######## block 1 ########
==> block_1/io_fan.png <==
(3 px per micron)
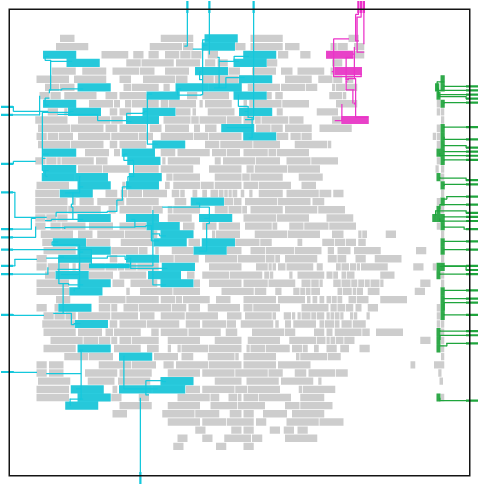

File: config.mk
export PLATFORM = sky130hd
export DESIGN_NAME = computedram_seq_flat
export DESIGN_NICKNAME = d
export VERILOG_FILES = /design/src/rtl/computedram_seq_if.sv /design/src/rtl/computedram_seq.sv /design/src/flat_wrapper.sv
export SDC_FILE = /design/constraint.sdc
export NUM_CORES = 1
export LEC_CHECK = 0
export CAP_MARGIN = 20
export CORE_AREA = 8 8 145 147
export CTS_BUF_LIST = sky130_fd_sc_hd__clkbuf_8
export CTS_CLUSTER_SIZE = 14
export DETAILED_ROUTE_END_ITERATION = 10
export DIE_AREA = 0 0 153 155
export PLACE_DENSITY = 0.85
export RECOVER_POWER = 100
export REMOVE_ABC_BUFFERS = 1
export SYNTH_ARGS = -nofsm -noshare
export SYNTH_HDL_FRONTEND = slang
export SYNTH_SLANG_ARGS = --single-unit
File: constraint.sdc
create_clock -name sys_clk -period 2.7 [get_ports sys_clk]
set_input_delay 0.27 -clock sys_clk [delete_from_list [all_inputs] [get_ports sys_clk]]
set_output_delay 0.27 -clock sys_clk [all_outputs]
set_load 0.02 [all_outputs]
File: src/rtl/computedram_seq_if.sv
// Request/command bus of the ComputeDRAM row-operation sequencer.
// The master side is the user logic plus the PHY command arbiter; the slave
// side is the sequencer itself.
interface computedram_seq_if #(
    parameter int ROW_W = 15,
    parameter int BA_W  = 3,
    parameter int T_W   = 4
);
    // Request queue side
    logic             req_valid;
    logic             req_ready;
    logic             req_mode;
    logic [BA_W-1:0]  req_bank;
    logic [ROW_W-1:0] req_r1;
    logic [ROW_W-1:0] req_r2;
    logic [T_W-1:0]   req_t1;
    logic [T_W-1:0]   req_t2;

    // Command side toward the arbiter
    logic             cmd_valid;
    logic             cmd_ready;
    logic [1:0]       cmd_type;
    logic [BA_W-1:0]  cmd_bank;
    logic [ROW_W-1:0] cmd_addr;

    modport master (
        output req_valid, req_mode, req_bank, req_r1, req_r2, req_t1, req_t2,
        output cmd_ready,
        input  req_ready,
        input  cmd_valid, cmd_type, cmd_bank, cmd_addr
    );

    modport slave (
        input  req_valid, req_mode, req_bank, req_r1, req_r2, req_t1, req_t2,
        input  cmd_ready,
        output req_ready,
        output cmd_valid, cmd_type, cmd_bank, cmd_addr
    );
endinterface

File: src/rtl/computedram_seq.sv
// ComputeDRAM row-operation sequencer.
// Queues requests (valid/ready, DEPTH entries) and expands each one into a
// timed ACT/PRE command sequence toward the PHY command arbiter, pulsing
// done once per finished operation.
// Optional statistics counters are built only when COMPUTEDRAM_STATS_EN is
// defined; otherwise stat_ops/stat_stall are tied to zero.
module computedram_seq #(
    parameter int ROW_W = 15,
    parameter int BA_W  = 3,
    parameter int T_W   = 4,
    parameter int DEPTH = 4,
    parameter int TRAS  = 8,
    parameter int TRP   = 4
) (
    input  logic                     sys_clk,
    input  logic                     sys_rst_n,
    computedram_seq_if.slave         bus,
    output logic                     done,
    output logic                     busy,
    output logic [$clog2(DEPTH):0]   level,
    output logic [31:0]              stat_ops,
    output logic [31:0]              stat_stall
);
    localparam int PTR_W  = $clog2(DEPTH);
    localparam int LVL_W  = PTR_W + 1;
    localparam int CNT_W0 = (T_W > $clog2(TRAS + 1)) ? T_W : $clog2(TRAS + 1);
    localparam int CNT_W  = (CNT_W0 > $clog2(TRP + 1)) ? CNT_W0 : $clog2(TRP + 1);

    localparam logic [1:0] CMD_ACT = 2'd1;
    localparam logic [1:0] CMD_PRE = 2'd2;

    // Final precharge sets only address bit 10 (precharge-all)
    localparam logic [ROW_W-1:0] PRE_ALL = (ROW_W'(1) << 10);

    // Fixed-delay reload values; only used when the delay is non-zero
    localparam logic [CNT_W-1:0] TRAS_LD = (TRAS > 0) ? CNT_W'(TRAS - 1) : '0;
    localparam logic [CNT_W-1:0] TRP_LD  = (TRP  > 0) ? CNT_W'(TRP  - 1) : '0;

    typedef struct packed {
        logic             mode;
        logic [BA_W-1:0]  bank;
        logic [ROW_W-1:0] r1;
        logic [ROW_W-1:0] r2;
        logic [T_W-1:0]   t1;
        logic [T_W-1:0]   t2;
    } req_t;

    typedef enum logic [3:0] {
        S_IDLE,
        S_ACT1,
        S_WAIT1,
        S_PRE1,
        S_WAIT2,
        S_ACT2,
        S_WAIT_RAS,
        S_PRE2,
        S_WAIT_RP,
        S_DONE
    } state_t;

    // ------------------------------------------------------------------
    // Request queue
    // ------------------------------------------------------------------
    req_t             r_mem [DEPTH];
    logic [PTR_W-1:0] r_wr_ptr;
    logic [PTR_W-1:0] r_rd_ptr;
    logic [LVL_W-1:0] r_level;

    req_t             w_in;
    req_t             w_head;
    logic             w_req_ready;
    logic             w_push;
    logic             w_pop;

    state_t           r_state;
    state_t           w_state_next;
    logic [CNT_W-1:0] r_cnt;
    logic [CNT_W-1:0] w_cnt_next;
    req_t             r_wk;

    assign w_in.mode = bus.req_mode;
    assign w_in.bank = bus.req_bank;
    assign w_in.r1   = bus.req_r1;
    assign w_in.r2   = bus.req_r2;
    assign w_in.t1   = bus.req_t1;
    assign w_in.t2   = bus.req_t2;

    assign w_req_ready   = (r_level < LVL_W'(DEPTH));
    assign w_push        = bus.req_valid && w_req_ready;
    assign w_pop         = (r_state == S_IDLE) && (r_level != '0);
    assign w_head        = r_mem[r_rd_ptr];
    assign bus.req_ready = w_req_ready;

    // Queue storage: left unreset so it maps onto plain RAM
    always_ff @(posedge sys_clk) begin
        if (w_push) begin
            r_mem[r_wr_ptr] <= w_in;
        end
    end

    // Queue pointers and occupancy; push+pop together keeps the level
    always_ff @(posedge sys_clk or negedge sys_rst_n) begin
        if (!sys_rst_n) begin
            r_wr_ptr <= '0;
            r_rd_ptr <= '0;
            r_level  <= '0;
        end else begin
            if (w_push) begin
                r_wr_ptr <= r_wr_ptr + PTR_W'(1);
            end
            if (w_pop) begin
                r_rd_ptr <= r_rd_ptr + PTR_W'(1);
            end
            if (w_push && !w_pop) begin
                r_level <= r_level + LVL_W'(1);
            end else if (w_pop && !w_push) begin
                r_level <= r_level - LVL_W'(1);
            end
        end
    end

    // ------------------------------------------------------------------
    // Sequencer FSM
    // ------------------------------------------------------------------
    // Next state and wait counter; a delay of zero skips its wait state
    always_comb begin
        w_state_next = r_state;
        w_cnt_next   = r_cnt;
        case (r_state)
            S_IDLE: begin
                if (w_pop) begin
                    w_state_next = S_ACT1;
                end
            end
            S_ACT1: begin
                if (bus.cmd_ready) begin
                    if (r_wk.t1 == '0) begin
                        w_state_next = S_PRE1;
                    end else begin
                        w_state_next = S_WAIT1;
                        w_cnt_next   = CNT_W'(r_wk.t1) - CNT_W'(1);
                    end
                end
            end
            S_WAIT1: begin
                if (r_cnt == '0) begin
                    w_state_next = S_PRE1;
                end else begin
                    w_cnt_next = r_cnt - CNT_W'(1);
                end
            end
            S_PRE1: begin
                if (bus.cmd_ready) begin
                    if (r_wk.mode) begin
                        // Single-row op: no second ACT, go to precharge recovery
                        if (TRP == 0) begin
                            w_state_next = S_DONE;
                        end else begin
                            w_state_next = S_WAIT_RP;
                            w_cnt_next   = TRP_LD;
                        end
                    end else if (r_wk.t2 == '0) begin
                        w_state_next = S_ACT2;
                    end else begin
                        w_state_next = S_WAIT2;
                        w_cnt_next   = CNT_W'(r_wk.t2) - CNT_W'(1);
                    end
                end
            end
            S_WAIT2: begin
                if (r_cnt == '0) begin
                    w_state_next = S_ACT2;
                end else begin
                    w_cnt_next = r_cnt - CNT_W'(1);
                end
            end
            S_ACT2: begin
                if (bus.cmd_ready) begin
                    if (TRAS == 0) begin
                        w_state_next = S_PRE2;
                    end else begin
                        w_state_next = S_WAIT_RAS;
                        w_cnt_next   = TRAS_LD;
                    end
                end
            end
            S_WAIT_RAS: begin
                if (r_cnt == '0) begin
                    w_state_next = S_PRE2;
                end else begin
                    w_cnt_next = r_cnt - CNT_W'(1);
                end
            end
            S_PRE2: begin
                if (bus.cmd_ready) begin
                    if (TRP == 0) begin
                        w_state_next = S_DONE;
                    end else begin
                        w_state_next = S_WAIT_RP;
                        w_cnt_next   = TRP_LD;
                    end
                end
            end
            S_WAIT_RP: begin
                if (r_cnt == '0) begin
                    w_state_next = S_DONE;
                end else begin
                    w_cnt_next = r_cnt - CNT_W'(1);
                end
            end
            S_DONE: begin
                w_state_next = S_IDLE;
            end
            default: begin
                w_state_next = S_IDLE;
            end
        endcase
    end

    // Fields of the op that will be current next cycle (fresh pop or held)
    logic [BA_W-1:0]  w_nxt_bank;
    logic [ROW_W-1:0] w_nxt_r1;
    logic [ROW_W-1:0] w_nxt_r2;

    assign w_nxt_bank = w_pop ? w_head.bank : r_wk.bank;
    assign w_nxt_r1   = w_pop ? w_head.r1   : r_wk.r1;
    assign w_nxt_r2   = w_pop ? w_head.r2   : r_wk.r2;

    // Command outputs decoded from the next state so they leave a register
    logic             w_cmd_valid_next;
    logic [1:0]       w_cmd_type_next;
    logic [BA_W-1:0]  w_cmd_bank_next;
    logic [ROW_W-1:0] w_cmd_addr_next;

    always_comb begin
        w_cmd_valid_next = 1'b0;
        w_cmd_type_next  = 2'd0;
        w_cmd_bank_next  = '0;
        w_cmd_addr_next  = '0;
        case (w_state_next)
            S_ACT1: begin
                w_cmd_valid_next = 1'b1;
                w_cmd_type_next  = CMD_ACT;
                w_cmd_bank_next  = w_nxt_bank;
                w_cmd_addr_next  = w_nxt_r1;
            end
            S_PRE1: begin
                // Intermediate precharge is always single-bank (address 0)
                w_cmd_valid_next = 1'b1;
                w_cmd_type_next  = CMD_PRE;
                w_cmd_bank_next  = w_nxt_bank;
            end
            S_ACT2: begin
                w_cmd_valid_next = 1'b1;
                w_cmd_type_next  = CMD_ACT;
                w_cmd_bank_next  = w_nxt_bank;
                w_cmd_addr_next  = w_nxt_r2;
            end
            S_PRE2: begin
                w_cmd_valid_next = 1'b1;
                w_cmd_type_next  = CMD_PRE;
                w_cmd_bank_next  = w_nxt_bank;
                w_cmd_addr_next  = PRE_ALL;
            end
            default: begin
            end
        endcase
    end

    logic             r_cmd_valid;
    logic [1:0]       r_cmd_type;
    logic [BA_W-1:0]  r_cmd_bank;
    logic [ROW_W-1:0] r_cmd_addr;
    logic             r_done;

    // FSM state, working op and registered command/done outputs
    always_ff @(posedge sys_clk or negedge sys_rst_n) begin
        if (!sys_rst_n) begin
            r_state     <= S_IDLE;
            r_cnt       <= '0;
            r_wk        <= '0;
            r_cmd_valid <= 1'b0;
            r_cmd_type  <= 2'd0;
            r_cmd_bank  <= '0;
            r_cmd_addr  <= '0;
            r_done      <= 1'b0;
        end else begin
            r_state     <= w_state_next;
            r_cnt       <= w_cnt_next;
            if (w_pop) begin
                r_wk <= w_head;
            end
            r_cmd_valid <= w_cmd_valid_next;
            r_cmd_type  <= w_cmd_type_next;
            r_cmd_bank  <= w_cmd_bank_next;
            r_cmd_addr  <= w_cmd_addr_next;
            r_done      <= (w_state_next == S_DONE);
        end
    end

    assign bus.cmd_valid = r_cmd_valid;
    assign bus.cmd_type  = r_cmd_type;
    assign bus.cmd_bank  = r_cmd_bank;
    assign bus.cmd_addr  = r_cmd_addr;
    assign done          = r_done;
    assign busy          = (r_state != S_IDLE) || (r_level != '0);
    assign level         = r_level;

    // ------------------------------------------------------------------
    // Optional statistics
    // ------------------------------------------------------------------
`ifdef COMPUTEDRAM_STATS_EN
    logic [31:0] r_stat_ops;
    logic [31:0] r_stat_stall;

    // Saturating counters of finished ops and back-pressured command cycles
    always_ff @(posedge sys_clk or negedge sys_rst_n) begin
        if (!sys_rst_n) begin
            r_stat_ops   <= '0;
            r_stat_stall <= '0;
        end else begin
            if (r_done && (r_stat_ops != 32'hFFFF_FFFF)) begin
                r_stat_ops <= r_stat_ops + 32'd1;
            end
            if (r_cmd_valid && !bus.cmd_ready && (r_stat_stall != 32'hFFFF_FFFF)) begin
                r_stat_stall <= r_stat_stall + 32'd1;
            end
        end
    end

    assign stat_ops   = r_stat_ops;
    assign stat_stall = r_stat_stall;
`else
    assign stat_ops   = 32'd0;
    assign stat_stall = 32'd0;
`endif

endmodule

File: src/flat_wrapper.sv
// flat-port wrapper written by rule: the top's interface ports become plain ports
module computedram_seq_flat 
#(
    parameter int ROW_W = 15,
    parameter int BA_W  = 3,
    parameter int T_W   = 4,
    parameter int DEPTH = 4,
    parameter int TRAS  = 8,
    parameter int TRP   = 4
)
  (sys_clk, sys_rst_n, done, busy, level, stat_ops, stat_stall, bus_req_valid, bus_req_mode, bus_req_bank, bus_req_r1, bus_req_r2, bus_req_t1, bus_req_t2, bus_cmd_ready, bus_req_ready, bus_cmd_valid, bus_cmd_type, bus_cmd_bank, bus_cmd_addr);
  computedram_seq_if #(.ROW_W(ROW_W), .BA_W(BA_W), .T_W(T_W)) bus_i ();
  input  logic sys_clk;
  input  logic sys_rst_n;
  output logic done;
  output logic busy;
  output logic [$clog2(DEPTH):0] level;
  output logic [31:0] stat_ops;
  output logic [31:0] stat_stall;
  input wire logic [$bits(bus_i.req_valid)-1:0] bus_req_valid;
  input wire logic [$bits(bus_i.req_mode)-1:0] bus_req_mode;
  input wire logic [$bits(bus_i.req_bank)-1:0] bus_req_bank;
  input wire logic [$bits(bus_i.req_r1)-1:0] bus_req_r1;
  input wire logic [$bits(bus_i.req_r2)-1:0] bus_req_r2;
  input wire logic [$bits(bus_i.req_t1)-1:0] bus_req_t1;
  input wire logic [$bits(bus_i.req_t2)-1:0] bus_req_t2;
  input wire logic [$bits(bus_i.cmd_ready)-1:0] bus_cmd_ready;
  output wire logic [$bits(bus_i.req_ready)-1:0] bus_req_ready;
  output wire logic [$bits(bus_i.cmd_valid)-1:0] bus_cmd_valid;
  output wire logic [$bits(bus_i.cmd_type)-1:0] bus_cmd_type;
  output wire logic [$bits(bus_i.cmd_bank)-1:0] bus_cmd_bank;
  output wire logic [$bits(bus_i.cmd_addr)-1:0] bus_cmd_addr;
  assign bus_i.req_valid = bus_req_valid;
  assign bus_i.req_mode = bus_req_mode;
  assign bus_i.req_bank = bus_req_bank;
  assign bus_i.req_r1 = bus_req_r1;
  assign bus_i.req_r2 = bus_req_r2;
  assign bus_i.req_t1 = bus_req_t1;
  assign bus_i.req_t2 = bus_req_t2;
  assign bus_i.cmd_ready = bus_cmd_ready;
  assign bus_req_ready = bus_i.req_ready;
  assign bus_cmd_valid = bus_i.cmd_valid;
  assign bus_cmd_type = bus_i.cmd_type;
  assign bus_cmd_bank = bus_i.cmd_bank;
  assign bus_cmd_addr = bus_i.cmd_addr;
  computedram_seq #(.ROW_W(ROW_W), .BA_W(BA_W), .T_W(T_W), .DEPTH(DEPTH), .TRAS(TRAS), .TRP(TRP)) u_core (.sys_clk(sys_clk), .sys_rst_n(sys_rst_n), .bus(bus_i), .done(done), .busy(busy), .level(level), .stat_ops(stat_ops), .stat_stall(stat_stall));
endmodule
######## block 2 ########
$ cat config.mk
export PLATFORM = sky130hd
export DESIGN_NAME = spi_flash_arbiter
export DESIGN_NICKNAME = d
export VERILOG_FILES = /design/src/rtl/spi_flash_arbiter.sv
export SDC_FILE = /design/constraint.sdc
export NUM_CORES = 1
export LEC_CHECK = 0
export CAP_MARGIN = 20
export CORE_AREA = 2 2 110 112
export DETAILED_ROUTE_END_ITERATION = 16
export DIE_AREA = 0 0 112 114
export PLACE_DENSITY = 0.92
export SETUP_SLACK_MARGIN = 0.02
export SYNTH_ARGS = -nofsm -noshare
export SYNTH_HDL_FRONTEND = slang
export SYNTH_SLANG_ARGS = --single-unit
export TNS_END_PERCENT = 1
$ cat constraint.sdc
create_clock -name clk -period 4.1 [get_ports clk]
set_input_delay 0.82 -clock clk [delete_from_list [all_inputs] [get_ports clk]]
set_output_delay 0.82 -clock clk [all_outputs]
set_load 0.02 [all_outputs]
$ cat src/rtl/spi_flash_arbiter.sv
// Two-client round-robin arbiter and sequencer in front of flash_ctrl.
// Holds one level request into flash_ctrl until f_ack. Returns a one-cycle
// ack (with err and read data) to the granted client. A watchdog aborts
// operations that never see f_ack.
module spi_flash_arbiter #(
  parameter int unsigned     TO_W    = 24,
  parameter logic [TO_W-1:0] TIMEOUT = 24'd12_000_000
) (
  input  logic        clk,
  input  logic        reset_n,
  input  logic        c0_req,
  input  logic [1:0]  c0_cmd,
  input  logic [23:0] c0_addr,
  input  logic [7:0]  c0_wdata,
  output logic        c0_ack,
  output logic        c0_err,
  output logic [7:0]  c0_rdata,
  input  logic        c1_req,
  input  logic [1:0]  c1_cmd,
  input  logic [23:0] c1_addr,
  input  logic [7:0]  c1_wdata,
  output logic        c1_ack,
  output logic        c1_err,
  output logic [7:0]  c1_rdata,
  output logic        f_rd_req,
  output logic        f_pp_req,
  output logic        f_se_req,
  output logic        f_be_req,
  output logic [23:0] f_rd_addr,
  output logic [23:0] f_wr_addr,
  output logic [23:0] f_se_addr,
  output logic [7:0]  f_wdata,
  input  logic [7:0]  f_rdata,
  input  logic        f_ack,
  output logic        busy,
  output logic        grant_id
);

  typedef enum logic [1:0] {S_IDLE, S_GRANT, S_WAIT, S_DONE} state_t;

  localparam logic [1:0]      CMD_READ = 2'd0;
  localparam logic [TO_W-1:0] LP_ONE   = TO_W'(1);
  localparam logic [TO_W-1:0] LP_LAST  = TIMEOUT - LP_ONE;

  state_t          r_state;
  state_t          w_next;
  logic            w_any_req;
  logic            w_sel;
  logic            w_timeout;
  logic [TO_W-1:0] r_cnt;
  logic            r_ptr;
  logic            r_gid;
  logic            r_busy;
  logic [1:0]      r_cmd;
  logic [23:0]     r_addr;
  logic [7:0]      r_wdata;
  logic [3:0]      r_f_req;   // {be, se, pp, rd}
  logic [23:0]     r_f_addr;
  logic [7:0]      r_f_wdata;
  logic [1:0]      r_ack;
  logic [1:0]      r_err;
  logic [7:0]      r_rdata0;
  logic [7:0]      r_rdata1;

  // A lone requester wins outright; under contention the pointer decides.
  assign w_any_req = c0_req | c1_req;
  assign w_sel     = (c0_req & c1_req) ? r_ptr : c1_req;
  assign w_timeout = (r_cnt == LP_LAST);

  assign c0_ack    = r_ack[0];
  assign c1_ack    = r_ack[1];
  assign c0_err    = r_err[0];
  assign c1_err    = r_err[1];
  assign c0_rdata  = r_rdata0;
  assign c1_rdata  = r_rdata1;
  assign f_rd_req  = r_f_req[0];
  assign f_pp_req  = r_f_req[1];
  assign f_se_req  = r_f_req[2];
  assign f_be_req  = r_f_req[3];
  assign f_rd_addr = r_f_addr;
  assign f_wr_addr = r_f_addr;
  assign f_se_addr = r_f_addr;
  assign f_wdata   = r_f_wdata;
  assign busy      = r_busy;
  assign grant_id  = r_gid;

  // Next-state logic for the operation sequencer.
  always_comb begin
    // NOTE: default first so every path assigns w_next and no latch is inferred.
    w_next = r_state;
    unique case (r_state)
      S_IDLE:  if (w_any_req)          w_next = S_GRANT;
      S_GRANT:                         w_next = S_WAIT;
      S_WAIT:  if (f_ack || w_timeout) w_next = S_DONE;
      S_DONE:                          w_next = S_IDLE;
      default:                         w_next = S_IDLE;
    endcase
  end

  // State register plus all registered datapath and outputs.
  always_ff @(posedge clk) begin
    if (!reset_n) begin
      // NOTE: every register is reset here because each one drives or feeds an
      // output that must read 0 right after the first reset edge.
      r_state   <= S_IDLE;
      r_cnt     <= '0;
      r_ptr     <= 1'b0;
      r_gid     <= 1'b0;
      r_busy    <= 1'b0;
      r_cmd     <= '0;
      r_addr    <= '0;
      r_wdata   <= '0;
      r_f_req   <= '0;
      r_f_addr  <= '0;
      r_f_wdata <= '0;
      r_ack     <= '0;
      r_err     <= '0;
      r_rdata0  <= '0;
      r_rdata1  <= '0;
    end else begin
      // NOTE: non-blocking so every register samples pre-edge values.
      r_state <= w_next;
      r_busy  <= (w_next != S_IDLE);
      unique case (r_state)
        S_IDLE: begin
          if (w_any_req) begin
            r_gid   <= w_sel;
            r_cmd   <= w_sel ? c1_cmd   : c0_cmd;
            r_addr  <= w_sel ? c1_addr  : c0_addr;
            r_wdata <= w_sel ? c1_wdata : c0_wdata;
          end
        end
        S_GRANT: begin
          r_f_req   <= 4'b0001 << r_cmd;
          r_f_addr  <= r_addr;
          r_f_wdata <= r_wdata;
          r_cnt     <= '0;
        end
        S_WAIT: begin
          if (f_ack || w_timeout) begin
            // f_ack takes priority over a coincident timeout.
            r_f_req      <= '0;
            r_ack[r_gid] <= 1'b1;
            r_err[r_gid] <= ~f_ack;
            if (f_ack && (r_cmd == CMD_READ)) begin
              if (r_gid) r_rdata1 <= f_rdata;
              else       r_rdata0 <= f_rdata;
            end
          end else begin
            r_cnt <= r_cnt + LP_ONE;
          end
        end
        S_DONE: begin
          r_ack <= '0;
          r_err <= '0;
          r_ptr <= ~r_gid;
        end
        default: ;
      endcase
    end
  end

endmodule
######## block 3 ########
File: src/rtl/pulse_param_loader.sv
// pulse_param_loader
// Parses 7-byte command frames (A5, addr, d3, d2, d1, d0, chk) from the UART
// receiver into shadow copies of the pulse-timing parameters. All shadows are
// then transferred to the live outputs in a single cycle on a period boundary.
// Ports:
//   clk           system clock
//   reset         asynchronous active-low reset
//   rx_data       received byte, qualified by rx_valid (one-cycle strobe)
//   period_start  one-cycle strobe at the pulse-counter wrap; commits occur here
//   per .. bl     live pulse parameters (registered)
//   pending       a commit command was accepted but is not yet applied
//   ack           one-cycle pulse per accepted frame
//   frame_err     one-cycle pulse per rejected or timed-out frame
//   committed     one-cycle pulse when the live parameters load
module pulse_param_loader #(
  parameter int TIMEOUT = 500000
) (
  input  logic        clk,
  input  logic        reset,
  input  logic [7:0]  rx_data,
  input  logic        rx_valid,
  input  logic        period_start,
  output logic [31:0] per,
  output logic [15:0] p1wid,
  output logic [15:0] del,
  output logic [15:0] p2wid,
  output logic [7:0]  nut_w,
  output logic [15:0] nut_d,
  output logic [7:0]  cp,
  output logic [7:0]  p_bl,
  output logic [15:0] p_bl_off,
  output logic        bl,
  output logic        pending,
  output logic        ack,
  output logic        frame_err,
  output logic        committed
);

  // The counter only has to reach TIMEOUT-1.
  localparam int CW = (TIMEOUT > 2) ? $clog2(TIMEOUT) : 1;
  localparam logic [CW-1:0] TO_LAST = CW'(TIMEOUT - 1);

  localparam logic [31:0] RST_PER      = 32'd65536;
  localparam logic [15:0] RST_P1WID    = 16'd30;
  localparam logic [15:0] RST_DEL      = 16'd200;
  localparam logic [15:0] RST_P2WID    = 16'd30;
  localparam logic [7:0]  RST_NUT_W    = 8'd50;
  localparam logic [15:0] RST_NUT_D    = 16'd300;
  localparam logic [7:0]  RST_CP       = 8'd3;
  localparam logic [7:0]  RST_P_BL     = 8'd50;
  localparam logic [15:0] RST_P_BL_OFF = 16'd100;
  localparam logic        RST_BL       = 1'b1;

  typedef enum logic [2:0] {
    S_HUNT = 3'd0,
    S_ADDR = 3'd1,
    S_DATA = 3'd2,
    S_CHK  = 3'd3,
    S_EXEC = 3'd4
  } state_t;

  // Parameter registers 0x00..0x09 and the commit command 0x0F.
  function automatic logic addr_mapped(input logic [7:0] a);
    addr_mapped = (a <= 8'h09) || (a == 8'h0F);
  endfunction

  state_t        state_q, state_d;
  logic [2:0]    idx_q, idx_d;
  logic [7:0]    addr_q, addr_d;
  logic [31:0]   asm_q, asm_d;
  logic [7:0]    xor_q, xor_d;
  logic [CW-1:0] cnt_q, cnt_d;
  logic          chk_err_s;
  logic          to_err_s;

  logic [31:0] sh_per_q, sh_per_d, lv_per_q, lv_per_d;
  logic [15:0] sh_p1wid_q, sh_p1wid_d, lv_p1wid_q, lv_p1wid_d;
  logic [15:0] sh_del_q, sh_del_d, lv_del_q, lv_del_d;
  logic [15:0] sh_p2wid_q, sh_p2wid_d, lv_p2wid_q, lv_p2wid_d;
  logic [7:0]  sh_nut_w_q, sh_nut_w_d, lv_nut_w_q, lv_nut_w_d;
  logic [15:0] sh_nut_d_q, sh_nut_d_d, lv_nut_d_q, lv_nut_d_d;
  logic [7:0]  sh_cp_q, sh_cp_d, lv_cp_q, lv_cp_d;
  logic [7:0]  sh_p_bl_q, sh_p_bl_d, lv_p_bl_q, lv_p_bl_d;
  logic [15:0] sh_p_bl_off_q, sh_p_bl_off_d, lv_p_bl_off_q, lv_p_bl_off_d;
  logic        sh_bl_q, sh_bl_d, lv_bl_q, lv_bl_d;
  logic        pending_q, pending_d;
  logic        ack_q, ack_d;
  logic        frame_err_q, frame_err_d;
  logic        committed_q, committed_d;

  // Frame parser state register.
  always_ff @(posedge clk or negedge reset) begin
    if (!reset) begin
      state_q <= S_HUNT;
    end else begin
      state_q <= state_d;
    end
  end

  // Next-state logic: byte assembly, running checksum and inter-byte timeout.
  always_comb begin
    state_d   = state_q;
    idx_d     = idx_q;
    addr_d    = addr_q;
    asm_d     = asm_q;
    xor_d     = xor_q;
    cnt_d     = '0;
    chk_err_s = 1'b0;
    to_err_s  = 1'b0;
    case (state_q)
      S_HUNT: begin
        // Anything other than a sync byte is dropped without a response.
        if (rx_valid && (rx_data == 8'hA5)) begin
          state_d = S_ADDR;
        end else begin
          state_d = S_HUNT;
        end
      end
      S_ADDR: begin
        if (rx_valid) begin
          addr_d  = rx_data;
          xor_d   = rx_data;
          idx_d   = 3'd0;
          state_d = S_DATA;
        end else begin
          state_d = S_ADDR;
        end
      end
      S_DATA: begin
        if (rx_valid) begin
          asm_d = {asm_q[23:0], rx_data};
          xor_d = xor_q ^ rx_data;
          if (idx_q == 3'd3) begin
            state_d = S_CHK;
          end else begin
            idx_d = idx_q + 3'd1;
          end
        end else begin
          state_d = S_DATA;
        end
      end
      S_CHK: begin
        if (rx_valid) begin
          if ((rx_data == xor_q) && addr_mapped(addr_q)) begin
            state_d = S_EXEC;
          end else begin
            chk_err_s = 1'b1;
            state_d   = S_HUNT;
          end
        end else begin
          state_d = S_CHK;
        end
      end
      S_EXEC: begin
        // Any byte arriving in this cycle is dropped.
        state_d = S_HUNT;
      end
      default: begin
        state_d = S_HUNT;
      end
    endcase

    // Idle cycles inside a frame are counted; any received byte restarts the count.
    if ((state_q == S_ADDR || state_q == S_DATA || state_q == S_CHK) && !rx_valid) begin
      if (cnt_q == TO_LAST) begin
        to_err_s = 1'b1;
        state_d  = S_HUNT;
        cnt_d    = '0;
      end else begin
        cnt_d = cnt_q + CW'(1);
      end
    end else begin
      cnt_d = '0;
    end
  end

  // Frame assembly registers.
  always_ff @(posedge clk or negedge reset) begin
    if (!reset) begin
      idx_q  <= 3'd0;
      addr_q <= 8'h00;
      asm_q  <= 32'h0000_0000;
      xor_q  <= 8'h00;
      cnt_q  <= '0;
    end else begin
      idx_q  <= idx_d;
      addr_q <= addr_d;
      asm_q  <= asm_d;
      xor_q  <= xor_d;
      cnt_q  <= cnt_d;
    end
  end

  // Output logic: shadow writes, atomic commit and status pulses.
  always_comb begin
    sh_per_d      = sh_per_q;
    sh_p1wid_d    = sh_p1wid_q;
    sh_del_d      = sh_del_q;
    sh_p2wid_d    = sh_p2wid_q;
    sh_nut_w_d    = sh_nut_w_q;
    sh_nut_d_d    = sh_nut_d_q;
    sh_cp_d       = sh_cp_q;
    sh_p_bl_d     = sh_p_bl_q;
    sh_p_bl_off_d = sh_p_bl_off_q;
    sh_bl_d       = sh_bl_q;
    lv_per_d      = lv_per_q;
    lv_p1wid_d    = lv_p1wid_q;
    lv_del_d      = lv_del_q;
    lv_p2wid_d    = lv_p2wid_q;
    lv_nut_w_d    = lv_nut_w_q;
    lv_nut_d_d    = lv_nut_d_q;
    lv_cp_d       = lv_cp_q;
    lv_p_bl_d     = lv_p_bl_q;
    lv_p_bl_off_d = lv_p_bl_off_q;
    lv_bl_d       = lv_bl_q;
    pending_d     = pending_q;
    ack_d         = 1'b0;
    committed_d   = 1'b0;
    frame_err_d   = chk_err_s | to_err_s;

    // Transfer reads the current shadows, so a write in this same cycle
    // lands in the shadow only and goes out with the next commit.
    if (period_start && pending_q) begin
      lv_per_d      = sh_per_q;
      lv_p1wid_d    = sh_p1wid_q;
      lv_del_d      = sh_del_q;
      lv_p2wid_d    = sh_p2wid_q;
      lv_nut_w_d    = sh_nut_w_q;
      lv_nut_d_d    = sh_nut_d_q;
      lv_cp_d       = sh_cp_q;
      lv_p_bl_d     = sh_p_bl_q;
      lv_p_bl_off_d = sh_p_bl_off_q;
      lv_bl_d       = sh_bl_q;
      pending_d     = 1'b0;
      committed_d   = 1'b1;
    end else begin
      committed_d = 1'b0;
    end

    // Executed after the transfer so a commit command arming in the same
    // cycle as period_start stays pending for the next boundary.
    if (state_q == S_EXEC) begin
      ack_d = 1'b1;
      case (addr_q)
        8'h00:   sh_per_d      = asm_q;
        8'h01:   sh_p1wid_d    = asm_q[15:0];
        8'h02:   sh_del_d      = asm_q[15:0];
        8'h03:   sh_p2wid_d    = asm_q[15:0];
        8'h04:   sh_nut_w_d    = asm_q[7:0];
        8'h05:   sh_nut_d_d    = asm_q[15:0];
        8'h06:   sh_cp_d       = asm_q[7:0];
        8'h07:   sh_p_bl_d     = asm_q[7:0];
        8'h08:   sh_p_bl_off_d = asm_q[15:0];
        8'h09:   sh_bl_d       = asm_q[0];
        8'h0F:   pending_d     = 1'b1;
        // Unmapped addresses are rejected before EXEC.
        default: ;
      endcase
    end else begin
      ack_d = 1'b0;
    end
  end

  // Shadow, live and status registers.
  always_ff @(posedge clk or negedge reset) begin
    if (!reset) begin
      sh_per_q      <= RST_PER;
      sh_p1wid_q    <= RST_P1WID;
      sh_del_q      <= RST_DEL;
      sh_p2wid_q    <= RST_P2WID;
      sh_nut_w_q    <= RST_NUT_W;
      sh_nut_d_q    <= RST_NUT_D;
      sh_cp_q       <= RST_CP;
      sh_p_bl_q     <= RST_P_BL;
      sh_p_bl_off_q <= RST_P_BL_OFF;
      sh_bl_q       <= RST_BL;
      lv_per_q      <= RST_PER;
      lv_p1wid_q    <= RST_P1WID;
      lv_del_q      <= RST_DEL;
      lv_p2wid_q    <= RST_P2WID;
      lv_nut_w_q    <= RST_NUT_W;
      lv_nut_d_q    <= RST_NUT_D;
      lv_cp_q       <= RST_CP;
      lv_p_bl_q     <= RST_P_BL;
      lv_p_bl_off_q <= RST_P_BL_OFF;
      lv_bl_q       <= RST_BL;
      pending_q     <= 1'b0;
      ack_q         <= 1'b0;
      frame_err_q   <= 1'b0;
      committed_q   <= 1'b0;
    end else begin
      sh_per_q      <= sh_per_d;
      sh_p1wid_q    <= sh_p1wid_d;
      sh_del_q      <= sh_del_d;
      sh_p2wid_q    <= sh_p2wid_d;
      sh_nut_w_q    <= sh_nut_w_d;
      sh_nut_d_q    <= sh_nut_d_d;
      sh_cp_q       <= sh_cp_d;
      sh_p_bl_q     <= sh_p_bl_d;
      sh_p_bl_off_q <= sh_p_bl_off_d;
      sh_bl_q       <= sh_bl_d;
      lv_per_q      <= lv_per_d;
      lv_p1wid_q    <= lv_p1wid_d;
      lv_del_q      <= lv_del_d;
      lv_p2wid_q    <= lv_p2wid_d;
      lv_nut_w_q    <= lv_nut_w_d;
      lv_nut_d_q    <= lv_nut_d_d;
      lv_cp_q       <= lv_cp_d;
      lv_p_bl_q     <= lv_p_bl_d;
      lv_p_bl_off_q <= lv_p_bl_off_d;
      lv_bl_q       <= lv_bl_d;
      pending_q     <= pending_d;
      ack_q         <= ack_d;
      frame_err_q   <= frame_err_d;
      committed_q   <= committed_d;
    end
  end

  assign per       = lv_per_q;
  assign p1wid     = lv_p1wid_q;
  assign del       = lv_del_q;
  assign p2wid     = lv_p2wid_q;
  assign nut_w     = lv_nut_w_q;
  assign nut_d     = lv_nut_d_q;
  assign cp        = lv_cp_q;
  assign p_bl      = lv_p_bl_q;
  assign p_bl_off  = lv_p_bl_off_q;
  assign bl        = lv_bl_q;
  assign pending   = pending_q;
  assign ack       = ack_q;
  assign frame_err = frame_err_q;
  assign committed = committed_q;

endmodule

File: config.mk
export PLATFORM = sky130hd
export DESIGN_NAME = pulse_param_loader
export DESIGN_NICKNAME = d
export VERILOG_FILES = /design/src/rtl/pulse_param_loader.sv
export SDC_FILE = /design/constraint.sdc
export NUM_CORES = 1
export LEC_CHECK = 0
export CAP_MARGIN = 15
export CORE_ASPECT_RATIO = 0.6
export CORE_MARGIN = 4
export CORE_UTILIZATION = 56
export CTS_CLUSTER_DIAMETER = 120
export DETAILED_ROUTE_END_ITERATION = 7
export HOLD_SLACK_MARGIN = 0.05
export PLACE_DENSITY = 0.79
export SETUP_SLACK_MARGIN = 0.15
export SLEW_MARGIN = 40
export SYNTH_ARGS = -nofsm -noshare
export SYNTH_HDL_FRONTEND = slang
export SYNTH_SLANG_ARGS = --single-unit
export TNS_END_PERCENT = 10
File: constraint.sdc
create_clock -name clk -period 2.9 [get_ports clk]
set_input_delay 0.29 -clock clk [delete_from_list [all_inputs] [get_ports clk]]
set_output_delay 0.29 -clock clk [all_outputs]
set_load 0.02 [all_outputs]
==> block_3/clocks.png <==
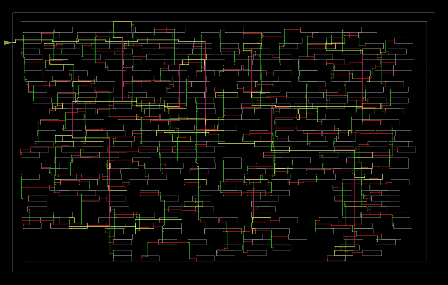
sequential cell count: 351
Clk power: 4.24 mW
clock buffer count: 45
Clk Latency, worst-skew pair: 0.55 ns
Clock Skew: 0.01775 ns

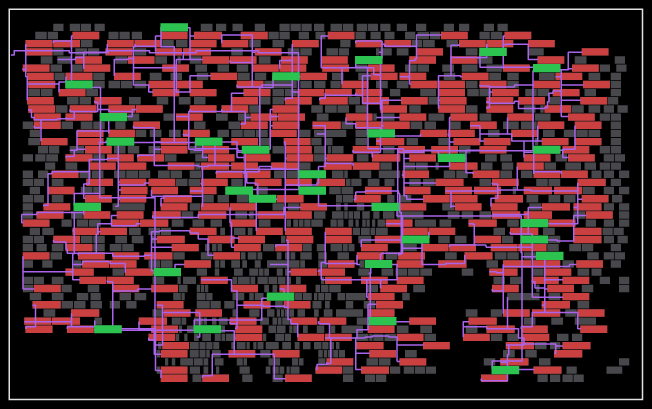
(block_3/clk_routes.png)
(3 px per micron)
- purple: clock wires (length 3720 microns)
- red: flip-flops (count 351)
- green: clock drivers (count 30)
- flops lie: widely spread

==> results.toml, block 3 <==
# yosys + openroad results
[clocking]
clock_path_buffers = 3

[power_and_ir_drop]
peakVddDrop_v = 0.0004923

[floorplanning]
die_h_microns = 129.5
core.rowCount = 44

[synthesis]
yosys.area.top_type_share = 0.5354
edf_count = 0
ys_sh_adder = 0.002722

[placement]
pre_cts_ws_ns = 0.6066
dp.cells = 1336

[detailed_routing]
drt-total-wl_microns = 29540
dr_wl_met3_microns = 1684
drt_iter0_drc = 534

[finish]
n_all_inverters = 9

[setup_path]
timing.critical_path.buf_inv = 0

[status]
status = "completed"

[grt]
gr-usage-all-layers = 0.2201

[flow_run]
cap_violations = 0
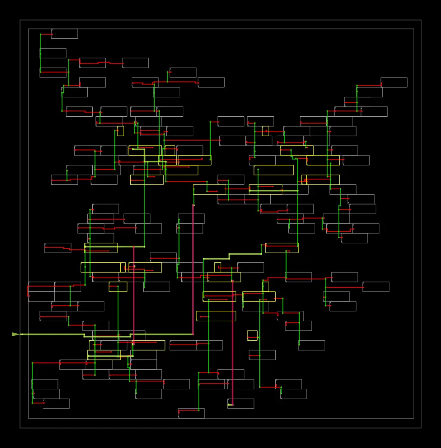
(block_2/clocks.png)
cts bufs inserted: 17
sequential cell count: 119
Sink Count: 119

==> results.toml, block 2 <==
# yosys + openroad results
[power_and_ir_drop]
power_density_nw_per_um2 = 553.4
power_frac_clock = 0.337
clk-power_mw = 1.47

[synthesis]
yosysCellCount = 585
ys_sh_simple = 0.1821
yosysTopAreaCell = "dfxtp_1"
common_cells = "dfxtp_1, mux2i_1, nand2_1"
yosys.area.top_type_share = 0.4198

[flow_run]
log.warning_count = 30

[status]
status = "completed"

[floorplanning]
core_sq_um = 11710
die_area_sq_um = 12770
tap_cells = 147

[finish]
seqCellArea_sq_um = 2382
nets = 803
dominant_cells = "logic gates"
clock_buffers = 22

[clocking]
h-tree-depth = 4
post-cts-setup-buffers = 0

[setup_path]
cp_top_family = "simple AND/OR/NAND/NOR gates"

[grt]
grt-ovfl-total = 0

[detailed_routing]
post_drt_wl_per_cell_microns = 16.21

[final_timing]
tightest_slew_ns = 0.8940
maxSlewViolCount = 0
clock_skew_ns = 0.01123
period_used_share = 0.6761
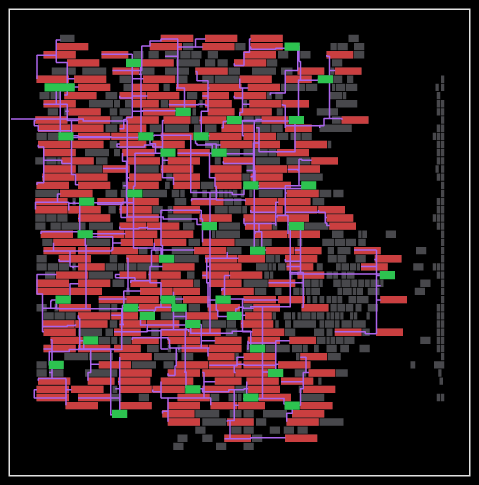
(block_1/clk_routes.png)
(3 px per micron)
- purple: clock wires (length 2760 microns)
- green: clock drivers (count 39)
- red: flip-flops (count 247)
- routed clock nets: 40

Notes on block_1/io_fan.png above:
- cyan: `bus_req_r2` (bits 15; direction input; edge 11 left, 3 top, 1 bottom; end cells 60; wire 927 microns)
- green: `stat_ops` (bits 32; direction output; edge right; end cells 32; wire 293 microns)
- magenta: `level` (bits 3; direction output; edge top; end cells 3; wire 131 microns)

==> results.toml, block 1 <==
# yosys + openroad results
[power_and_ir_drop]
power_density_nw_per_um2 = 1116
intPower_mw = 8.830
p_comb_frac = 0.338

[finish]
stdcell_area_sq_um = 11690
largest_reg_flops = 168
nets = 731
n_all_inverters = 12
top_register = "u_core.r_mem"

[flow_run]
cap_violations = 1

[placement]
pre_cts_ws_ns = 0.4217

[synthesis]
yosys.area.top_type_share = 0.4988
yosysTopAreaCell = "edfxtp_1"
mux_share = 0.1446
netlist_area_sq_um = 10110
edf_count = 168

[setup_path]
cp_slowest_cell = "or4b_1"
crit_path_start_kind = "register"
rrSetupSlack_ns = 0.24

[detailed_routing]
wl_met2_microns = 10250

[status]
status = "complete, but fails checks"
violations = "max-capacitance violations, max-slew violations"

[grt]
grt-ovfl-total = 0

[final_timing]
maxSlewViolCount = 60

[floorplanning]
tap_cells = 238

==> screenshots <==
Placed cells, one colour a class.
picture 1
(2 px per micron)
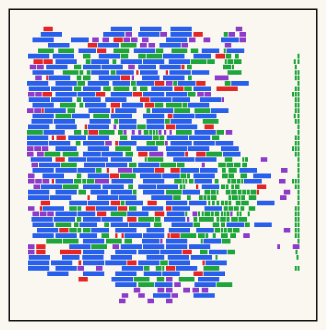
picture 2
(1.5 px per micron)
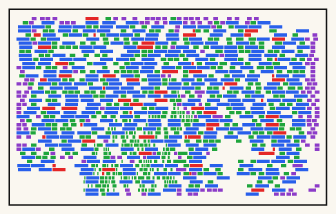
picture 3
(2 px per micron)
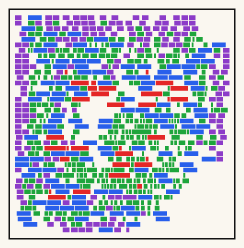
- most sequential cells: picture 2
- smallest die: picture 3
For block 3, see picture 2.
For block 2, see picture 3.
For block 1, see picture 1.

Key to picture 2:
- red: clock drivers and dummy loads (cells 56; share of their area 6.5%)
- blue: sequential cells (cells 351; share of their area 54%)
- purple: remaining buffers and delay cells (cells 167; share of their area 10%)
- green: combinational and other logic (cells 497; share of their area 29%)


######## block 4 ########
==> block_4/clk_routes.png <==
(6 px per micron)
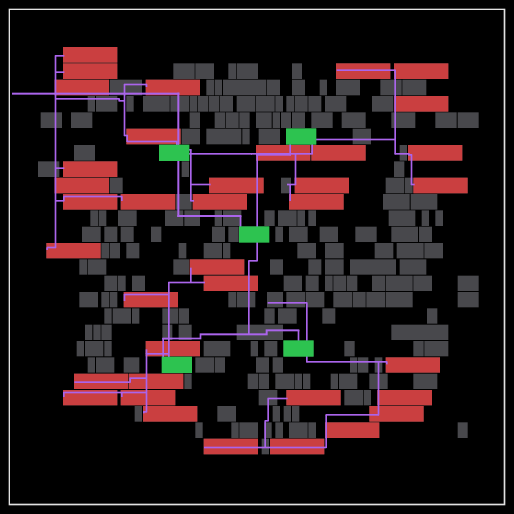

### src/rtl/stepper_phase_sequencer_pkg.sv
`default_nettype none
// ============================================================================
// Module   : stepper_pkg
// Brief    : Shared phase table, FSM encoding and widths for the stepper sequencer.
// Revision : 1.0
// ============================================================================
package stepper_pkg;

    localparam int SPEED_W = 2;

    // Index order {A,B,C,D}: even entries energise one coil, odd entries two.
    localparam logic [3:0] PHASE_TABLE [0:7] = '{
        4'b1000, 4'b1100, 4'b0100, 4'b0110,
        4'b0010, 4'b0011, 4'b0001, 4'b1001
    };

    typedef enum logic [0:0] {
        ST_IDLE = 1'b0,
        ST_RUN  = 1'b1
    } state_t;

endpackage
`default_nettype wire

### src/rtl/stepper_phase_sequencer_edge_rise.sv
`default_nettype none
// ============================================================================
// Module   : edge_rise
// Brief    : Rising-edge detector on an already synchronised level.
// Revision : 1.0
// ============================================================================
module edge_rise (
    input  logic clk,
    input  logic rst_n,
    input  logic d,
    output logic pulse
);

    logic r_prev;

    always_ff @(posedge clk or negedge rst_n) begin
        if (!rst_n) begin
            r_prev <= 1'b0;
        end else begin
            r_prev <= d;
        end
    end

    assign pulse = d & ~r_prev;

endmodule
`default_nettype wire

### src/rtl/stepper_phase_sequencer.sv
`default_nettype none
// ============================================================================
// Module   : stepper_phase_sequencer
// Brief    : Rate-divided coil phase sequencer with direction, half/full step
//            and a button-cycled speed select.
// Revision : 1.0
// ============================================================================
module stepper_phase_sequencer
    import stepper_pkg::*;
#(
    parameter int DIV_BASE = 250000,
    parameter int CTR_W    = 24,
    parameter int HOLD     = 1
) (
    input  logic               clk,
    input  logic               rst_n,
    input  logic               en_in,
    input  logic               dir_in,
    input  logic               speed_btn,
    input  logic               half_in,
    output logic [3:0]         coil,
    output logic               step_pulse,
    output logic [SPEED_W-1:0] speed_idx,
    output logic               busy
);

    localparam logic [CTR_W-1:0] C_DIV      = CTR_W'(DIV_BASE);
    localparam logic [CTR_W-1:0] C_ONE      = CTR_W'(1);
    localparam logic [3:0]       C_COIL_OFF = 4'b0000;
    localparam bit               C_HOLD     = (HOLD != 0);

    state_t           r_state;
    logic [CTR_W-1:0] r_ctr;
    logic [2:0]       r_idx;

    logic             w_speed_edge;
    logic [CTR_W-1:0] w_period;
    logic             w_terminal;
    logic [2:0]       w_next_idx;
    logic [3:0]       w_idle_coil;

    edge_rise u_speed_edge (
        .clk   (clk),
        .rst_n (rst_n),
        .d     (speed_btn),
        .pulse (w_speed_edge)
    );

    always_comb begin
        w_period   = C_DIV >> speed_idx;
        w_terminal = (r_ctr == (w_period - C_ONE));
        // Full step lands on the odd (two-coil) entries regardless of start index.
        if (half_in) begin
            w_next_idx = dir_in ? (r_idx + 3'd1) : (r_idx - 3'd1);
        end else begin
            w_next_idx = (dir_in ? (r_idx + 3'd2) : (r_idx - 3'd2)) | 3'b001;
        end
        w_idle_coil = C_HOLD ? PHASE_TABLE[r_idx] : C_COIL_OFF;
    end

    always_ff @(posedge clk or negedge rst_n) begin
        if (!rst_n) begin
            r_state    <= ST_IDLE;
            r_ctr      <= '0;
            r_idx      <= 3'd0;
            speed_idx  <= '0;
            coil       <= C_COIL_OFF;
            step_pulse <= 1'b0;
            busy       <= 1'b0;
        end else begin
            step_pulse <= 1'b0;
            if (w_speed_edge) begin
                speed_idx <= speed_idx + SPEED_W'(1);
            end
            case (r_state)
                ST_IDLE: begin
                    r_ctr <= '0;
                    if (en_in) begin
                        r_state <= ST_RUN;
                        busy    <= 1'b1;
                        coil    <= PHASE_TABLE[r_idx];
                    end else begin
                        coil    <= w_idle_coil;
                    end
                end
                ST_RUN: begin
                    // Disable and speed change both beat a terminal count.
                    if (!en_in) begin
                        r_state <= ST_IDLE;
                        busy    <= 1'b0;
                        r_ctr   <= '0;
                        coil    <= w_idle_coil;
                    end else if (w_speed_edge) begin
                        r_ctr   <= '0;
                    end else if (w_terminal) begin
                        r_ctr      <= '0;
                        r_idx      <= w_next_idx;
                        coil       <= PHASE_TABLE[w_next_idx];
                        step_pulse <= 1'b1;
                    end else begin
                        r_ctr   <= r_ctr + C_ONE;
                    end
                end
                default: begin
                    r_state <= ST_IDLE;
                    busy    <= 1'b0;
                    r_ctr   <= '0;
                end
            endcase
        end
    end

endmodule
`default_nettype wire

### config.mk
export PLATFORM = sky130hd
export DESIGN_NAME = stepper_phase_sequencer
export DESIGN_NICKNAME = d
export VERILOG_FILES = /design/src/rtl/stepper_phase_sequencer_pkg.sv /design/src/rtl/stepper_phase_sequencer_edge_rise.sv /design/src/rtl/stepper_phase_sequencer.sv
export SDC_FILE = /design/constraint.sdc
export NUM_CORES = 1
export LEC_CHECK = 0
export CAP_MARGIN = 25
export CORE_MARGIN = 4
export CORE_UTILIZATION = 40
export CTS_CLUSTER_DIAMETER = 120
export DETAILED_ROUTE_END_ITERATION = 7
export GPL_TIMING_DRIVEN = 1
export HOLD_SLACK_MARGIN = 0.02
export PLACE_DENSITY_LB_ADDON = 0.05
export SYNTH_ARGS = -nofsm -noshare
export SYNTH_HDL_FRONTEND = slang
export SYNTH_SLANG_ARGS = --single-unit
### constraint.sdc
create_clock -name clk -period 6.9 [get_ports clk]
set_input_delay 0.69 -clock clk [delete_from_list [all_inputs] [get_ports clk]]
set_output_delay 0.69 -clock clk [all_outputs]
set_load 0.005 [all_outputs]
######## block 5 ########
$ cat config.mk
export PLATFORM = sky130hd
export DESIGN_NAME = uart_rx_flat
export DESIGN_NICKNAME = d
export VERILOG_FILES = /design/src/rtl/uart_pkg.sv /design/src/rtl/uart_rx_if.sv /design/src/rtl/uart_baud_tick.sv /design/src/rtl/uart_rx.sv /design/src/flat_wrapper.sv
export SDC_FILE = /design/constraint.sdc
export NUM_CORES = 1
export LEC_CHECK = 0
export ABC_CLOCK_PERIOD_IN_PS = 3150
export CAP_MARGIN = 20
export CORE_UTILIZATION = 58
export DETAILED_ROUTE_END_ITERATION = 8
export GPL_TIMING_DRIVEN = 0
export HOLD_SLACK_MARGIN = 0.06
export PLACE_DENSITY_LB_ADDON = 0.1
export RECOVER_POWER = 100
export SYNTH_ARGS = -nofsm -noshare
export SYNTH_HDL_FRONTEND = slang
export SYNTH_HIERARCHICAL = 1
export SYNTH_SLANG_ARGS = --single-unit
$ cat constraint.sdc
create_clock -name sysclk -period 3.15 [get_ports sysclk]
set_clock_uncertainty 0.2 [all_clocks]
set_input_delay 0.63 -clock sysclk [delete_from_list [all_inputs] [get_ports sysclk]]
set_output_delay 0.63 -clock sysclk [all_outputs]
set_load 0.1 [all_outputs]
$ cat src/rtl/uart_pkg.sv
// -----------------------------------------------------------------------------
// uart_pkg
// Definitions shared by the UART receive and transmit paths:
//   OSR         - line oversample ratio (samples per bit)
//   rx_state_t  - receiver frame-recovery states
//   baud_div()  - sysclk cycles per oversample tick, rounded to nearest
// -----------------------------------------------------------------------------
package uart_pkg;

  localparam int OSR = 16;

  typedef enum logic [2:0] {
    IDLE,   // line idle, waiting for a falling edge
    START,  // qualifying the start bit at its midpoint
    DATA,   // sampling the eight data bits
    STOP,   // sampling the stop bit
    BREAK   // stop bit was low; wait for the line to return high
  } rx_state_t;

  // Round-to-nearest divisor so the tick rate error stays symmetric.
  function automatic int baud_div(input int clk_hz, input int baud);
    return (clk_hz + (baud * OSR) / 2) / (baud * OSR);
  endfunction

endpackage

$ cat src/rtl/uart_rx_if.sv
// -----------------------------------------------------------------------------
// uart_rx_if
// CPU-facing receive port of the UART receiver.
//   rx_ack     - one-cycle pulse from the CPU: consume byte, clear error flags
//   rx_data    - last received byte
//   rx_status  - byte valid, sticky until rx_ack
//   frame_err  - sticky, a stop bit was sampled low
//   overrun    - sticky, a byte completed while rx_status was already set
// Modports: slave = receiver side, master = CPU bus side.
// -----------------------------------------------------------------------------
interface uart_rx_if;

  logic       rx_ack;
  logic [7:0] rx_data;
  logic       rx_status;
  logic       frame_err;
  logic       overrun;

  modport slave (
    input  rx_ack,
    output rx_data,
    output rx_status,
    output frame_err,
    output overrun
  );

  modport master (
    output rx_ack,
    input  rx_data,
    input  rx_status,
    input  frame_err,
    input  overrun
  );

endinterface

$ cat src/rtl/uart_baud_tick.sv
// -----------------------------------------------------------------------------
// uart_baud_tick
// Free-running divider producing one oversample tick every DIV sysclk cycles.
// Shared by the UART receiver and transmitter.
//   sysclk   - clock
//   reset    - synchronous, active-high
//   restart  - force the divider back to 0 (re-phases ticks to a line edge)
//   tick     - one-cycle pulse while the divider sits at DIV-1
// -----------------------------------------------------------------------------
module uart_baud_tick #(
  parameter int DIV = 326
) (
  input  logic sysclk,
  input  logic reset,
  input  logic restart,
  output logic tick
);

  localparam int            CW   = (DIV > 1) ? $clog2(DIV) : 1;
  localparam logic [CW-1:0] LAST = CW'(DIV - 1);

  logic [CW-1:0] cnt_q, cnt_d;

  // NOTE: every signal written in always_comb gets a value before any branch,
  // otherwise a path that skips the assignment infers a latch.
  always_comb begin
    cnt_d = cnt_q + 1'b1;
    if (restart || (cnt_q == LAST)) begin
      cnt_d = '0;
    end
  end

  // NOTE: sequential state uses non-blocking assignments so every flop samples
  // the pre-edge values regardless of statement order across processes.
  always_ff @(posedge sysclk) begin
    if (reset) begin
      cnt_q <= '0;
    end else begin
      cnt_q <= cnt_d;
    end
  end

  assign tick = (cnt_q == LAST);

endmodule

$ cat src/rtl/uart_rx.sv
// -----------------------------------------------------------------------------
// uart_rx
// 8N1 serial byte receiver with 16x oversampling. Each completed byte is held
// with a sticky valid flag until the CPU acknowledges it, so a slow poller
// never loses the most recent byte (older unread bytes raise overrun).
//   sysclk    - the only clock
//   reset     - synchronous, active-high
//   uart_rxd  - asynchronous serial input, idle high
//   bus       - CPU receive port (uart_rx_if.slave): rx_ack in; rx_data,
//               rx_status, frame_err, overrun out (all registered)
// -----------------------------------------------------------------------------
module uart_rx #(
  parameter int CLK_HZ = 50_000_000,
  parameter int BAUD   = 9600,
  parameter int OSR    = 16,
  parameter int DIV    = uart_pkg::baud_div(CLK_HZ, BAUD)
) (
  input  logic      sysclk,
  input  logic      reset,
  input  logic      uart_rxd,
  uart_rx_if.slave  bus
);

  import uart_pkg::*;

  // Sample-counter values marking mid start bit and the end of a bit period.
  localparam logic [3:0] SC_MID  = 4'(OSR / 2 - 1);
  localparam logic [3:0] SC_LAST = 4'(OSR - 1);

  // ---------------------------------------------------------------------------
  // Registers
  // ---------------------------------------------------------------------------
  logic       sync1_q, sync1_d;
  logic       rxs_q, rxs_d;
  rx_state_t  state_q, state_d;
  logic [3:0] sc_q, sc_d;
  logic [2:0] bitcnt_q, bitcnt_d;
  logic [7:0] shreg_q, shreg_d;
  logic [7:0] rx_data_q, rx_data_d;
  logic       rx_status_q, rx_status_d;
  logic       frame_err_q, frame_err_d;
  logic       overrun_q, overrun_d;

  logic       tick;
  logic       restart;
  logic       good_stop;
  logic       bad_stop;

  // ---------------------------------------------------------------------------
  // Oversample tick
  // ---------------------------------------------------------------------------
  uart_baud_tick #(
    .DIV (DIV)
  ) u_baud_tick (
    .sysclk  (sysclk),
    .reset   (reset),
    .restart (restart),
    .tick    (tick)
  );

  // ---------------------------------------------------------------------------
  // Two-flop synchronizer; resets to the idle (high) line level so reset
  // release never looks like a start edge.
  // ---------------------------------------------------------------------------
  always_comb begin
    sync1_d = uart_rxd;
    rxs_d   = sync1_q;
  end

  // ---------------------------------------------------------------------------
  // Frame FSM: next state, sample counter, bit counter, shift register
  // ---------------------------------------------------------------------------
  always_comb begin
    state_d   = state_q;
    sc_d      = tick ? (sc_q + 4'd1) : sc_q;
    bitcnt_d  = bitcnt_q;
    shreg_d   = shreg_q;
    restart   = 1'b0;
    good_stop = 1'b0;
    bad_stop  = 1'b0;

    unique case (state_q)
      IDLE: begin
        if (!rxs_q) begin
          // Re-phase the divider to the edge so mid-bit sampling is centred.
          restart = 1'b1;
          sc_d    = '0;
          state_d = START;
        end
      end

      START: begin
        if (tick && (sc_q == SC_MID)) begin
          if (rxs_q) begin
            state_d = IDLE;          // glitch shorter than half a bit
          end else begin
            sc_d     = '0;           // from here sc==15 is mid-bit
            bitcnt_d = '0;
            state_d  = DATA;
          end
        end
      end

      DATA: begin
        if (tick && (sc_q == SC_LAST)) begin
          shreg_d  = {rxs_q, shreg_q[7:1]};   // LSB arrives first
          bitcnt_d = bitcnt_q + 3'd1;
          if (bitcnt_q == 3'd7) begin
            state_d = STOP;
          end
        end
      end

      STOP: begin
        if (tick && (sc_q == SC_LAST)) begin
          if (rxs_q) begin
            good_stop = 1'b1;
            state_d   = IDLE;        // leave at mid-stop: zero-gap frames work
          end else begin
            bad_stop  = 1'b1;
            state_d   = BREAK;
          end
        end
      end

      BREAK: begin
        // A line held low must return high before another start is accepted.
        if (rxs_q) begin
          state_d = IDLE;
        end
      end

      default: begin
        state_d = IDLE;
      end
    endcase
  end

  // ---------------------------------------------------------------------------
  // CPU-visible flags. Acknowledge clears first; a same-cycle frame event then
  // takes precedence, so a byte landing with rx_ack is never lost.
  // ---------------------------------------------------------------------------
  always_comb begin
    rx_data_d   = rx_data_q;
    rx_status_d = rx_status_q;
    frame_err_d = frame_err_q;
    overrun_d   = overrun_q;

    if (bus.rx_ack) begin
      rx_status_d = 1'b0;
      frame_err_d = 1'b0;
      overrun_d   = 1'b0;
    end

    if (good_stop) begin
      rx_data_d   = shreg_q;
      rx_status_d = 1'b1;
      // The previous byte is only lost if the CPU did not take it this cycle.
      if (rx_status_q && !bus.rx_ack) begin
        overrun_d = 1'b1;
      end
    end

    if (bad_stop) begin
      frame_err_d = 1'b1;
    end
  end

  // ---------------------------------------------------------------------------
  // State register
  // ---------------------------------------------------------------------------
  always_ff @(posedge sysclk) begin
    if (reset) begin
      sync1_q     <= 1'b1;
      rxs_q       <= 1'b1;
      state_q     <= IDLE;
      sc_q        <= '0;
      bitcnt_q    <= '0;
      shreg_q     <= '0;
      rx_data_q   <= '0;
      rx_status_q <= 1'b0;
      frame_err_q <= 1'b0;
      overrun_q   <= 1'b0;
    end else begin
      sync1_q     <= sync1_d;
      rxs_q       <= rxs_d;
      state_q     <= state_d;
      sc_q        <= sc_d;
      bitcnt_q    <= bitcnt_d;
      shreg_q     <= shreg_d;
      rx_data_q   <= rx_data_d;
      rx_status_q <= rx_status_d;
      frame_err_q <= frame_err_d;
      overrun_q   <= overrun_d;
    end
  end

  // ---------------------------------------------------------------------------
  // Outputs (registered, no combinational path from inputs)
  // ---------------------------------------------------------------------------
  assign bus.rx_data   = rx_data_q;
  assign bus.rx_status = rx_status_q;
  assign bus.frame_err = frame_err_q;
  assign bus.overrun   = overrun_q;

endmodule

$ cat src/flat_wrapper.sv
// flat-port wrapper written by rule: the top's interface ports become plain ports
module uart_rx_flat import uart_pkg::*;
#(
  parameter int CLK_HZ = 50_000_000,
  parameter int BAUD   = 9600,
  parameter int OSR    = 16,
  parameter int DIV    = uart_pkg::baud_div(CLK_HZ, BAUD)
)
  (sysclk, reset, uart_rxd, bus_rx_ack, bus_rx_data, bus_rx_status, bus_frame_err, bus_overrun);
  uart_rx_if bus_i ();
  input  logic sysclk;
  input  logic reset;
  input  logic uart_rxd;
  input wire logic [$bits(bus_i.rx_ack)-1:0] bus_rx_ack;
  output wire logic [$bits(bus_i.rx_data)-1:0] bus_rx_data;
  output wire logic [$bits(bus_i.rx_status)-1:0] bus_rx_status;
  output wire logic [$bits(bus_i.frame_err)-1:0] bus_frame_err;
  output wire logic [$bits(bus_i.overrun)-1:0] bus_overrun;
  assign bus_i.rx_ack = bus_rx_ack;
  assign bus_rx_data = bus_i.rx_data;
  assign bus_rx_status = bus_i.rx_status;
  assign bus_frame_err = bus_i.frame_err;
  assign bus_overrun = bus_i.overrun;
  uart_rx #(.CLK_HZ(CLK_HZ), .BAUD(BAUD), .OSR(OSR), .DIV(DIV)) u_core (.sysclk(sysclk), .reset(reset), .uart_rxd(uart_rxd), .bus(bus_i));
endmodule
==> block_5/layer_met3.png <==
(6 px per micron) Cells faint in the background.
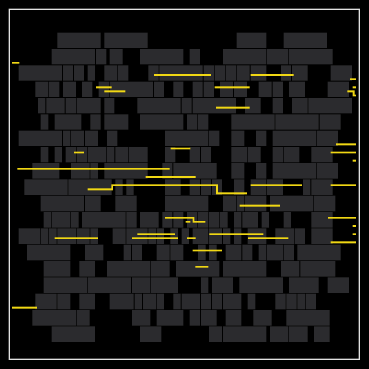
- wire length on this layer: 191 microns
- nets with wire on the layer: 31
- share of all routed wire: 5.1%
- main direction: horizontal
- longest straight run: 25.1 microns

==> results.toml, block 5 <==
# yosys + openroad results
[status]
status = "completed"

[floorplanning]
io_pins = 15
tap_cells = 42

[detailed_routing]
drt-total-wl_microns = 3711
met1Wirelength_microns = 1738
dr.pass1.iters = 5
viasPerCell = 5.996

[final_timing]
post-route-min-period_ns = 2.754
hold_ws_ns = 0.2202
period_used_share = 0.8742

[clocking]
clock-sinks = 40

[grt]
antenna_found_initial = 0

[synthesis]
yosysTopAreaCell = "dfxtp_1"

[min_path]
whs_path_depth = 1

[finish]
n_all_inverters = 7
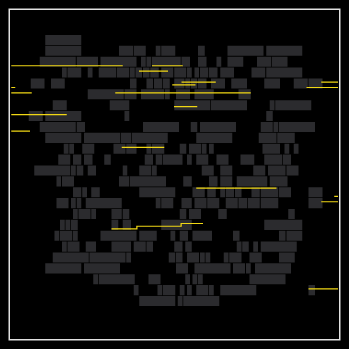
(block_4/layer_met3.png)
(4 px per micron) Cells faint in the background.
- wire length on this layer: 196 microns
- longest straight run: 33.6 microns
- nets with wire on the layer: 17
vias post-DR: 1596
GR Layer Usage met3: 0.03796
final wirelength: 4418 microns

Notes on block_4/clk_routes.png above:
- purple: clock wires (length 480 microns)
- green: clock drivers (count 5)
- red: flip-flops (count 37)
- routed clock nets: 6
- flops lie: widely spread

==> results.toml, block 4 <==
# yosys + openroad results
[status]
status = "completed"

[finish]
seq_share = 0.3722
drive_gt1_frac = 0.09244
stdcell_area_sq_um = 2487
largest_reg_flops = 24

[grt]
grt-ovfl-total = 0
grt_busiest_layer = "met1"

[synthesis]
top_logic_kind = "simple AND/OR/NAND/NOR gates"
synth_warnings = 0
yosysTopAreaCell = "dfrtp_1"
yosysCellCount = 221

[power_and_ir_drop]
peakVddDrop_v = 0.0001300
clk-power_uw = 147
p_sw_frac = 0.3312
intPower_uw = 372.1
power_frac_clock = 0.264

[final_timing]
hold_ws_ns = 0.4863
hold_viol_final = 0
rsz0062_at_grt = "no"
worst_slack_ns = 4.069

[detailed_routing]
drt_iter0_drc = 131

[floorplanning]
fp_util = 0.4214
tap_cells = 70

[setup_path]
crit_start = "speed_idx[0]"

######## block 6 ########
==> block_6/io_fan.png <==
(10 px per micron)
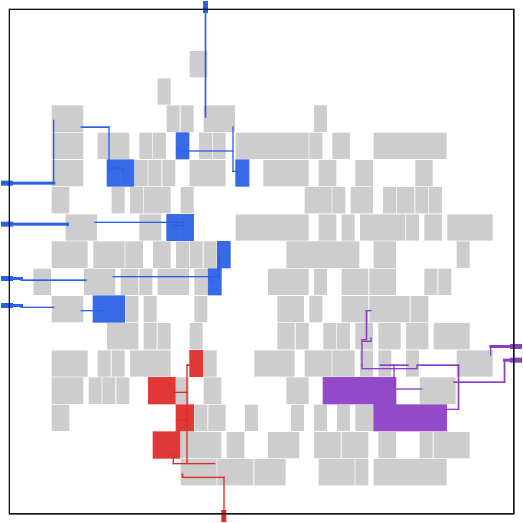

**src/rtl/pipe_ctrl_pkg.sv**
```systemverilog
// Shared types for the pipeline hazard/stall controller.
// Optional perf counters in pipeline_control: PIPE_CTRL_PERF_EN.
package pipe_ctrl_pkg;

  localparam int REG_ADDR_W_DEF = 5;

  typedef enum logic [1:0] {
    RUN      = 2'd0,
    MEM_WAIT = 2'd1,
    FAULT    = 2'd2
  } state_e;

  typedef struct packed {
    logic en;
    logic flush;
  } stage_ctrl_t;

  localparam stage_ctrl_t SC_GO    = '{en: 1'b1, flush: 1'b0};
  localparam stage_ctrl_t SC_HOLD  = '{en: 1'b0, flush: 1'b0};
  localparam stage_ctrl_t SC_CLR   = '{en: 1'b0, flush: 1'b1};
  localparam stage_ctrl_t SC_FLUSH = '{en: 1'b1, flush: 1'b1};

endpackage

```
**src/rtl/pipeline_control_load_use.sv**
```systemverilog
// Load-use comparator: EX load whose rd feeds an ID source.
// x0 is never a hazard since it is hardwired to zero.
module load_use_detect
  import pipe_ctrl_pkg::*;
#(
  parameter int REG_ADDR_W = REG_ADDR_W_DEF
) (
  input  logic [REG_ADDR_W-1:0] id_rs1,
  input  logic [REG_ADDR_W-1:0] id_rs2,
  input  logic [REG_ADDR_W-1:0] ex_rd,
  input  logic                  ex_mem_read,
  output logic                  hazard
);

  logic rd_nz;
  logic hit;

  assign rd_nz  = |ex_rd;
  assign hit    = (ex_rd == id_rs1) | (ex_rd == id_rs2);
  assign hazard = ex_mem_read & rd_nz & hit;

endmodule

```
**src/rtl/pipeline_control.sv**
```systemverilog
// Pipeline hazard/stall controller with memory-wait timeout FSM.
// Define PIPE_CTRL_PERF_EN to add stall/flush perf counters.
module pipeline_control
  import pipe_ctrl_pkg::*;
#(
  parameter int REG_ADDR_W  = REG_ADDR_W_DEF,
  parameter int MEM_TIMEOUT = 15
) (
  input  logic                  clk,
  input  logic                  reset,
  input  logic [REG_ADDR_W-1:0] id_rs1,
  input  logic [REG_ADDR_W-1:0] id_rs2,
  input  logic [REG_ADDR_W-1:0] ex_rd,
  input  logic                  ex_mem_read,
  input  logic                  ex_branch_taken,
  input  logic                  mem_req,
  input  logic                  mem_ready,
  output logic                  pc_en,
  output logic                  ifid_en,
  output logic                  idex_en,
  output logic                  exmem_en,
  output logic                  memwb_en,
  output logic                  ifid_flush,
  output logic                  idex_flush,
  output logic                  exmem_flush,
  output logic                  memwb_flush,
  output logic                  mem_timeout,
  output logic [1:0]            state
`ifdef PIPE_CTRL_PERF_EN
  ,
  output logic [31:0]           stall_cycles,
  output logic [31:0]           flush_events
`endif
);

  localparam int CW = (MEM_TIMEOUT < 1) ? 1
                    : $clog2(MEM_TIMEOUT + 1);
  localparam bit TO_EN = (MEM_TIMEOUT != 0);
  localparam logic [CW-1:0] LAST =
    CW'(TO_EN ? MEM_TIMEOUT - 1 : 0);

  state_e        st_q;
  logic [CW-1:0] wait_cnt;
  logic          lu_hz;
  logic          freeze;
  logic          sel_hold;
  logic          sel_frz;
  logic          sel_br;
  logic          sel_lu;

  stage_ctrl_t ifid_c, idex_c, exmem_c, memwb_c;

  load_use_detect #(
    .REG_ADDR_W (REG_ADDR_W)
  ) u_lu (
    .id_rs1      (id_rs1),
    .id_rs2      (id_rs2),
    .ex_rd       (ex_rd),
    .ex_mem_read (ex_mem_read),
    .hazard      (lu_hz)
  );

  // Release cycle of a wait (mem_ready high) is not frozen.
  assign freeze = ~mem_ready &
    ((st_q == MEM_WAIT) | ((st_q == RUN) & mem_req));

  assign sel_hold = reset | (st_q == FAULT);
  assign sel_frz  = ~sel_hold & freeze;
  assign sel_br   = ~sel_hold & ~freeze & ex_branch_taken;
  assign sel_lu   = ~sel_hold & ~freeze
                  & ~ex_branch_taken & lu_hz;

  always_comb begin
    pc_en   = 1'b1;
    ifid_c  = SC_GO;
    idex_c  = SC_GO;
    exmem_c = SC_GO;
    memwb_c = SC_GO;
    unique case (1'b1)
      sel_hold: begin
        pc_en   = 1'b0;
        ifid_c  = SC_CLR;
        idex_c  = SC_CLR;
        exmem_c = SC_CLR;
        memwb_c = SC_CLR;
      end
      sel_frz: begin
        pc_en   = 1'b0;
        ifid_c  = SC_HOLD;
        idex_c  = SC_HOLD;
        exmem_c = SC_HOLD;
        memwb_c = SC_HOLD;
      end
      sel_br: begin
        ifid_c = SC_FLUSH;
        idex_c = SC_FLUSH;
      end
      sel_lu: begin
        pc_en  = 1'b0;
        ifid_c = SC_HOLD;
        idex_c = SC_FLUSH;
      end
      default: ;
    endcase
  end

  assign ifid_en     = ifid_c.en;
  assign idex_en     = idex_c.en;
  assign exmem_en    = exmem_c.en;
  assign memwb_en    = memwb_c.en;
  assign ifid_flush  = ifid_c.flush;
  assign idex_flush  = idex_c.flush;
  assign exmem_flush = exmem_c.flush;
  assign memwb_flush = memwb_c.flush;
  assign state       = st_q;

  always_ff @(posedge clk) begin
    if (reset) begin
      st_q        <= RUN;
      wait_cnt    <= '0;
      mem_timeout <= 1'b0;
    end else begin
      case (st_q)
        RUN: begin
          if (mem_req && !mem_ready) begin
            st_q     <= MEM_WAIT;
            wait_cnt <= '0;
          end
        end
        MEM_WAIT: begin
          if (mem_ready) begin
            st_q <= RUN;
          end else if (TO_EN && wait_cnt == LAST) begin
            st_q        <= FAULT;
            mem_timeout <= 1'b1;
          end else if (TO_EN) begin
            wait_cnt <= wait_cnt + CW'(1);
          end
        end
        FAULT: ;
        default: st_q <= RUN;
      endcase
    end
  end

`ifdef PIPE_CTRL_PERF_EN
  always_ff @(posedge clk) begin
    if (reset) begin
      stall_cycles <= '0;
      flush_events <= '0;
    end else begin
      if (sel_frz | sel_lu)
        stall_cycles <= stall_cycles + 32'd1;
      if (sel_br)
        flush_events <= flush_events + 32'd1;
    end
  end
`endif

endmodule

```
**config.mk**
```make
export PLATFORM = sky130hd
export DESIGN_NAME = pipeline_control
export DESIGN_NICKNAME = d
export VERILOG_FILES = /design/src/rtl/pipe_ctrl_pkg.sv /design/src/rtl/pipeline_control_load_use.sv /design/src/rtl/pipeline_control.sv
export SDC_FILE = /design/constraint.sdc
export NUM_CORES = 1
export LEC_CHECK = 0
export ABC_AREA = 1
export CAP_MARGIN = 5
export CORE_MARGIN = 2
export CORE_UTILIZATION = 29
export DETAILED_ROUTE_END_ITERATION = 16
export PLACE_DENSITY = 0.66
export SYNTH_ARGS = -nofsm -noshare
export SYNTH_HDL_FRONTEND = slang
export SYNTH_HIERARCHICAL = 1
export SYNTH_SLANG_ARGS = --single-unit
```
**constraint.sdc**
```tcl
create_clock -name clk -period 3 [get_ports clk]
set_input_delay 0.9 -clock clk [delete_from_list [all_inputs] [get_ports clk]]
set_output_delay 0.9 -clock clk [all_outputs]
set_load 0.02 [all_outputs]
```
######## block 7 ########
`config.mk`:
```
export PLATFORM = sky130hd
export DESIGN_NAME = trace_packet_framer
export DESIGN_NICKNAME = d
export VERILOG_FILES = /design/src/rtl/trace_framer_pkg.sv /design/src/rtl/trace_framer_out_reg.sv /design/src/rtl/trace_packet_framer.sv
export SDC_FILE = /design/constraint.sdc
export NUM_CORES = 1
export LEC_CHECK = 0
export ABC_AREA = 0
export CORE_UTILIZATION = 45
export DETAILED_ROUTE_END_ITERATION = 8
export PLACE_DENSITY = 0.7
export SKIP_LAST_GASP = 1
export SYNTH_ARGS = -nofsm -noshare
export SYNTH_HDL_FRONTEND = slang
export SYNTH_SLANG_ARGS = --single-unit
```
`constraint.sdc`:
```
create_clock -name clk -period 6.1 [get_ports clk]
set_input_delay 0.915 -clock clk [delete_from_list [all_inputs] [get_ports clk]]
set_output_delay 0.915 -clock clk [all_outputs]
set_load 0.01 [all_outputs]
```
`src/rtl/trace_framer_pkg.sv`:
```
// -----------------------------------------------------------------------------
// trace_framer_pkg
// Shared definitions for the trace packet framer:
//   - FSM state encoding
//   - header layout: channel in the MSBs, sequence number in the LSBs
//   - trailer layout: error flag in bit 7, saturating payload length in [6:0]
// Optional feature macro: TRACE_FRAMER_TIMESTAMP_EN adds the ST_TSTAMP state.
// -----------------------------------------------------------------------------
package trace_framer_pkg;

    typedef enum logic [2:0] {
        ST_IDLE    = 3'd0,
        ST_HEADER  = 3'd1,
        ST_PAYLOAD = 3'd2,
`ifdef TRACE_FRAMER_TIMESTAMP_EN
        ST_TSTAMP  = 3'd4,
`endif
        ST_TRAILER = 3'd3
    } framer_state_t;

    // Header byte is {chan, seq}: the channel takes the top bits and the
    // sequence number fills whatever is left of the byte.
    localparam int HDR_BITS = 8;

    function automatic int seq_width_f(input int chan_width);
        return HDR_BITS - chan_width;
    endfunction

    // Trailer byte is {err, len[6:0]}.
    localparam int         TRL_ERR_BIT = 7;
    localparam logic [6:0] LEN_MASK    = 7'h7F;
    localparam logic [6:0] LEN_SAT     = 7'd127;

    function automatic logic [7:0] make_trailer(input logic err, input logic [6:0] len);
        logic [7:0] trl;
        trl                  = {1'b0, len & LEN_MASK};
        trl[TRL_ERR_BIT]     = err;
        return trl;
    endfunction

endpackage

```
`src/rtl/trace_framer_out_reg.sv`:
```
// -----------------------------------------------------------------------------
// trace_framer_out_reg
// One-slot registered output stage of the trace packet framer.
// A new beat may be written whenever the slot is empty or being accepted
// (load_en). When load_en is high and no beat is offered, the slot empties.
// Ports:
//   clk, reset_n          clock, asynchronous active-low reset
//   load                  a beat is offered this cycle (honoured only when load_en)
//   load_data/sop/eop     payload of the offered beat
//   out_ready             downstream ready
//   load_en               slot can take a new beat this cycle
//   out_valid/data/sop/eop registered output beat
// -----------------------------------------------------------------------------
module trace_framer_out_reg (
    input  logic       clk,
    input  logic       reset_n,
    input  logic       load,
    input  logic [7:0] load_data,
    input  logic       load_sop,
    input  logic       load_eop,
    input  logic       out_ready,
    output logic       load_en,
    output logic       out_valid,
    output logic [7:0] out_data,
    output logic       out_startofpacket,
    output logic       out_endofpacket
);

    logic       valid_r;
    logic [7:0] data_r;
    logic       sop_r;
    logic       eop_r;

    assign load_en = !valid_r || out_ready;

    // Output slot: load a new beat, drain on accept, otherwise hold steady.
    always_ff @(posedge clk or negedge reset_n) begin
        if (!reset_n) begin
            valid_r <= 1'b0;
            data_r  <= 8'h00;
            sop_r   <= 1'b0;
            eop_r   <= 1'b0;
        end else if (load_en) begin
            if (load) begin
                valid_r <= 1'b1;
                data_r  <= load_data;
                sop_r   <= load_sop;
                eop_r   <= load_eop;
            end else begin
                valid_r <= 1'b0;
            end
        end else begin
            valid_r <= valid_r;
        end
    end

    assign out_valid         = valid_r;
    assign out_data          = data_r;
    assign out_startofpacket = sop_r;
    assign out_endofpacket   = eop_r;

endmodule

```
`src/rtl/trace_packet_framer.sv`:
```
// -----------------------------------------------------------------------------
// trace_packet_framer
// Wraps each channel-tagged Avalon-ST packet with a header byte {chan, seq}
// and a trailer byte {err, len}. Beats outside a packet are dropped; a packet
// cut short by a new sop is closed with err=1. Both events bump drop_count.
// Optional feature macro: TRACE_FRAMER_TIMESTAMP_EN -- inserts a timestamp
// beat (8-bit free-running cycle count sampled at sop) after the header.
// Ports:
//   clk, reset_n                          clock, asynchronous active-low reset
//   in_valid/in_ready/in_data/in_channel  upstream beat
//   in_startofpacket/in_endofpacket       upstream framing
//   out_valid/out_ready/out_data          framed downstream beat
//   out_startofpacket/out_endofpacket     header / trailer markers
//   drop_count                            saturating drop + repair count
// -----------------------------------------------------------------------------
module trace_packet_framer
    import trace_framer_pkg::*;
#(
    parameter int CHANNEL_WIDTH  = 1,
    parameter int DROP_CNT_WIDTH = 8
) (
    input  logic                      clk,
    input  logic                      reset_n,
    input  logic                      in_valid,
    output logic                      in_ready,
    input  logic [7:0]                in_data,
    input  logic [CHANNEL_WIDTH-1:0]  in_channel,
    input  logic                      in_startofpacket,
    input  logic                      in_endofpacket,
    output logic                      out_valid,
    input  logic                      out_ready,
    output logic [7:0]                out_data,
    output logic                      out_startofpacket,
    output logic                      out_endofpacket,
    output logic [DROP_CNT_WIDTH-1:0] drop_count
);

    localparam int SEQ_WIDTH = seq_width_f(CHANNEL_WIDTH);

    framer_state_t             state_r;
    framer_state_t             state_n;
    logic [CHANNEL_WIDTH-1:0]  chan_r;
    logic [SEQ_WIDTH-1:0]      seq_r;
    logic [6:0]                len_r;
    logic                      err_r;
    logic [DROP_CNT_WIDTH-1:0] drop_r;

    logic       load_en_s;
    logic       load_s;
    logic [7:0] load_data_s;
    logic       load_sop_s;
    logic       load_eop_s;
    logic       in_ready_s;
    logic       consume_s;
    logic       repair_s;
    logic       drop_s;
    logic       start_s;

`ifdef TRACE_FRAMER_TIMESTAMP_EN
    logic [7:0] cycle_cnt_r;
    logic [7:0] tstamp_r;
`endif

    // A sop seen once the packet already has payload means the previous
    // packet lost its eop; len is only zero before the first payload beat.
    logic early_sop_s;
    assign early_sop_s = in_startofpacket && (len_r != 7'd0);

    assign start_s = (state_r == ST_IDLE) && in_valid && in_startofpacket;

    // FSM state register.
    always_ff @(posedge clk or negedge reset_n) begin
        if (!reset_n) begin
            state_r <= ST_IDLE;
        end else begin
            state_r <= state_n;
        end
    end

    // FSM next-state logic.
    always_comb begin
        state_n = state_r;
        case (state_r)
            ST_IDLE: begin
                if (in_valid && in_startofpacket) begin
                    state_n = ST_HEADER;
                end else begin
                    state_n = ST_IDLE;
                end
            end
            ST_HEADER: begin
                if (load_en_s) begin
`ifdef TRACE_FRAMER_TIMESTAMP_EN
                    state_n = ST_TSTAMP;
`else
                    state_n = ST_PAYLOAD;
`endif
                end else begin
                    state_n = ST_HEADER;
                end
            end
`ifdef TRACE_FRAMER_TIMESTAMP_EN
            ST_TSTAMP: begin
                if (load_en_s) begin
                    state_n = ST_PAYLOAD;
                end else begin
                    state_n = ST_TSTAMP;
                end
            end
`endif
            ST_PAYLOAD: begin
                if (repair_s || (consume_s && in_endofpacket)) begin
                    state_n = ST_TRAILER;
                end else begin
                    state_n = ST_PAYLOAD;
                end
            end
            ST_TRAILER: begin
                if (load_en_s) begin
                    state_n = ST_IDLE;
                end else begin
                    state_n = ST_TRAILER;
                end
            end
            default: begin
                state_n = ST_IDLE;
            end
        endcase
    end

    // FSM outputs: what to load into the output slot and handshake strobes.
    always_comb begin
        load_s      = 1'b0;
        load_data_s = 8'h00;
        load_sop_s  = 1'b0;
        load_eop_s  = 1'b0;
        in_ready_s  = 1'b0;
        consume_s   = 1'b0;
        repair_s    = 1'b0;
        drop_s      = 1'b0;
        case (state_r)
            ST_IDLE: begin
                // The sop beat is left on the bus and consumed in PAYLOAD.
                in_ready_s = !in_startofpacket;
                drop_s     = in_valid && !in_startofpacket;
            end
            ST_HEADER: begin
                load_s      = load_en_s;
                load_data_s = {chan_r, seq_r};
                load_sop_s  = 1'b1;
            end
`ifdef TRACE_FRAMER_TIMESTAMP_EN
            ST_TSTAMP: begin
                load_s      = load_en_s;
                load_data_s = tstamp_r;
            end
`endif
            ST_PAYLOAD: begin
                if (early_sop_s) begin
                    // Hold the new packet's sop beat until this one is closed.
                    in_ready_s = 1'b0;
                    repair_s   = load_en_s && in_valid;
                end else begin
                    in_ready_s  = load_en_s;
                    consume_s   = load_en_s && in_valid;
                    load_s      = consume_s;
                    load_data_s = in_data;
                end
            end
            ST_TRAILER: begin
                load_s      = load_en_s;
                load_data_s = make_trailer(err_r, len_r);
                load_eop_s  = 1'b1;
            end
            default: begin
                in_ready_s = 1'b0;
            end
        endcase
    end

    assign in_ready = in_ready_s;

    // Channel is latched at sop; later channel changes inside the packet are ignored.
    always_ff @(posedge clk or negedge reset_n) begin
        if (!reset_n) begin
            chan_r <= '0;
        end else if (start_s) begin
            chan_r <= in_channel;
        end else begin
            chan_r <= chan_r;
        end
    end

    // Sequence number advances as each trailer leaves; wraps naturally.
    always_ff @(posedge clk or negedge reset_n) begin
        if (!reset_n) begin
            seq_r <= '0;
        end else if ((state_r == ST_TRAILER) && load_en_s) begin
            seq_r <= seq_r + SEQ_WIDTH'(1);
        end else begin
            seq_r <= seq_r;
        end
    end

    // Payload length (saturating) and error flag for the trailer.
    always_ff @(posedge clk or negedge reset_n) begin
        if (!reset_n) begin
            len_r <= 7'd0;
            err_r <= 1'b0;
        end else if ((state_r == ST_HEADER) && load_en_s) begin
            len_r <= 7'd0;
            err_r <= 1'b0;
        end else if (repair_s) begin
            err_r <= 1'b1;
        end else if (consume_s && (len_r != LEN_SAT)) begin
            len_r <= len_r + 7'd1;
        end else begin
            len_r <= len_r;
        end
    end

    // Saturating counter of dropped stray beats and repaired packets.
    always_ff @(posedge clk or negedge reset_n) begin
        if (!reset_n) begin
            drop_r <= '0;
        end else if ((drop_s || repair_s) && (drop_r != {DROP_CNT_WIDTH{1'b1}})) begin
            drop_r <= drop_r + DROP_CNT_WIDTH'(1);
        end else begin
            drop_r <= drop_r;
        end
    end

    assign drop_count = drop_r;

`ifdef TRACE_FRAMER_TIMESTAMP_EN
    // Free-running cycle counter and its snapshot taken when a packet starts.
    always_ff @(posedge clk or negedge reset_n) begin
        if (!reset_n) begin
            cycle_cnt_r <= 8'h00;
            tstamp_r    <= 8'h00;
        end else begin
            cycle_cnt_r <= cycle_cnt_r + 8'd1;
            if (start_s) begin
                tstamp_r <= cycle_cnt_r;
            end else begin
                tstamp_r <= tstamp_r;
            end
        end
    end
`endif

    trace_framer_out_reg u_out_reg (
        .clk               (clk),
        .reset_n           (reset_n),
        .load              (load_s),
        .load_data         (load_data_s),
        .load_sop          (load_sop_s),
        .load_eop          (load_eop_s),
        .out_ready         (out_ready),
        .load_en           (load_en_s),
        .out_valid         (out_valid),
        .out_data          (out_data),
        .out_startofpacket (out_startofpacket),
        .out_endofpacket   (out_endofpacket)
    );

endmodule

```
==> block_6/placement_by_type.png <==
(6 px per micron)
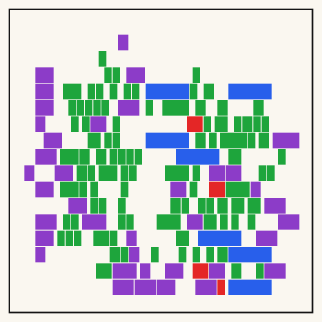
- blue: sequential cells (cells 7; share of their area 15%)
- red: clock drivers and dummy loads (cells 4; share of their area 2.8%)
- purple: remaining buffers and delay cells (cells 38; share of their area 33%)
- green: combinational and other logic (cells 98; share of their area 49%)
design area: 988.4 sq um
cell row count: 16
core area: 2002 sq um
fraction of area in registers: 0.1418

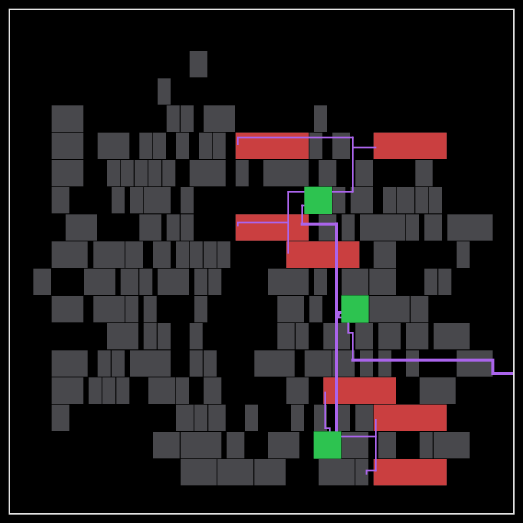
(block_6/clk_routes.png)
(10 px per micron)
- purple: clock wires (length 108 microns)
- red: flip-flops (count 7)
- green: clock drivers (count 3)
- routed clock nets: 4
clock power share: 0.303
Clock Skew: 0.009508 ns

Notes on block_6/io_fan.png above:
- red: `ex_branch_taken` (bits 1; direction input; edge bottom; end cells 4; wire 25.5 microns)
- blue: `id_rs1` (bits 5; direction input; edge 4 left, 1 top; end cells 9; wire 83.3 microns)
- purple: `state` (bits 2; direction output; edge right; end cells 2; wire 42.5 microns)

==> results.toml, block 6 <==
# yosys + openroad results
[final_timing]
maxSlewViolCount = 0
tightest_slew_ns = 0.2227
period_used_share = 0.9706
post-route-min-period_ns = 2.912

[min_path]
hp-class = "reg -> reg"

[synthesis]
yosysTopAreaCell = "dfxtp_1"
synthesis.nets = 130
common_cells = "nand2_1, inv_1, nor2_1"
top_logic_kind = "simple AND/OR/NAND/NOR gates"

[finish]
area_delta_synth_final_pct = 58.95
antennaDiodeCount = 0
nets = 171

[floorplanning]
io_pins = 33

[grt]
antenna_found_initial = 0
grt_busiest_layer = "met2"
grt_pass1_wl_microns = 2497

[placement]
pre_cts_ws_ns = -0.6375
portBuffers = 32

[status]
status = "completed"

[setup_path]
max_stage_delay_ns = 0.24
crit_start = "ex_rd[3]"

[detailed_routing]
drcViolationCount = 0
drt_iter0_drc = 6
wl_met2_microns = 751
met1Wirelength_microns = 669
ant_nets = 0

[flow_run]
log.warning_count = 27

[power_and_ir_drop]
power.leakage_nw = 0.5265
total_power_uw = 289.9

[clocking]
cts-root-buf = "clkbuf_4"
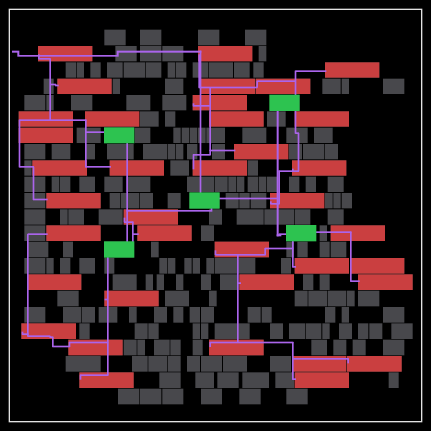
(block_7/clk_routes.png)
(6 px per micron)
- purple: clock wires (length 439 microns)
- red: flip-flops (count 37)
- green: clock drivers (count 5)
- flops lie: widely spread

==> results.toml, block 7 <==
# yosys + openroad results
[status]
status = "completed"

[floorplanning]
die_area_sq_um = 4691

[grt]
met3_usage = 0.03947

[clocking]
tritoncts = "done"

[synthesis]
async_flop_share = 1.000
mux_share = 0.06164
syn_avg_cell_area_sq_um = 10.15
common_cells = "dfrtp_1, nor2_1, a21oi_1"
ys_ff = 37

[finish]
seqCellArea_sq_um = 925.9
fin_util = 0.5889

[setup_path]
rr_endpoint = "len_r[3]"
cp-end-kind = "output port"
crit_fanout = 4
rrSetupSlack_ns = 3.68

[detailed_routing]
drt_iter0_drc = 88
wl_met2_microns = 1877

[placement]
pre_cts_ws_ns = 2.729

######## block 8 ########
==> block_8/io_fan.png <==
(3 px per micron)
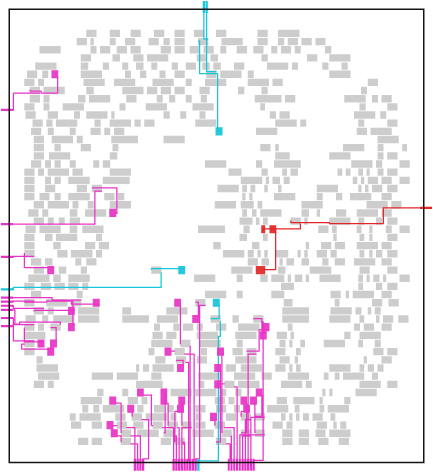

--- config.mk ---
export PLATFORM = sky130hd
export DESIGN_NAME = d_mem_lsu
export DESIGN_NICKNAME = d
export VERILOG_FILES = /design/src/rtl/d_mem_pkg.sv /design/src/rtl/d_mem_ld_ext.sv /design/src/rtl/d_mem_lsu.sv
export SDC_FILE = /design/constraint.sdc
export NUM_CORES = 1
export LEC_CHECK = 0
export CELL_PAD_IN_SITES_DETAIL_PLACEMENT = 1
export CELL_PAD_IN_SITES_GLOBAL_PLACEMENT = 2
export CORE_ASPECT_RATIO = 1.1
export CORE_MARGIN = 4
export CORE_UTILIZATION = 22
export CTS_CLUSTER_SIZE = 8
export DETAILED_ROUTE_END_ITERATION = 12
export GPL_ROUTABILITY_DRIVEN = 0
export PLACE_DENSITY = 0.8
export SYNTH_ARGS = -nofsm -noshare
export SYNTH_HDL_FRONTEND = slang
export SYNTH_SLANG_ARGS = --single-unit
export TNS_END_PERCENT = 1
--- constraint.sdc ---
create_clock -name clk -period 2.15 [get_ports clk]
set_input_delay 0.43 -clock clk [delete_from_list [all_inputs] [get_ports clk]]
set_output_delay 0.43 -clock clk [all_outputs]
set_load 0.005 [all_outputs]
--- src/rtl/d_mem_pkg.sv ---
// Shared types and helpers for the data-memory load/store unit.
// Also provides the synchronous active-low DFF macro used by the d_mem blocks.
`ifndef D_MEM_DFF_RN
`define D_MEM_DFF_RN(clk, rst_n, q, d, rv) \
    always_ff @(posedge clk) begin \
        if (!(rst_n)) q <= (rv); \
        else q <= (d); \
    end
`endif

package d_mem_pkg;

    localparam int unsigned WORD_W = 32;

    typedef enum logic [1:0] {
        SZ_BYTE = 2'b00,
        SZ_HALF = 2'b01,
        SZ_WORD = 2'b10,
        SZ_ILL  = 2'b11
    } d_size_e;

    typedef enum logic [1:0] {
        ST_IDLE = 2'd0,
        ST_P1   = 2'd1,
`ifdef D_MEM_LSU_MISALIGN_SPLIT_EN
        ST_P2   = 2'd2,
`endif
        ST_DONE = 2'd3
    } d_state_e;

    // LSB-aligned byte-enable mask for an access size
    function automatic logic [3:0] size_mask(input d_size_e size);
        case (size)
            SZ_BYTE: size_mask = 4'b0001;
            SZ_HALF: size_mask = 4'b0011;
            SZ_WORD: size_mask = 4'b1111;
            default: size_mask = 4'b0000;
        endcase
    endfunction

    // Access spills past the end of its aligned word
    function automatic logic is_crossing(input d_size_e size, input logic [1:0] offset);
        is_crossing = ((size == SZ_HALF) && (offset == 2'd3)) ||
                      ((size == SZ_WORD) && (offset != 2'd0));
    endfunction

endpackage

--- src/rtl/d_mem_ld_ext.sv ---
// Load-data merge of the two word halves of a split access, then sign/zero extension.
// Merge inputs exist only when D_MEM_LSU_MISALIGN_SPLIT_EN is defined.
module d_mem_ld_ext
    import d_mem_pkg::*;
(
`ifdef D_MEM_LSU_MISALIGN_SPLIT_EN
    input  logic [WORD_W-1:0] part_a,
    input  logic [1:0]        offset,
    input  logic              merge,
`endif
    input  logic [WORD_W-1:0] rd_data,
    input  d_size_e           size,
    input  logic              is_unsigned,
    output logic [WORD_W-1:0] data_c
);

    logic [WORD_W-1:0] raw;

`ifdef D_MEM_LSU_MISALIGN_SPLIT_EN
    logic [1:0] lo_bytes;
    logic [4:0] shamt;

    // Second-word bytes land above the 4-offset bytes captured in the first access
    always_comb begin
        lo_bytes = 2'(3'd4 - {1'b0, offset});
        shamt    = {lo_bytes, 3'b000};
        raw      = merge ? (part_a | (rd_data << shamt)) : rd_data;
    end
`else
    assign raw = rd_data;
`endif

    always_comb begin
        data_c = raw;
        case (size)
            SZ_BYTE: data_c = is_unsigned ? {24'h0, raw[7:0]}   : {{24{raw[7]}}, raw[7:0]};
            SZ_HALF: data_c = is_unsigned ? {16'h0, raw[15:0]}  : {{16{raw[15]}}, raw[15:0]};
            default: data_c = raw;
        endcase
    end

endmodule

--- src/rtl/d_mem_lsu.sv ---
// Data-memory load/store unit: one request at a time, misaligned accesses split in two.
// Splitting is built only with D_MEM_LSU_MISALIGN_SPLIT_EN; otherwise crossing accesses error out.
module d_mem_lsu
    import d_mem_pkg::*;
#(
    parameter int unsigned ADRS_WIDTH = 32,
    parameter int unsigned WORD_WIDTH = 32
) (
    input  logic                  clk,
    input  logic                  rst_n,
    input  logic                  req_valid,
    output logic                  req_ready,
    input  logic                  req_we,
    input  logic [1:0]            req_size,
    input  logic                  req_unsigned,
    input  logic [ADRS_WIDTH-1:0] req_adrs,
    input  logic [WORD_WIDTH-1:0] req_wdata,
    output logic                  rsp_valid,
    output logic [WORD_WIDTH-1:0] rsp_rdata,
    output logic                  rsp_err,
    output logic [ADRS_WIDTH-1:0] mem_adrs,
    output logic                  mem_rden,
    output logic                  mem_wren,
    output logic [3:0]            mem_byt_en,
    output logic                  mem_sign_ext,
    output logic [WORD_WIDTH-1:0] mem_wr_data,
    input  logic [WORD_WIDTH-1:0] mem_rd_data
);

    d_state_e state_q, state_d;
    d_size_e  req_size_c, size_q;
    logic     we_q, uns_q, err_q;
    logic     accept_c, req_bad_c;
    logic [WORD_W-1:0] ext_c;

    logic                  ready_q, ready_d, valid_q, valid_d, rerr_q, rerr_d;
    logic [WORD_W-1:0]     rdata_q, rdata_d, wdat_q, wdat_d;
    logic [ADRS_WIDTH-1:0] madrs_q, madrs_d;
    logic                  rden_q, rden_d, wren_q, wren_d;
    logic [3:0]            ben_q, ben_d;

    assign req_size_c = d_size_e'(req_size);
    assign accept_c   = req_valid && req_ready;

`ifdef D_MEM_LSU_MISALIGN_SPLIT_EN
    localparam int unsigned WADR_W = ADRS_WIDTH - 2;

    logic [ADRS_WIDTH-1:0] adrs_q;
    logic [WORD_W-1:0]     wdata_q, part_a_q, part_a_d;
    logic [1:0]            lo_bytes;
    logic [4:0]            shamt;

    assign req_bad_c = (req_size_c == SZ_ILL);
    assign lo_bytes  = 2'(3'd4 - {1'b0, adrs_q[1:0]});
    assign shamt     = {lo_bytes, 3'b000};

    `D_MEM_DFF_RN(clk, rst_n, adrs_q,   accept_c ? req_adrs  : adrs_q,  '0)
    `D_MEM_DFF_RN(clk, rst_n, wdata_q,  accept_c ? req_wdata : wdata_q, '0)
    `D_MEM_DFF_RN(clk, rst_n, part_a_q, part_a_d, '0)
`else
    assign req_bad_c = (req_size_c == SZ_ILL) || is_crossing(req_size_c, req_adrs[1:0]);
`endif

    // Request fields held for the whole transaction
    `D_MEM_DFF_RN(clk, rst_n, we_q,   accept_c ? req_we       : we_q,   1'b0)
    `D_MEM_DFF_RN(clk, rst_n, size_q, accept_c ? req_size_c   : size_q, SZ_BYTE)
    `D_MEM_DFF_RN(clk, rst_n, uns_q,  accept_c ? req_unsigned : uns_q,  1'b0)
    `D_MEM_DFF_RN(clk, rst_n, err_q,  accept_c ? req_bad_c    : err_q,  1'b0)

    `D_MEM_DFF_RN(clk, rst_n, state_q, state_d, ST_IDLE)
    `D_MEM_DFF_RN(clk, rst_n, ready_q, ready_d, 1'b1)
    `D_MEM_DFF_RN(clk, rst_n, valid_q, valid_d, 1'b0)
    `D_MEM_DFF_RN(clk, rst_n, rerr_q,  rerr_d,  1'b0)
    `D_MEM_DFF_RN(clk, rst_n, rdata_q, rdata_d, '0)
    `D_MEM_DFF_RN(clk, rst_n, madrs_q, madrs_d, '0)
    `D_MEM_DFF_RN(clk, rst_n, rden_q,  rden_d,  1'b0)
    `D_MEM_DFF_RN(clk, rst_n, wren_q,  wren_d,  1'b0)
    `D_MEM_DFF_RN(clk, rst_n, ben_q,   ben_d,   4'b0000)
    `D_MEM_DFF_RN(clk, rst_n, wdat_q,  wdat_d,  '0)

    d_mem_ld_ext u_ld_ext (
`ifdef D_MEM_LSU_MISALIGN_SPLIT_EN
        .part_a      (part_a_q),
        .offset      (adrs_q[1:0]),
        .merge       (state_q == ST_P2),
`endif
        .rd_data     (mem_rd_data),
        .size        (size_q),
        .is_unsigned (uns_q),
        .data_c      (ext_c)
    );

    // Next state plus the output values for the state being entered.
    // Errored requests pass through P1 with no memory access to keep the 2-cycle latency.
    always_comb begin
        state_d = state_q;
        ready_d = 1'b0;
        valid_d = 1'b0;
        rerr_d  = 1'b0;
        rdata_d = '0;
        madrs_d = '0;
        rden_d  = 1'b0;
        wren_d  = 1'b0;
        ben_d   = 4'b0000;
        wdat_d  = '0;
`ifdef D_MEM_LSU_MISALIGN_SPLIT_EN
        part_a_d = part_a_q;
`endif
        case (state_q)
            ST_IDLE: begin
                ready_d = 1'b1;
                if (accept_c) begin
                    state_d = ST_P1;
                    ready_d = 1'b0;
                    if (!req_bad_c) begin
                        madrs_d = req_adrs;
                        ben_d   = size_mask(req_size_c);
                        wdat_d  = req_wdata;
                        rden_d  = !req_we;
                        wren_d  = req_we;
                    end
                end
            end
            ST_P1: begin
`ifdef D_MEM_LSU_MISALIGN_SPLIT_EN
                if (!err_q && is_crossing(size_q, adrs_q[1:0])) begin
                    state_d  = ST_P2;
                    madrs_d  = {adrs_q[ADRS_WIDTH-1:2] + WADR_W'(1), 2'b00};
                    ben_d    = size_mask(size_q) >> lo_bytes;
                    wdat_d   = wdata_q >> shamt;
                    rden_d   = !we_q;
                    wren_d   = we_q;
                    part_a_d = mem_rd_data;
                end else
`endif
                begin
                    state_d = ST_DONE;
                    valid_d = 1'b1;
                    rerr_d  = err_q;
                    rdata_d = (we_q || err_q) ? '0 : ext_c;
                end
            end
`ifdef D_MEM_LSU_MISALIGN_SPLIT_EN
            ST_P2: begin
                state_d = ST_DONE;
                valid_d = 1'b1;
                rdata_d = we_q ? '0 : ext_c;
            end
`endif
            ST_DONE: begin
                state_d = ST_IDLE;
                ready_d = 1'b1;
            end
            default: state_d = ST_IDLE;
        endcase
    end

    // Reset masks every output in the same cycle, so a write in flight never commits
    assign req_ready    = ready_q & rst_n;
    assign rsp_valid    = valid_q & rst_n;
    assign rsp_err      = rerr_q & rst_n;
    assign rsp_rdata    = rdata_q & {WORD_W{rst_n}};
    assign mem_adrs     = madrs_q & {ADRS_WIDTH{rst_n}};
    assign mem_rden     = rden_q & rst_n;
    assign mem_wren     = wren_q & rst_n;
    assign mem_byt_en   = ben_q & {4{rst_n}};
    assign mem_wr_data  = wdat_q & {WORD_W{rst_n}};
    assign mem_sign_ext = 1'b0;

endmodule
######## block 9 ########
### src/rtl/adiabatic_clock_sequencer.sv
// -----------------------------------------------------------------------------
// adiabatic_clock_sequencer
//
// Generates the four-phase trapezoidal power-clock schedule for the adiabatic
// datapath. Each phase p runs RISE -> HOLD -> FALL -> REST. One segment lasts
// STEPS cycles. Phase p lags phase 0 by p segments. For each phase the block
// emits a stepwise-charging tap index for the clkpos rail and the complementary
// index for the clkneg rail. Phase p powers pipeline stage p mod 4.
//
// Modes:
//   IDLE  - all rails at rest (pos = 0, neg = STEPS).
//   RUN   - normal four-phase sequencing.
//   DRAIN - entered when en is low at the end of segment 3. New rises are
//           suppressed and phases already charged are let down. The block
//           returns to IDLE at the end of segment 1.
//
// Handshake: none. en is a level run request. It is only sampled in IDLE and
// on the last cycle of segment 3 in RUN. It is ignored during DRAIN.
//
// Ports:
//   clk        in   system clock
//   reset      in   synchronous active-high reset
//   en         in   run request
//   busy       out  high in RUN or DRAIN
//   pos_tap    out  clkpos tap per phase, phase p at [p*TW +: TW]
//   neg_tap    out  clkneg tap per phase (STEPS - pos_tap), same packing
//   seg        out  current segment index 0..3
//   seg_tick   out  high on the last cycle of every segment while busy
//   cycle_cnt  out  completed RUN cycles, wraps modulo 2^CW
//   mode_o     out  FSM state (0 = IDLE, 1 = RUN, 2 = DRAIN), for observation
// -----------------------------------------------------------------------------
module adiabatic_clock_sequencer #(
  parameter int STEPS = 4,
  parameter int CW    = 16,
  localparam int TW   = $clog2(STEPS + 1)
) (
  input  logic            clk,
  input  logic            reset,
  input  logic            en,
  output logic            busy,
  output logic [4*TW-1:0] pos_tap,
  output logic [4*TW-1:0] neg_tap,
  output logic [1:0]      seg,
  output logic            seg_tick,
  output logic [CW-1:0]   cycle_cnt,
  output logic [1:0]      mode_o
);

  typedef enum logic [1:0] {
    IDLE  = 2'd0,
    RUN   = 2'd1,
    DRAIN = 2'd2
  } mode_t;

  localparam logic [TW-1:0] STEPS_T = TW'(STEPS);
  localparam logic [TW-1:0] LAST_T  = TW'(STEPS - 1);

  mode_t         mode_q, mode_d;
  logic [1:0]    seg_q, seg_d;
  logic [TW-1:0] cnt_q, cnt_d;
  logic [CW-1:0] cyc_q, cyc_d;
  logic          seg_end;

  assign seg_end = (cnt_q == LAST_T);

  // State register
  always_ff @(posedge clk) begin
    if (reset) begin
      mode_q <= IDLE;
      seg_q  <= 2'd0;
      cnt_q  <= '0;
      cyc_q  <= '0;
    end else begin
      mode_q <= mode_d;
      seg_q  <= seg_d;
      cnt_q  <= cnt_d;
      cyc_q  <= cyc_d;
    end
  end

  // Next-state logic
  always_comb begin
    mode_d = mode_q;
    seg_d  = seg_q;
    cnt_d  = cnt_q;
    cyc_d  = cyc_q;
    case (mode_q)
      IDLE: begin
        if (en) begin
          mode_d = RUN;
          seg_d  = 2'd0;
          cnt_d  = '0;
        end
      end
      RUN: begin
        if (seg_end) begin
          cnt_d = '0;
          seg_d = seg_q + 2'd1;
          // The 3 -> 0 wrap completes a cycle even when this is the stop point.
          if (seg_q == 2'd3) begin
            cyc_d = cyc_q + CW'(1);
            if (!en) mode_d = DRAIN;
          end
        end else begin
          cnt_d = cnt_q + TW'(1);
        end
      end
      DRAIN: begin
        if (seg_end) begin
          cnt_d = '0;
          if (seg_q == 2'd1) begin
            mode_d = IDLE;
            seg_d  = 2'd0;
          end else begin
            seg_d = seg_q + 2'd1;
          end
        end else begin
          cnt_d = cnt_q + TW'(1);
        end
      end
      default: begin
        mode_d = IDLE;
        seg_d  = 2'd0;
        cnt_d  = '0;
      end
    endcase
  end

  // Output decode
  always_comb begin
    logic [1:0]    ps;
    logic [TW-1:0] tap;
    logic          active;
    busy      = (mode_q != IDLE);
    seg_tick  = busy && seg_end;
    seg       = seg_q;
    cycle_cnt = cyc_q;
    mode_o    = mode_q;
    pos_tap   = '0;
    neg_tap   = '0;
    for (int p = 0; p < 4; p++) begin
      ps  = seg_q - 2'(p);
      tap = '0;
      // During DRAIN only the phases that had charged before the stop boundary
      // are allowed to finish. Those are the phases with index above the
      // current drain segment. Every other phase stays at rest.
      active = (mode_q == RUN) || ((mode_q == DRAIN) && (2'(p) > seg_q));
      if (active) begin
        case (ps)
          2'd0:    tap = (mode_q == RUN) ? (cnt_q + TW'(1)) : '0;  // RISE
          2'd1:    tap = STEPS_T;                                  // HOLD
          2'd2:    tap = LAST_T - cnt_q;                           // FALL
          default: tap = '0;                                       // REST
        endcase
      end
      pos_tap[p*TW +: TW] = tap;
      neg_tap[p*TW +: TW] = STEPS_T - tap;
    end
  end

endmodule

### config.mk
export PLATFORM = sky130hd
export DESIGN_NAME = adiabatic_clock_sequencer
export DESIGN_NICKNAME = d
export VERILOG_FILES = /design/src/rtl/adiabatic_clock_sequencer.sv
export SDC_FILE = /design/constraint.sdc
export NUM_CORES = 1
export LEC_CHECK = 0
export ABC_AREA = 1
export CORE_ASPECT_RATIO = 1.1
export CORE_MARGIN = 2
export CORE_UTILIZATION = 40
export DETAILED_ROUTE_END_ITERATION = 6
export PLACE_DENSITY = 0.67
export RECOVER_POWER = 25
export SYNTH_ARGS = -nofsm -noshare
export SYNTH_HDL_FRONTEND = slang
export SYNTH_SLANG_ARGS = --single-unit
### constraint.sdc
create_clock -name clk -period 2.5 [get_ports clk]
set_input_delay 0.625 -clock clk [delete_from_list [all_inputs] [get_ports clk]]
set_output_delay 0.625 -clock clk [all_outputs]
set_load 0.1 [all_outputs]
######## block 10 ########
**src/rtl/mips_pkg.sv**
```systemverilog
// Shared MIPS definitions used by the multiply/divide unit and its neighbours.
package mips_pkg;

    typedef enum logic [1:0] {
        MD_MULT  = 2'b00,
        MD_MULTU = 2'b01,
        MD_DIV   = 2'b10,
        MD_DIVU  = 2'b11
    } md_op_e;

    typedef enum logic [1:0] {
        ST_IDLE = 2'b00,
        ST_RUN  = 2'b01,
        ST_FIX  = 2'b10
    } md_state_e;

    localparam logic [5:0] FN_MFHI  = 6'd16;
    localparam logic [5:0] FN_MTHI  = 6'd17;
    localparam logic [5:0] FN_MFLO  = 6'd18;
    localparam logic [5:0] FN_MTLO  = 6'd19;
    localparam logic [5:0] FN_MULT  = 6'd24;
    localparam logic [5:0] FN_MULTU = 6'd25;
    localparam logic [5:0] FN_DIV   = 6'd26;
    localparam logic [5:0] FN_DIVU  = 6'd27;

    // Edges from accepting start to the edge that writes HI/LO.
    localparam int MD_LATENCY = 33;

    function automatic logic is_div_op(input logic [1:0] op);
        return op[1];
    endfunction

    function automatic logic is_signed_op(input logic [1:0] op);
        return ~op[0];
    endfunction

endpackage

```
**src/rtl/md_shift_core.sv**
```systemverilog
// Shift-register datapath shared by multiply and divide: one shift-add
// (multiply) or shift-subtract-restore (divide) step per enabled edge.
// Operates on magnitudes only; sign handling lives in the parent.
module md_shift_core #(
    parameter int WIDTH = 32
) (
    input  logic             clk,
    input  logic             load,
    input  logic             step,
    input  logic             div_mode,
    input  logic [WIDTH-1:0] a_mag,
    input  logic [WIDTH-1:0] b_mag,
    output logic [WIDTH-1:0] acc_out,
    output logic [WIDTH-1:0] q_out
);

    logic [WIDTH-1:0] acc;
    logic [WIDTH-1:0] q;
    logic [WIDTH-1:0] opnd;
    logic             mode;
    logic [WIDTH:0]   add_sum;
    logic [WIDTH:0]   shl_rem;
    logic [WIDTH:0]   trial;

    // Candidate next values for both step kinds. Since the partial remainder
    // is always below the divisor, shl_rem < 2*divisor, so bit WIDTH of the
    // 33-bit trial difference is exactly the borrow.
    always_comb begin
        add_sum = {1'b0, acc} + (q[0] ? {1'b0, opnd} : {(WIDTH+1){1'b0}});
        shl_rem = {acc, q[WIDTH-1]};
        trial   = shl_rem - {1'b0, opnd};
    end

    // Load operands, then advance one iteration per step.
    always_ff @(posedge clk) begin
        if (load) begin
            acc  <= '0;
            q    <= div_mode ? a_mag : b_mag;
            opnd <= div_mode ? b_mag : a_mag;
            mode <= div_mode;
        end else if (step) begin
            if (mode) begin
                if (!trial[WIDTH]) begin
                    acc <= trial[WIDTH-1:0];
                    q   <= {q[WIDTH-2:0], 1'b1};
                end else begin
                    acc <= shl_rem[WIDTH-1:0];
                    q   <= {q[WIDTH-2:0], 1'b0};
                end
            end else begin
                acc <= add_sum[WIDTH:1];
                q   <= {add_sum[0], q[WIDTH-1:1]};
            end
        end
    end

    assign acc_out = acc;
    assign q_out   = q;

endmodule

```
**src/rtl/mul_div_unit.sv**
```systemverilog
// MULT/MULTU/DIV/DIVU unit with architectural HI/LO registers.
//
//  state   | meaning
//  --------+-----------------------------------------------------------
//  ST_IDLE | waiting; start accepted, MTHI/MTLO honoured when no start
//  ST_RUN  | one core iteration per edge, ITER edges total
//  ST_FIX  | apply sign correction, write HI/LO, pulse done
module mul_div_unit
    import mips_pkg::*;
#(
    parameter int WIDTH = 32,
    parameter int ITER  = WIDTH
) (
    input  logic             clk,
    input  logic             rst,
    input  logic             start,
    input  logic [1:0]       md_op,
    input  logic [WIDTH-1:0] a_in,
    input  logic [WIDTH-1:0] b_in,
    input  logic             mthi,
    input  logic             mtlo,
    output logic             busy,
    output logic             done,
    output logic [WIDTH-1:0] hi_out,
    output logic [WIDTH-1:0] lo_out
);

    localparam int CNT_W = $clog2(ITER);

    md_state_e        state_q;
    md_state_e        state_d;
    logic             load_go;
    logic             step_go;
    logic             fix_go;
    logic             idle_write;
    logic [CNT_W-1:0] count_q;

    logic             neg_a_q;
    logic             neg_b_q;
    logic             div_q;
    logic             zero_q;

    logic             a_neg;
    logic             b_neg;
    logic [WIDTH-1:0] a_mag;
    logic [WIDTH-1:0] b_mag;
    logic [WIDTH-1:0] core_hi;
    logic [WIDTH-1:0] core_lo;
    logic [2*WIDTH-1:0] prod_fix;
    logic [WIDTH-1:0] fix_hi;
    logic [WIDTH-1:0] fix_lo;

    // State register.
    always_ff @(posedge clk) begin
        if (rst) state_q <= ST_IDLE;
        else     state_q <= state_d;
    end

    // Next-state and per-cycle control strobes.
    always_comb begin
        state_d    = state_q;
        load_go    = 1'b0;
        step_go    = 1'b0;
        fix_go     = 1'b0;
        idle_write = 1'b0;
        case (state_q)
            ST_IDLE: begin
                if (start) begin
                    load_go = 1'b1;
                    state_d = ST_RUN;
                end else begin
                    idle_write = 1'b1;
                end
            end
            ST_RUN: begin
                step_go = 1'b1;
                if (count_q == CNT_W'(ITER - 1)) state_d = ST_FIX;
            end
            ST_FIX: begin
                fix_go  = 1'b1;
                state_d = ST_IDLE;
            end
            default: state_d = ST_IDLE;
        endcase
    end

    // Operand magnitudes; 0x80000000 negates to itself, which is the right
    // unsigned magnitude for the core.
    always_comb begin
        a_neg = is_signed_op(md_op) & a_in[WIDTH-1];
        b_neg = is_signed_op(md_op) & b_in[WIDTH-1];
        a_mag = a_neg ? -a_in : a_in;
        b_mag = b_neg ? -b_in : b_in;
    end

    md_shift_core #(.WIDTH(WIDTH)) u_core (
        .clk      (clk),
        .load     (load_go),
        .step     (step_go),
        .div_mode (is_div_op(md_op)),
        .a_mag    (a_mag),
        .b_mag    (b_mag),
        .acc_out  (core_hi),
        .q_out    (core_lo)
    );

    // Sign correction of the finished magnitudes. On divide-by-zero the core's
    // accumulator has shifted in every dividend bit, so it holds |a|; restoring
    // the dividend sign gives back a_in for HI.
    always_comb begin
        prod_fix = (neg_a_q ^ neg_b_q) ? -{core_hi, core_lo} : {core_hi, core_lo};
        fix_hi   = prod_fix[2*WIDTH-1:WIDTH];
        fix_lo   = prod_fix[WIDTH-1:0];
        if (div_q) begin
            fix_hi = neg_a_q ? -core_hi : core_hi;
            if (zero_q)                 fix_lo = '1;
            else if (neg_a_q ^ neg_b_q) fix_lo = -core_lo;
            else                        fix_lo = core_lo;
        end
    end

    // Iteration counter and operation flags latched at start.
    always_ff @(posedge clk) begin
        if (rst) begin
            count_q <= '0;
            neg_a_q <= 1'b0;
            neg_b_q <= 1'b0;
            div_q   <= 1'b0;
            zero_q  <= 1'b0;
        end else if (load_go) begin
            count_q <= '0;
            neg_a_q <= a_neg;
            neg_b_q <= b_neg;
            div_q   <= is_div_op(md_op);
            zero_q  <= (b_in == '0);
        end else if (step_go) begin
            count_q <= count_q + 1'b1;
        end
    end

    // HI/LO: result write at FIX, otherwise MTHI/MTLO while idle.
    always_ff @(posedge clk) begin
        if (rst) begin
            hi_out <= '0;
            lo_out <= '0;
        end else if (fix_go) begin
            hi_out <= fix_hi;
            lo_out <= fix_lo;
        end else if (idle_write) begin
            if (mthi) hi_out <= a_in;
            if (mtlo) lo_out <= a_in;
        end
    end

    // Done pulse coincides with the HI/LO update.
    always_ff @(posedge clk) begin
        if (rst) done <= 1'b0;
        else     done <= fix_go;
    end

    assign busy = (state_q != ST_IDLE);

endmodule
```
**config.mk**
```make
export PLATFORM = sky130hd
export DESIGN_NAME = mul_div_unit
export DESIGN_NICKNAME = d
export VERILOG_FILES = /design/src/rtl/mips_pkg.sv /design/src/rtl/md_shift_core.sv /design/src/rtl/mul_div_unit.sv
export SDC_FILE = /design/constraint.sdc
export NUM_CORES = 1
export LEC_CHECK = 0
export CAP_MARGIN = 20
export CORE_ASPECT_RATIO = 0.5
export CORE_MARGIN = 4
export CORE_UTILIZATION = 49
export DETAILED_ROUTE_END_ITERATION = 12
export PLACE_DENSITY = 0.7
export SETUP_SLACK_MARGIN = 0.1
export SLEW_MARGIN = 20
export SYNTH_ARGS = -nofsm -noshare
export SYNTH_HDL_FRONTEND = slang
export SYNTH_HIERARCHICAL = 1
export SYNTH_SLANG_ARGS = --single-unit
export TNS_END_PERCENT = 100
```
**constraint.sdc**
```tcl
create_clock -name clk -period 5.5 [get_ports clk]
set_clock_uncertainty 0.1 [all_clocks]
set_input_delay 1.1 -clock clk [delete_from_list [all_inputs] [get_ports clk]]
set_output_delay 1.1 -clock clk [all_outputs]
set_load 0.02 [all_outputs]
```
==> block_10/placement_by_type.png <==
(1.5 px per micron)
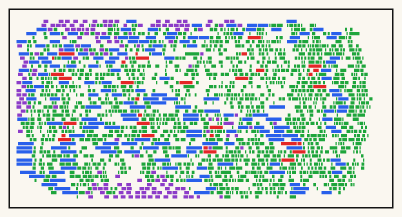
- purple: remaining buffers and delay cells (cells 159; share of their area 9.3%)
- red: clock drivers and dummy loads (cells 32; share of their area 3.6%)
- blue: sequential cells (cells 173; share of their area 25%)
- green: combinational and other logic (cells 1529; share of their area 62%)

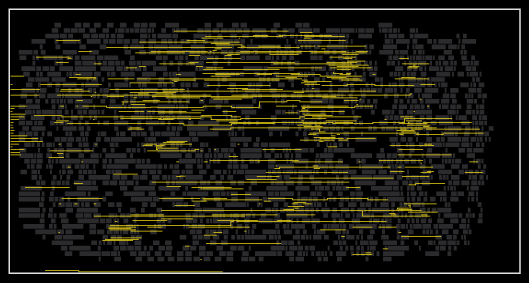
(block_10/layer_met3.png)
(2 px per micron) Cells faint in the background.
- share of all routed wire: 10%
- nets with wire on the layer: 232
- longest straight run: 106 microns
- main direction: horizontal
- wire length on this layer: 5480 microns
vias post-DR: 14760
final wirelength: 55030 microns
GR Layer Usage met3: 0.07109

==> results.toml, block 10 <==
# yosys + openroad results
[status]
status = "completed"

[finish]
nonClkBufAreaFrac = 0.08990
layout_top_cell = "a21oi_1"
n_all_inverters = 71

[setup_path]
cp_slowest_cell = "edfxtp_1"
crit_path_frequent_cell = "a31oi_1"
cp.required_ns = 5.74
worstPathCellList = "buf_4 > and2_1 > ha_1 > a21o_1 > a21oi_1 > a31oi_1 > o21ai_0 > o31ai_1 > a221o_1 > a31oi_1 > xnor2_1 > nor2_1 > a2111oi_2"
max_stage_delay_ns = 0.59

[placement]
dp_hpwl_microns = 42170

[synthesis]
synthesis.nets = 1950
edf_count = 65
ys_sh_simple = 0.1813

[floorplanning]
fp_util = 0.5059
core.rowCount = 44
die_h_microns = 131.3

[detailed_routing]
viasPerCell = 6.462

[final_timing]
post-route-min-period_ns = 4.256
tightest_slew_ns = 1.150

[min_path]
hold_end = "lo_out[0]"

[power_and_ir_drop]
total_power_mw = 5.035
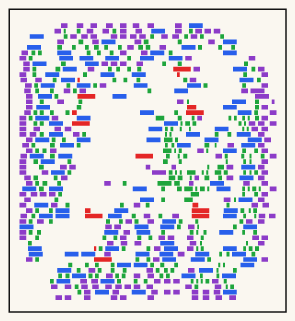
(block_8/placement_by_type.png)
(2 px per micron)
- purple: remaining buffers and delay cells (cells 215; share of their area 34%)
- red: clock drivers and dummy loads (cells 16; share of their area 4.3%)
- green: combinational and other logic (cells 281; share of their area 27%)
- blue: sequential cells (cells 111; share of their area 35%)

About block_8/io_fan.png:
- cyan: `mem_byt_en` (bits 4; direction output; edge 2 top, 1 bottom, 1 left; end cells 3; wire 200 microns)
- magenta: `mem_adrs` (bits 32; direction output; edge 23 bottom, 9 left; end cells 32; wire 976 microns)
- red: `req_valid` (bits 1; direction input; edge right; end cells 3; wire 83.0 microns)
IO buf count: 207
Top Ports: 209

==> results.toml, block 8 <==
# yosys + openroad results
[status]
status = "completed"

[synthesis]
ys_sh_adder = 0.02153
postSynthSeqShare = 0.5463

[clocking]
clk_pin_slew_ns = 0.07
h-tree-depth = 3

[grt]
antenna_found_initial = 0
grt_pass1_wl_microns = 19290

[setup_path]
cp.required_ns = 1.72
rrSetupSlack_ns = 0.43
rr_endpoint = "rdata_q[29]"
worstSetupPathType = "in -> out"

[finish]
clkCellAreaFrac = 0.04145
antennaDiodeCount = 0
lay_top_cells = "clkdlybuf4s50_1, and2_1, dfxtp_1, nand2_1, a21oi_1"

[detailed_routing]
met1Wirelength_microns = 4653

[power_and_ir_drop]
intPower_mw = 3.594
total_power_mw = 4.796
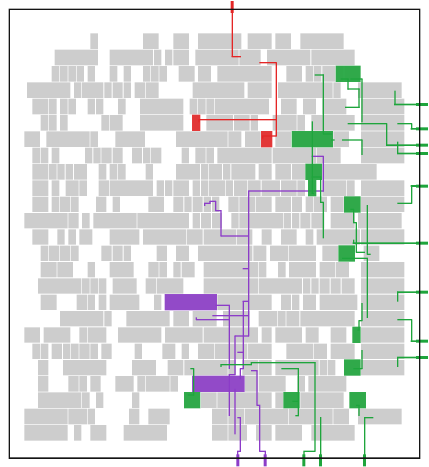
(block_9/io_fan.png)
(6 px per micron)
- green: `pos_tap` (bits 12; direction output; edge 9 right, 3 bottom; end cells 12; wire 233 microns)
- red: `en` (bits 1; direction input; edge top; end cells 2; wire 39.7 microns)
- purple: `seg` (bits 2; direction output; edge bottom; end cells 2; wire 146 microns)

==> results.toml, block 9 <==
# yosys + openroad results
[detailed_routing]
vias = 2046

[setup_path]
cp.depth = 11
rr_endpoint = "seg[0]"
max_stage_delay_ns = 0.37
worstSetupPathType = "reg -> out"

[status]
status = "complete, but fails checks"
violations = "negative setup slack"

[power_and_ir_drop]
intPower_mw = 1.649

[grt]
grt_pass1_vias = 1909
grt-ovfl-total = 0

[finish]
clkCellAreaFrac = 0.01398
area.share.combinational = 0.4541

[final_timing]
setup_viol = 9
worst_slack_ns = -0.1089

[flow_run]
cap_violations = 0

[synthesis]
synth_warnings = 0
area_leaders = "dfxtp_1, nand2_1, ha_1, inv_1, nor2_1"

[clocking]
clock_path_buffers = 2
tritoncts = "done"


==> layout pictures side by side <==
Placed cells, one colour a class.
shot_01.png
(4 px per micron)
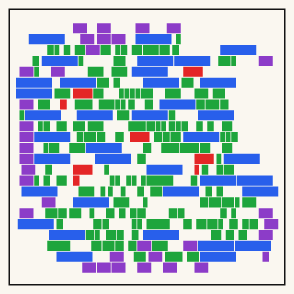
shot_02.png
(3 px per micron)
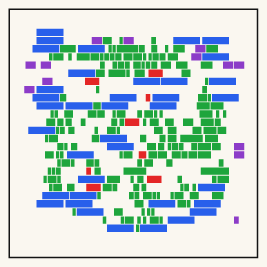
shot_03.png
(4 px per micron)
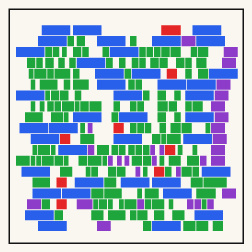
shot_04.png
(4 px per micron)
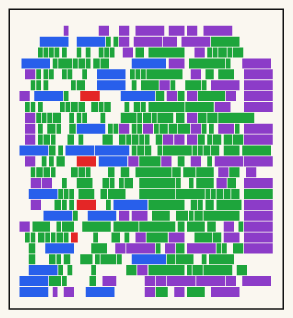
- shot_04.png = block 9
- shot_02.png = block 4
- shot_01.png = block 7
- shot_03.png = block 5
The one with the lowest utilization is shot_02.png.


==> gallery <==
Clock wires, drivers and flops.
image #1
(3 px per micron)
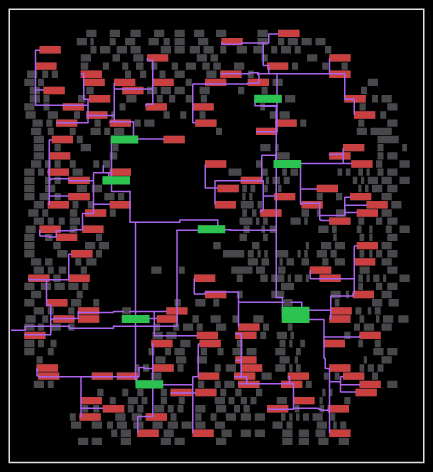
image #2
(4 px per micron)
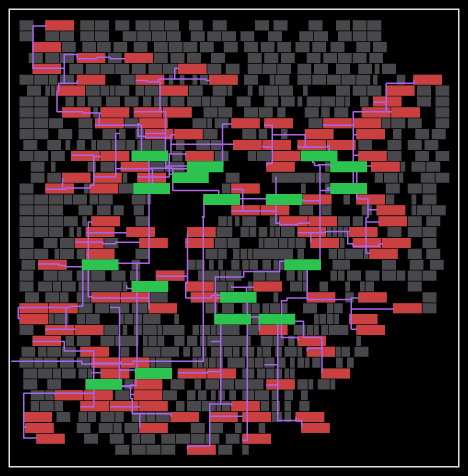
image #3
(2 px per micron)
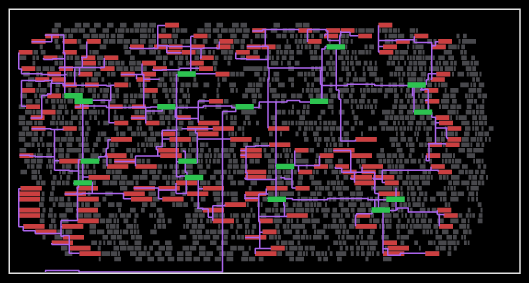
image #4
(6 px per micron)
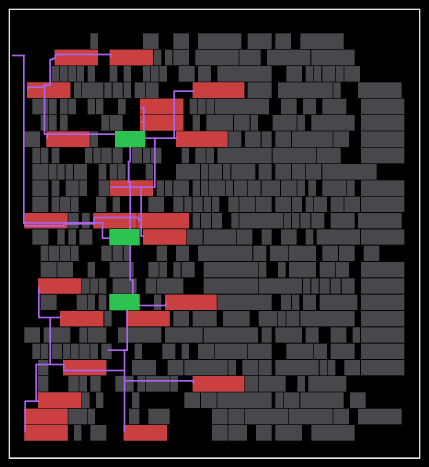
image #5
(8 px per micron)
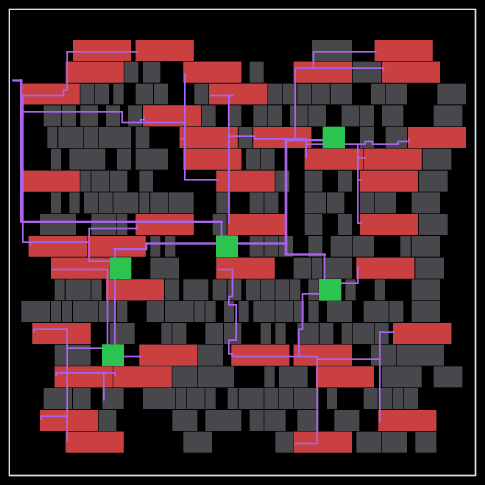
Of these, most sequential cells: image #3
Of these, fewest sequential cells: image #4
image #4 -> block 9
image #5 -> block 5
image #3 -> block 10
image #2 -> block 2
image #1 -> block 8

No activity file was given, so power comes from the tool's default toggle rates.
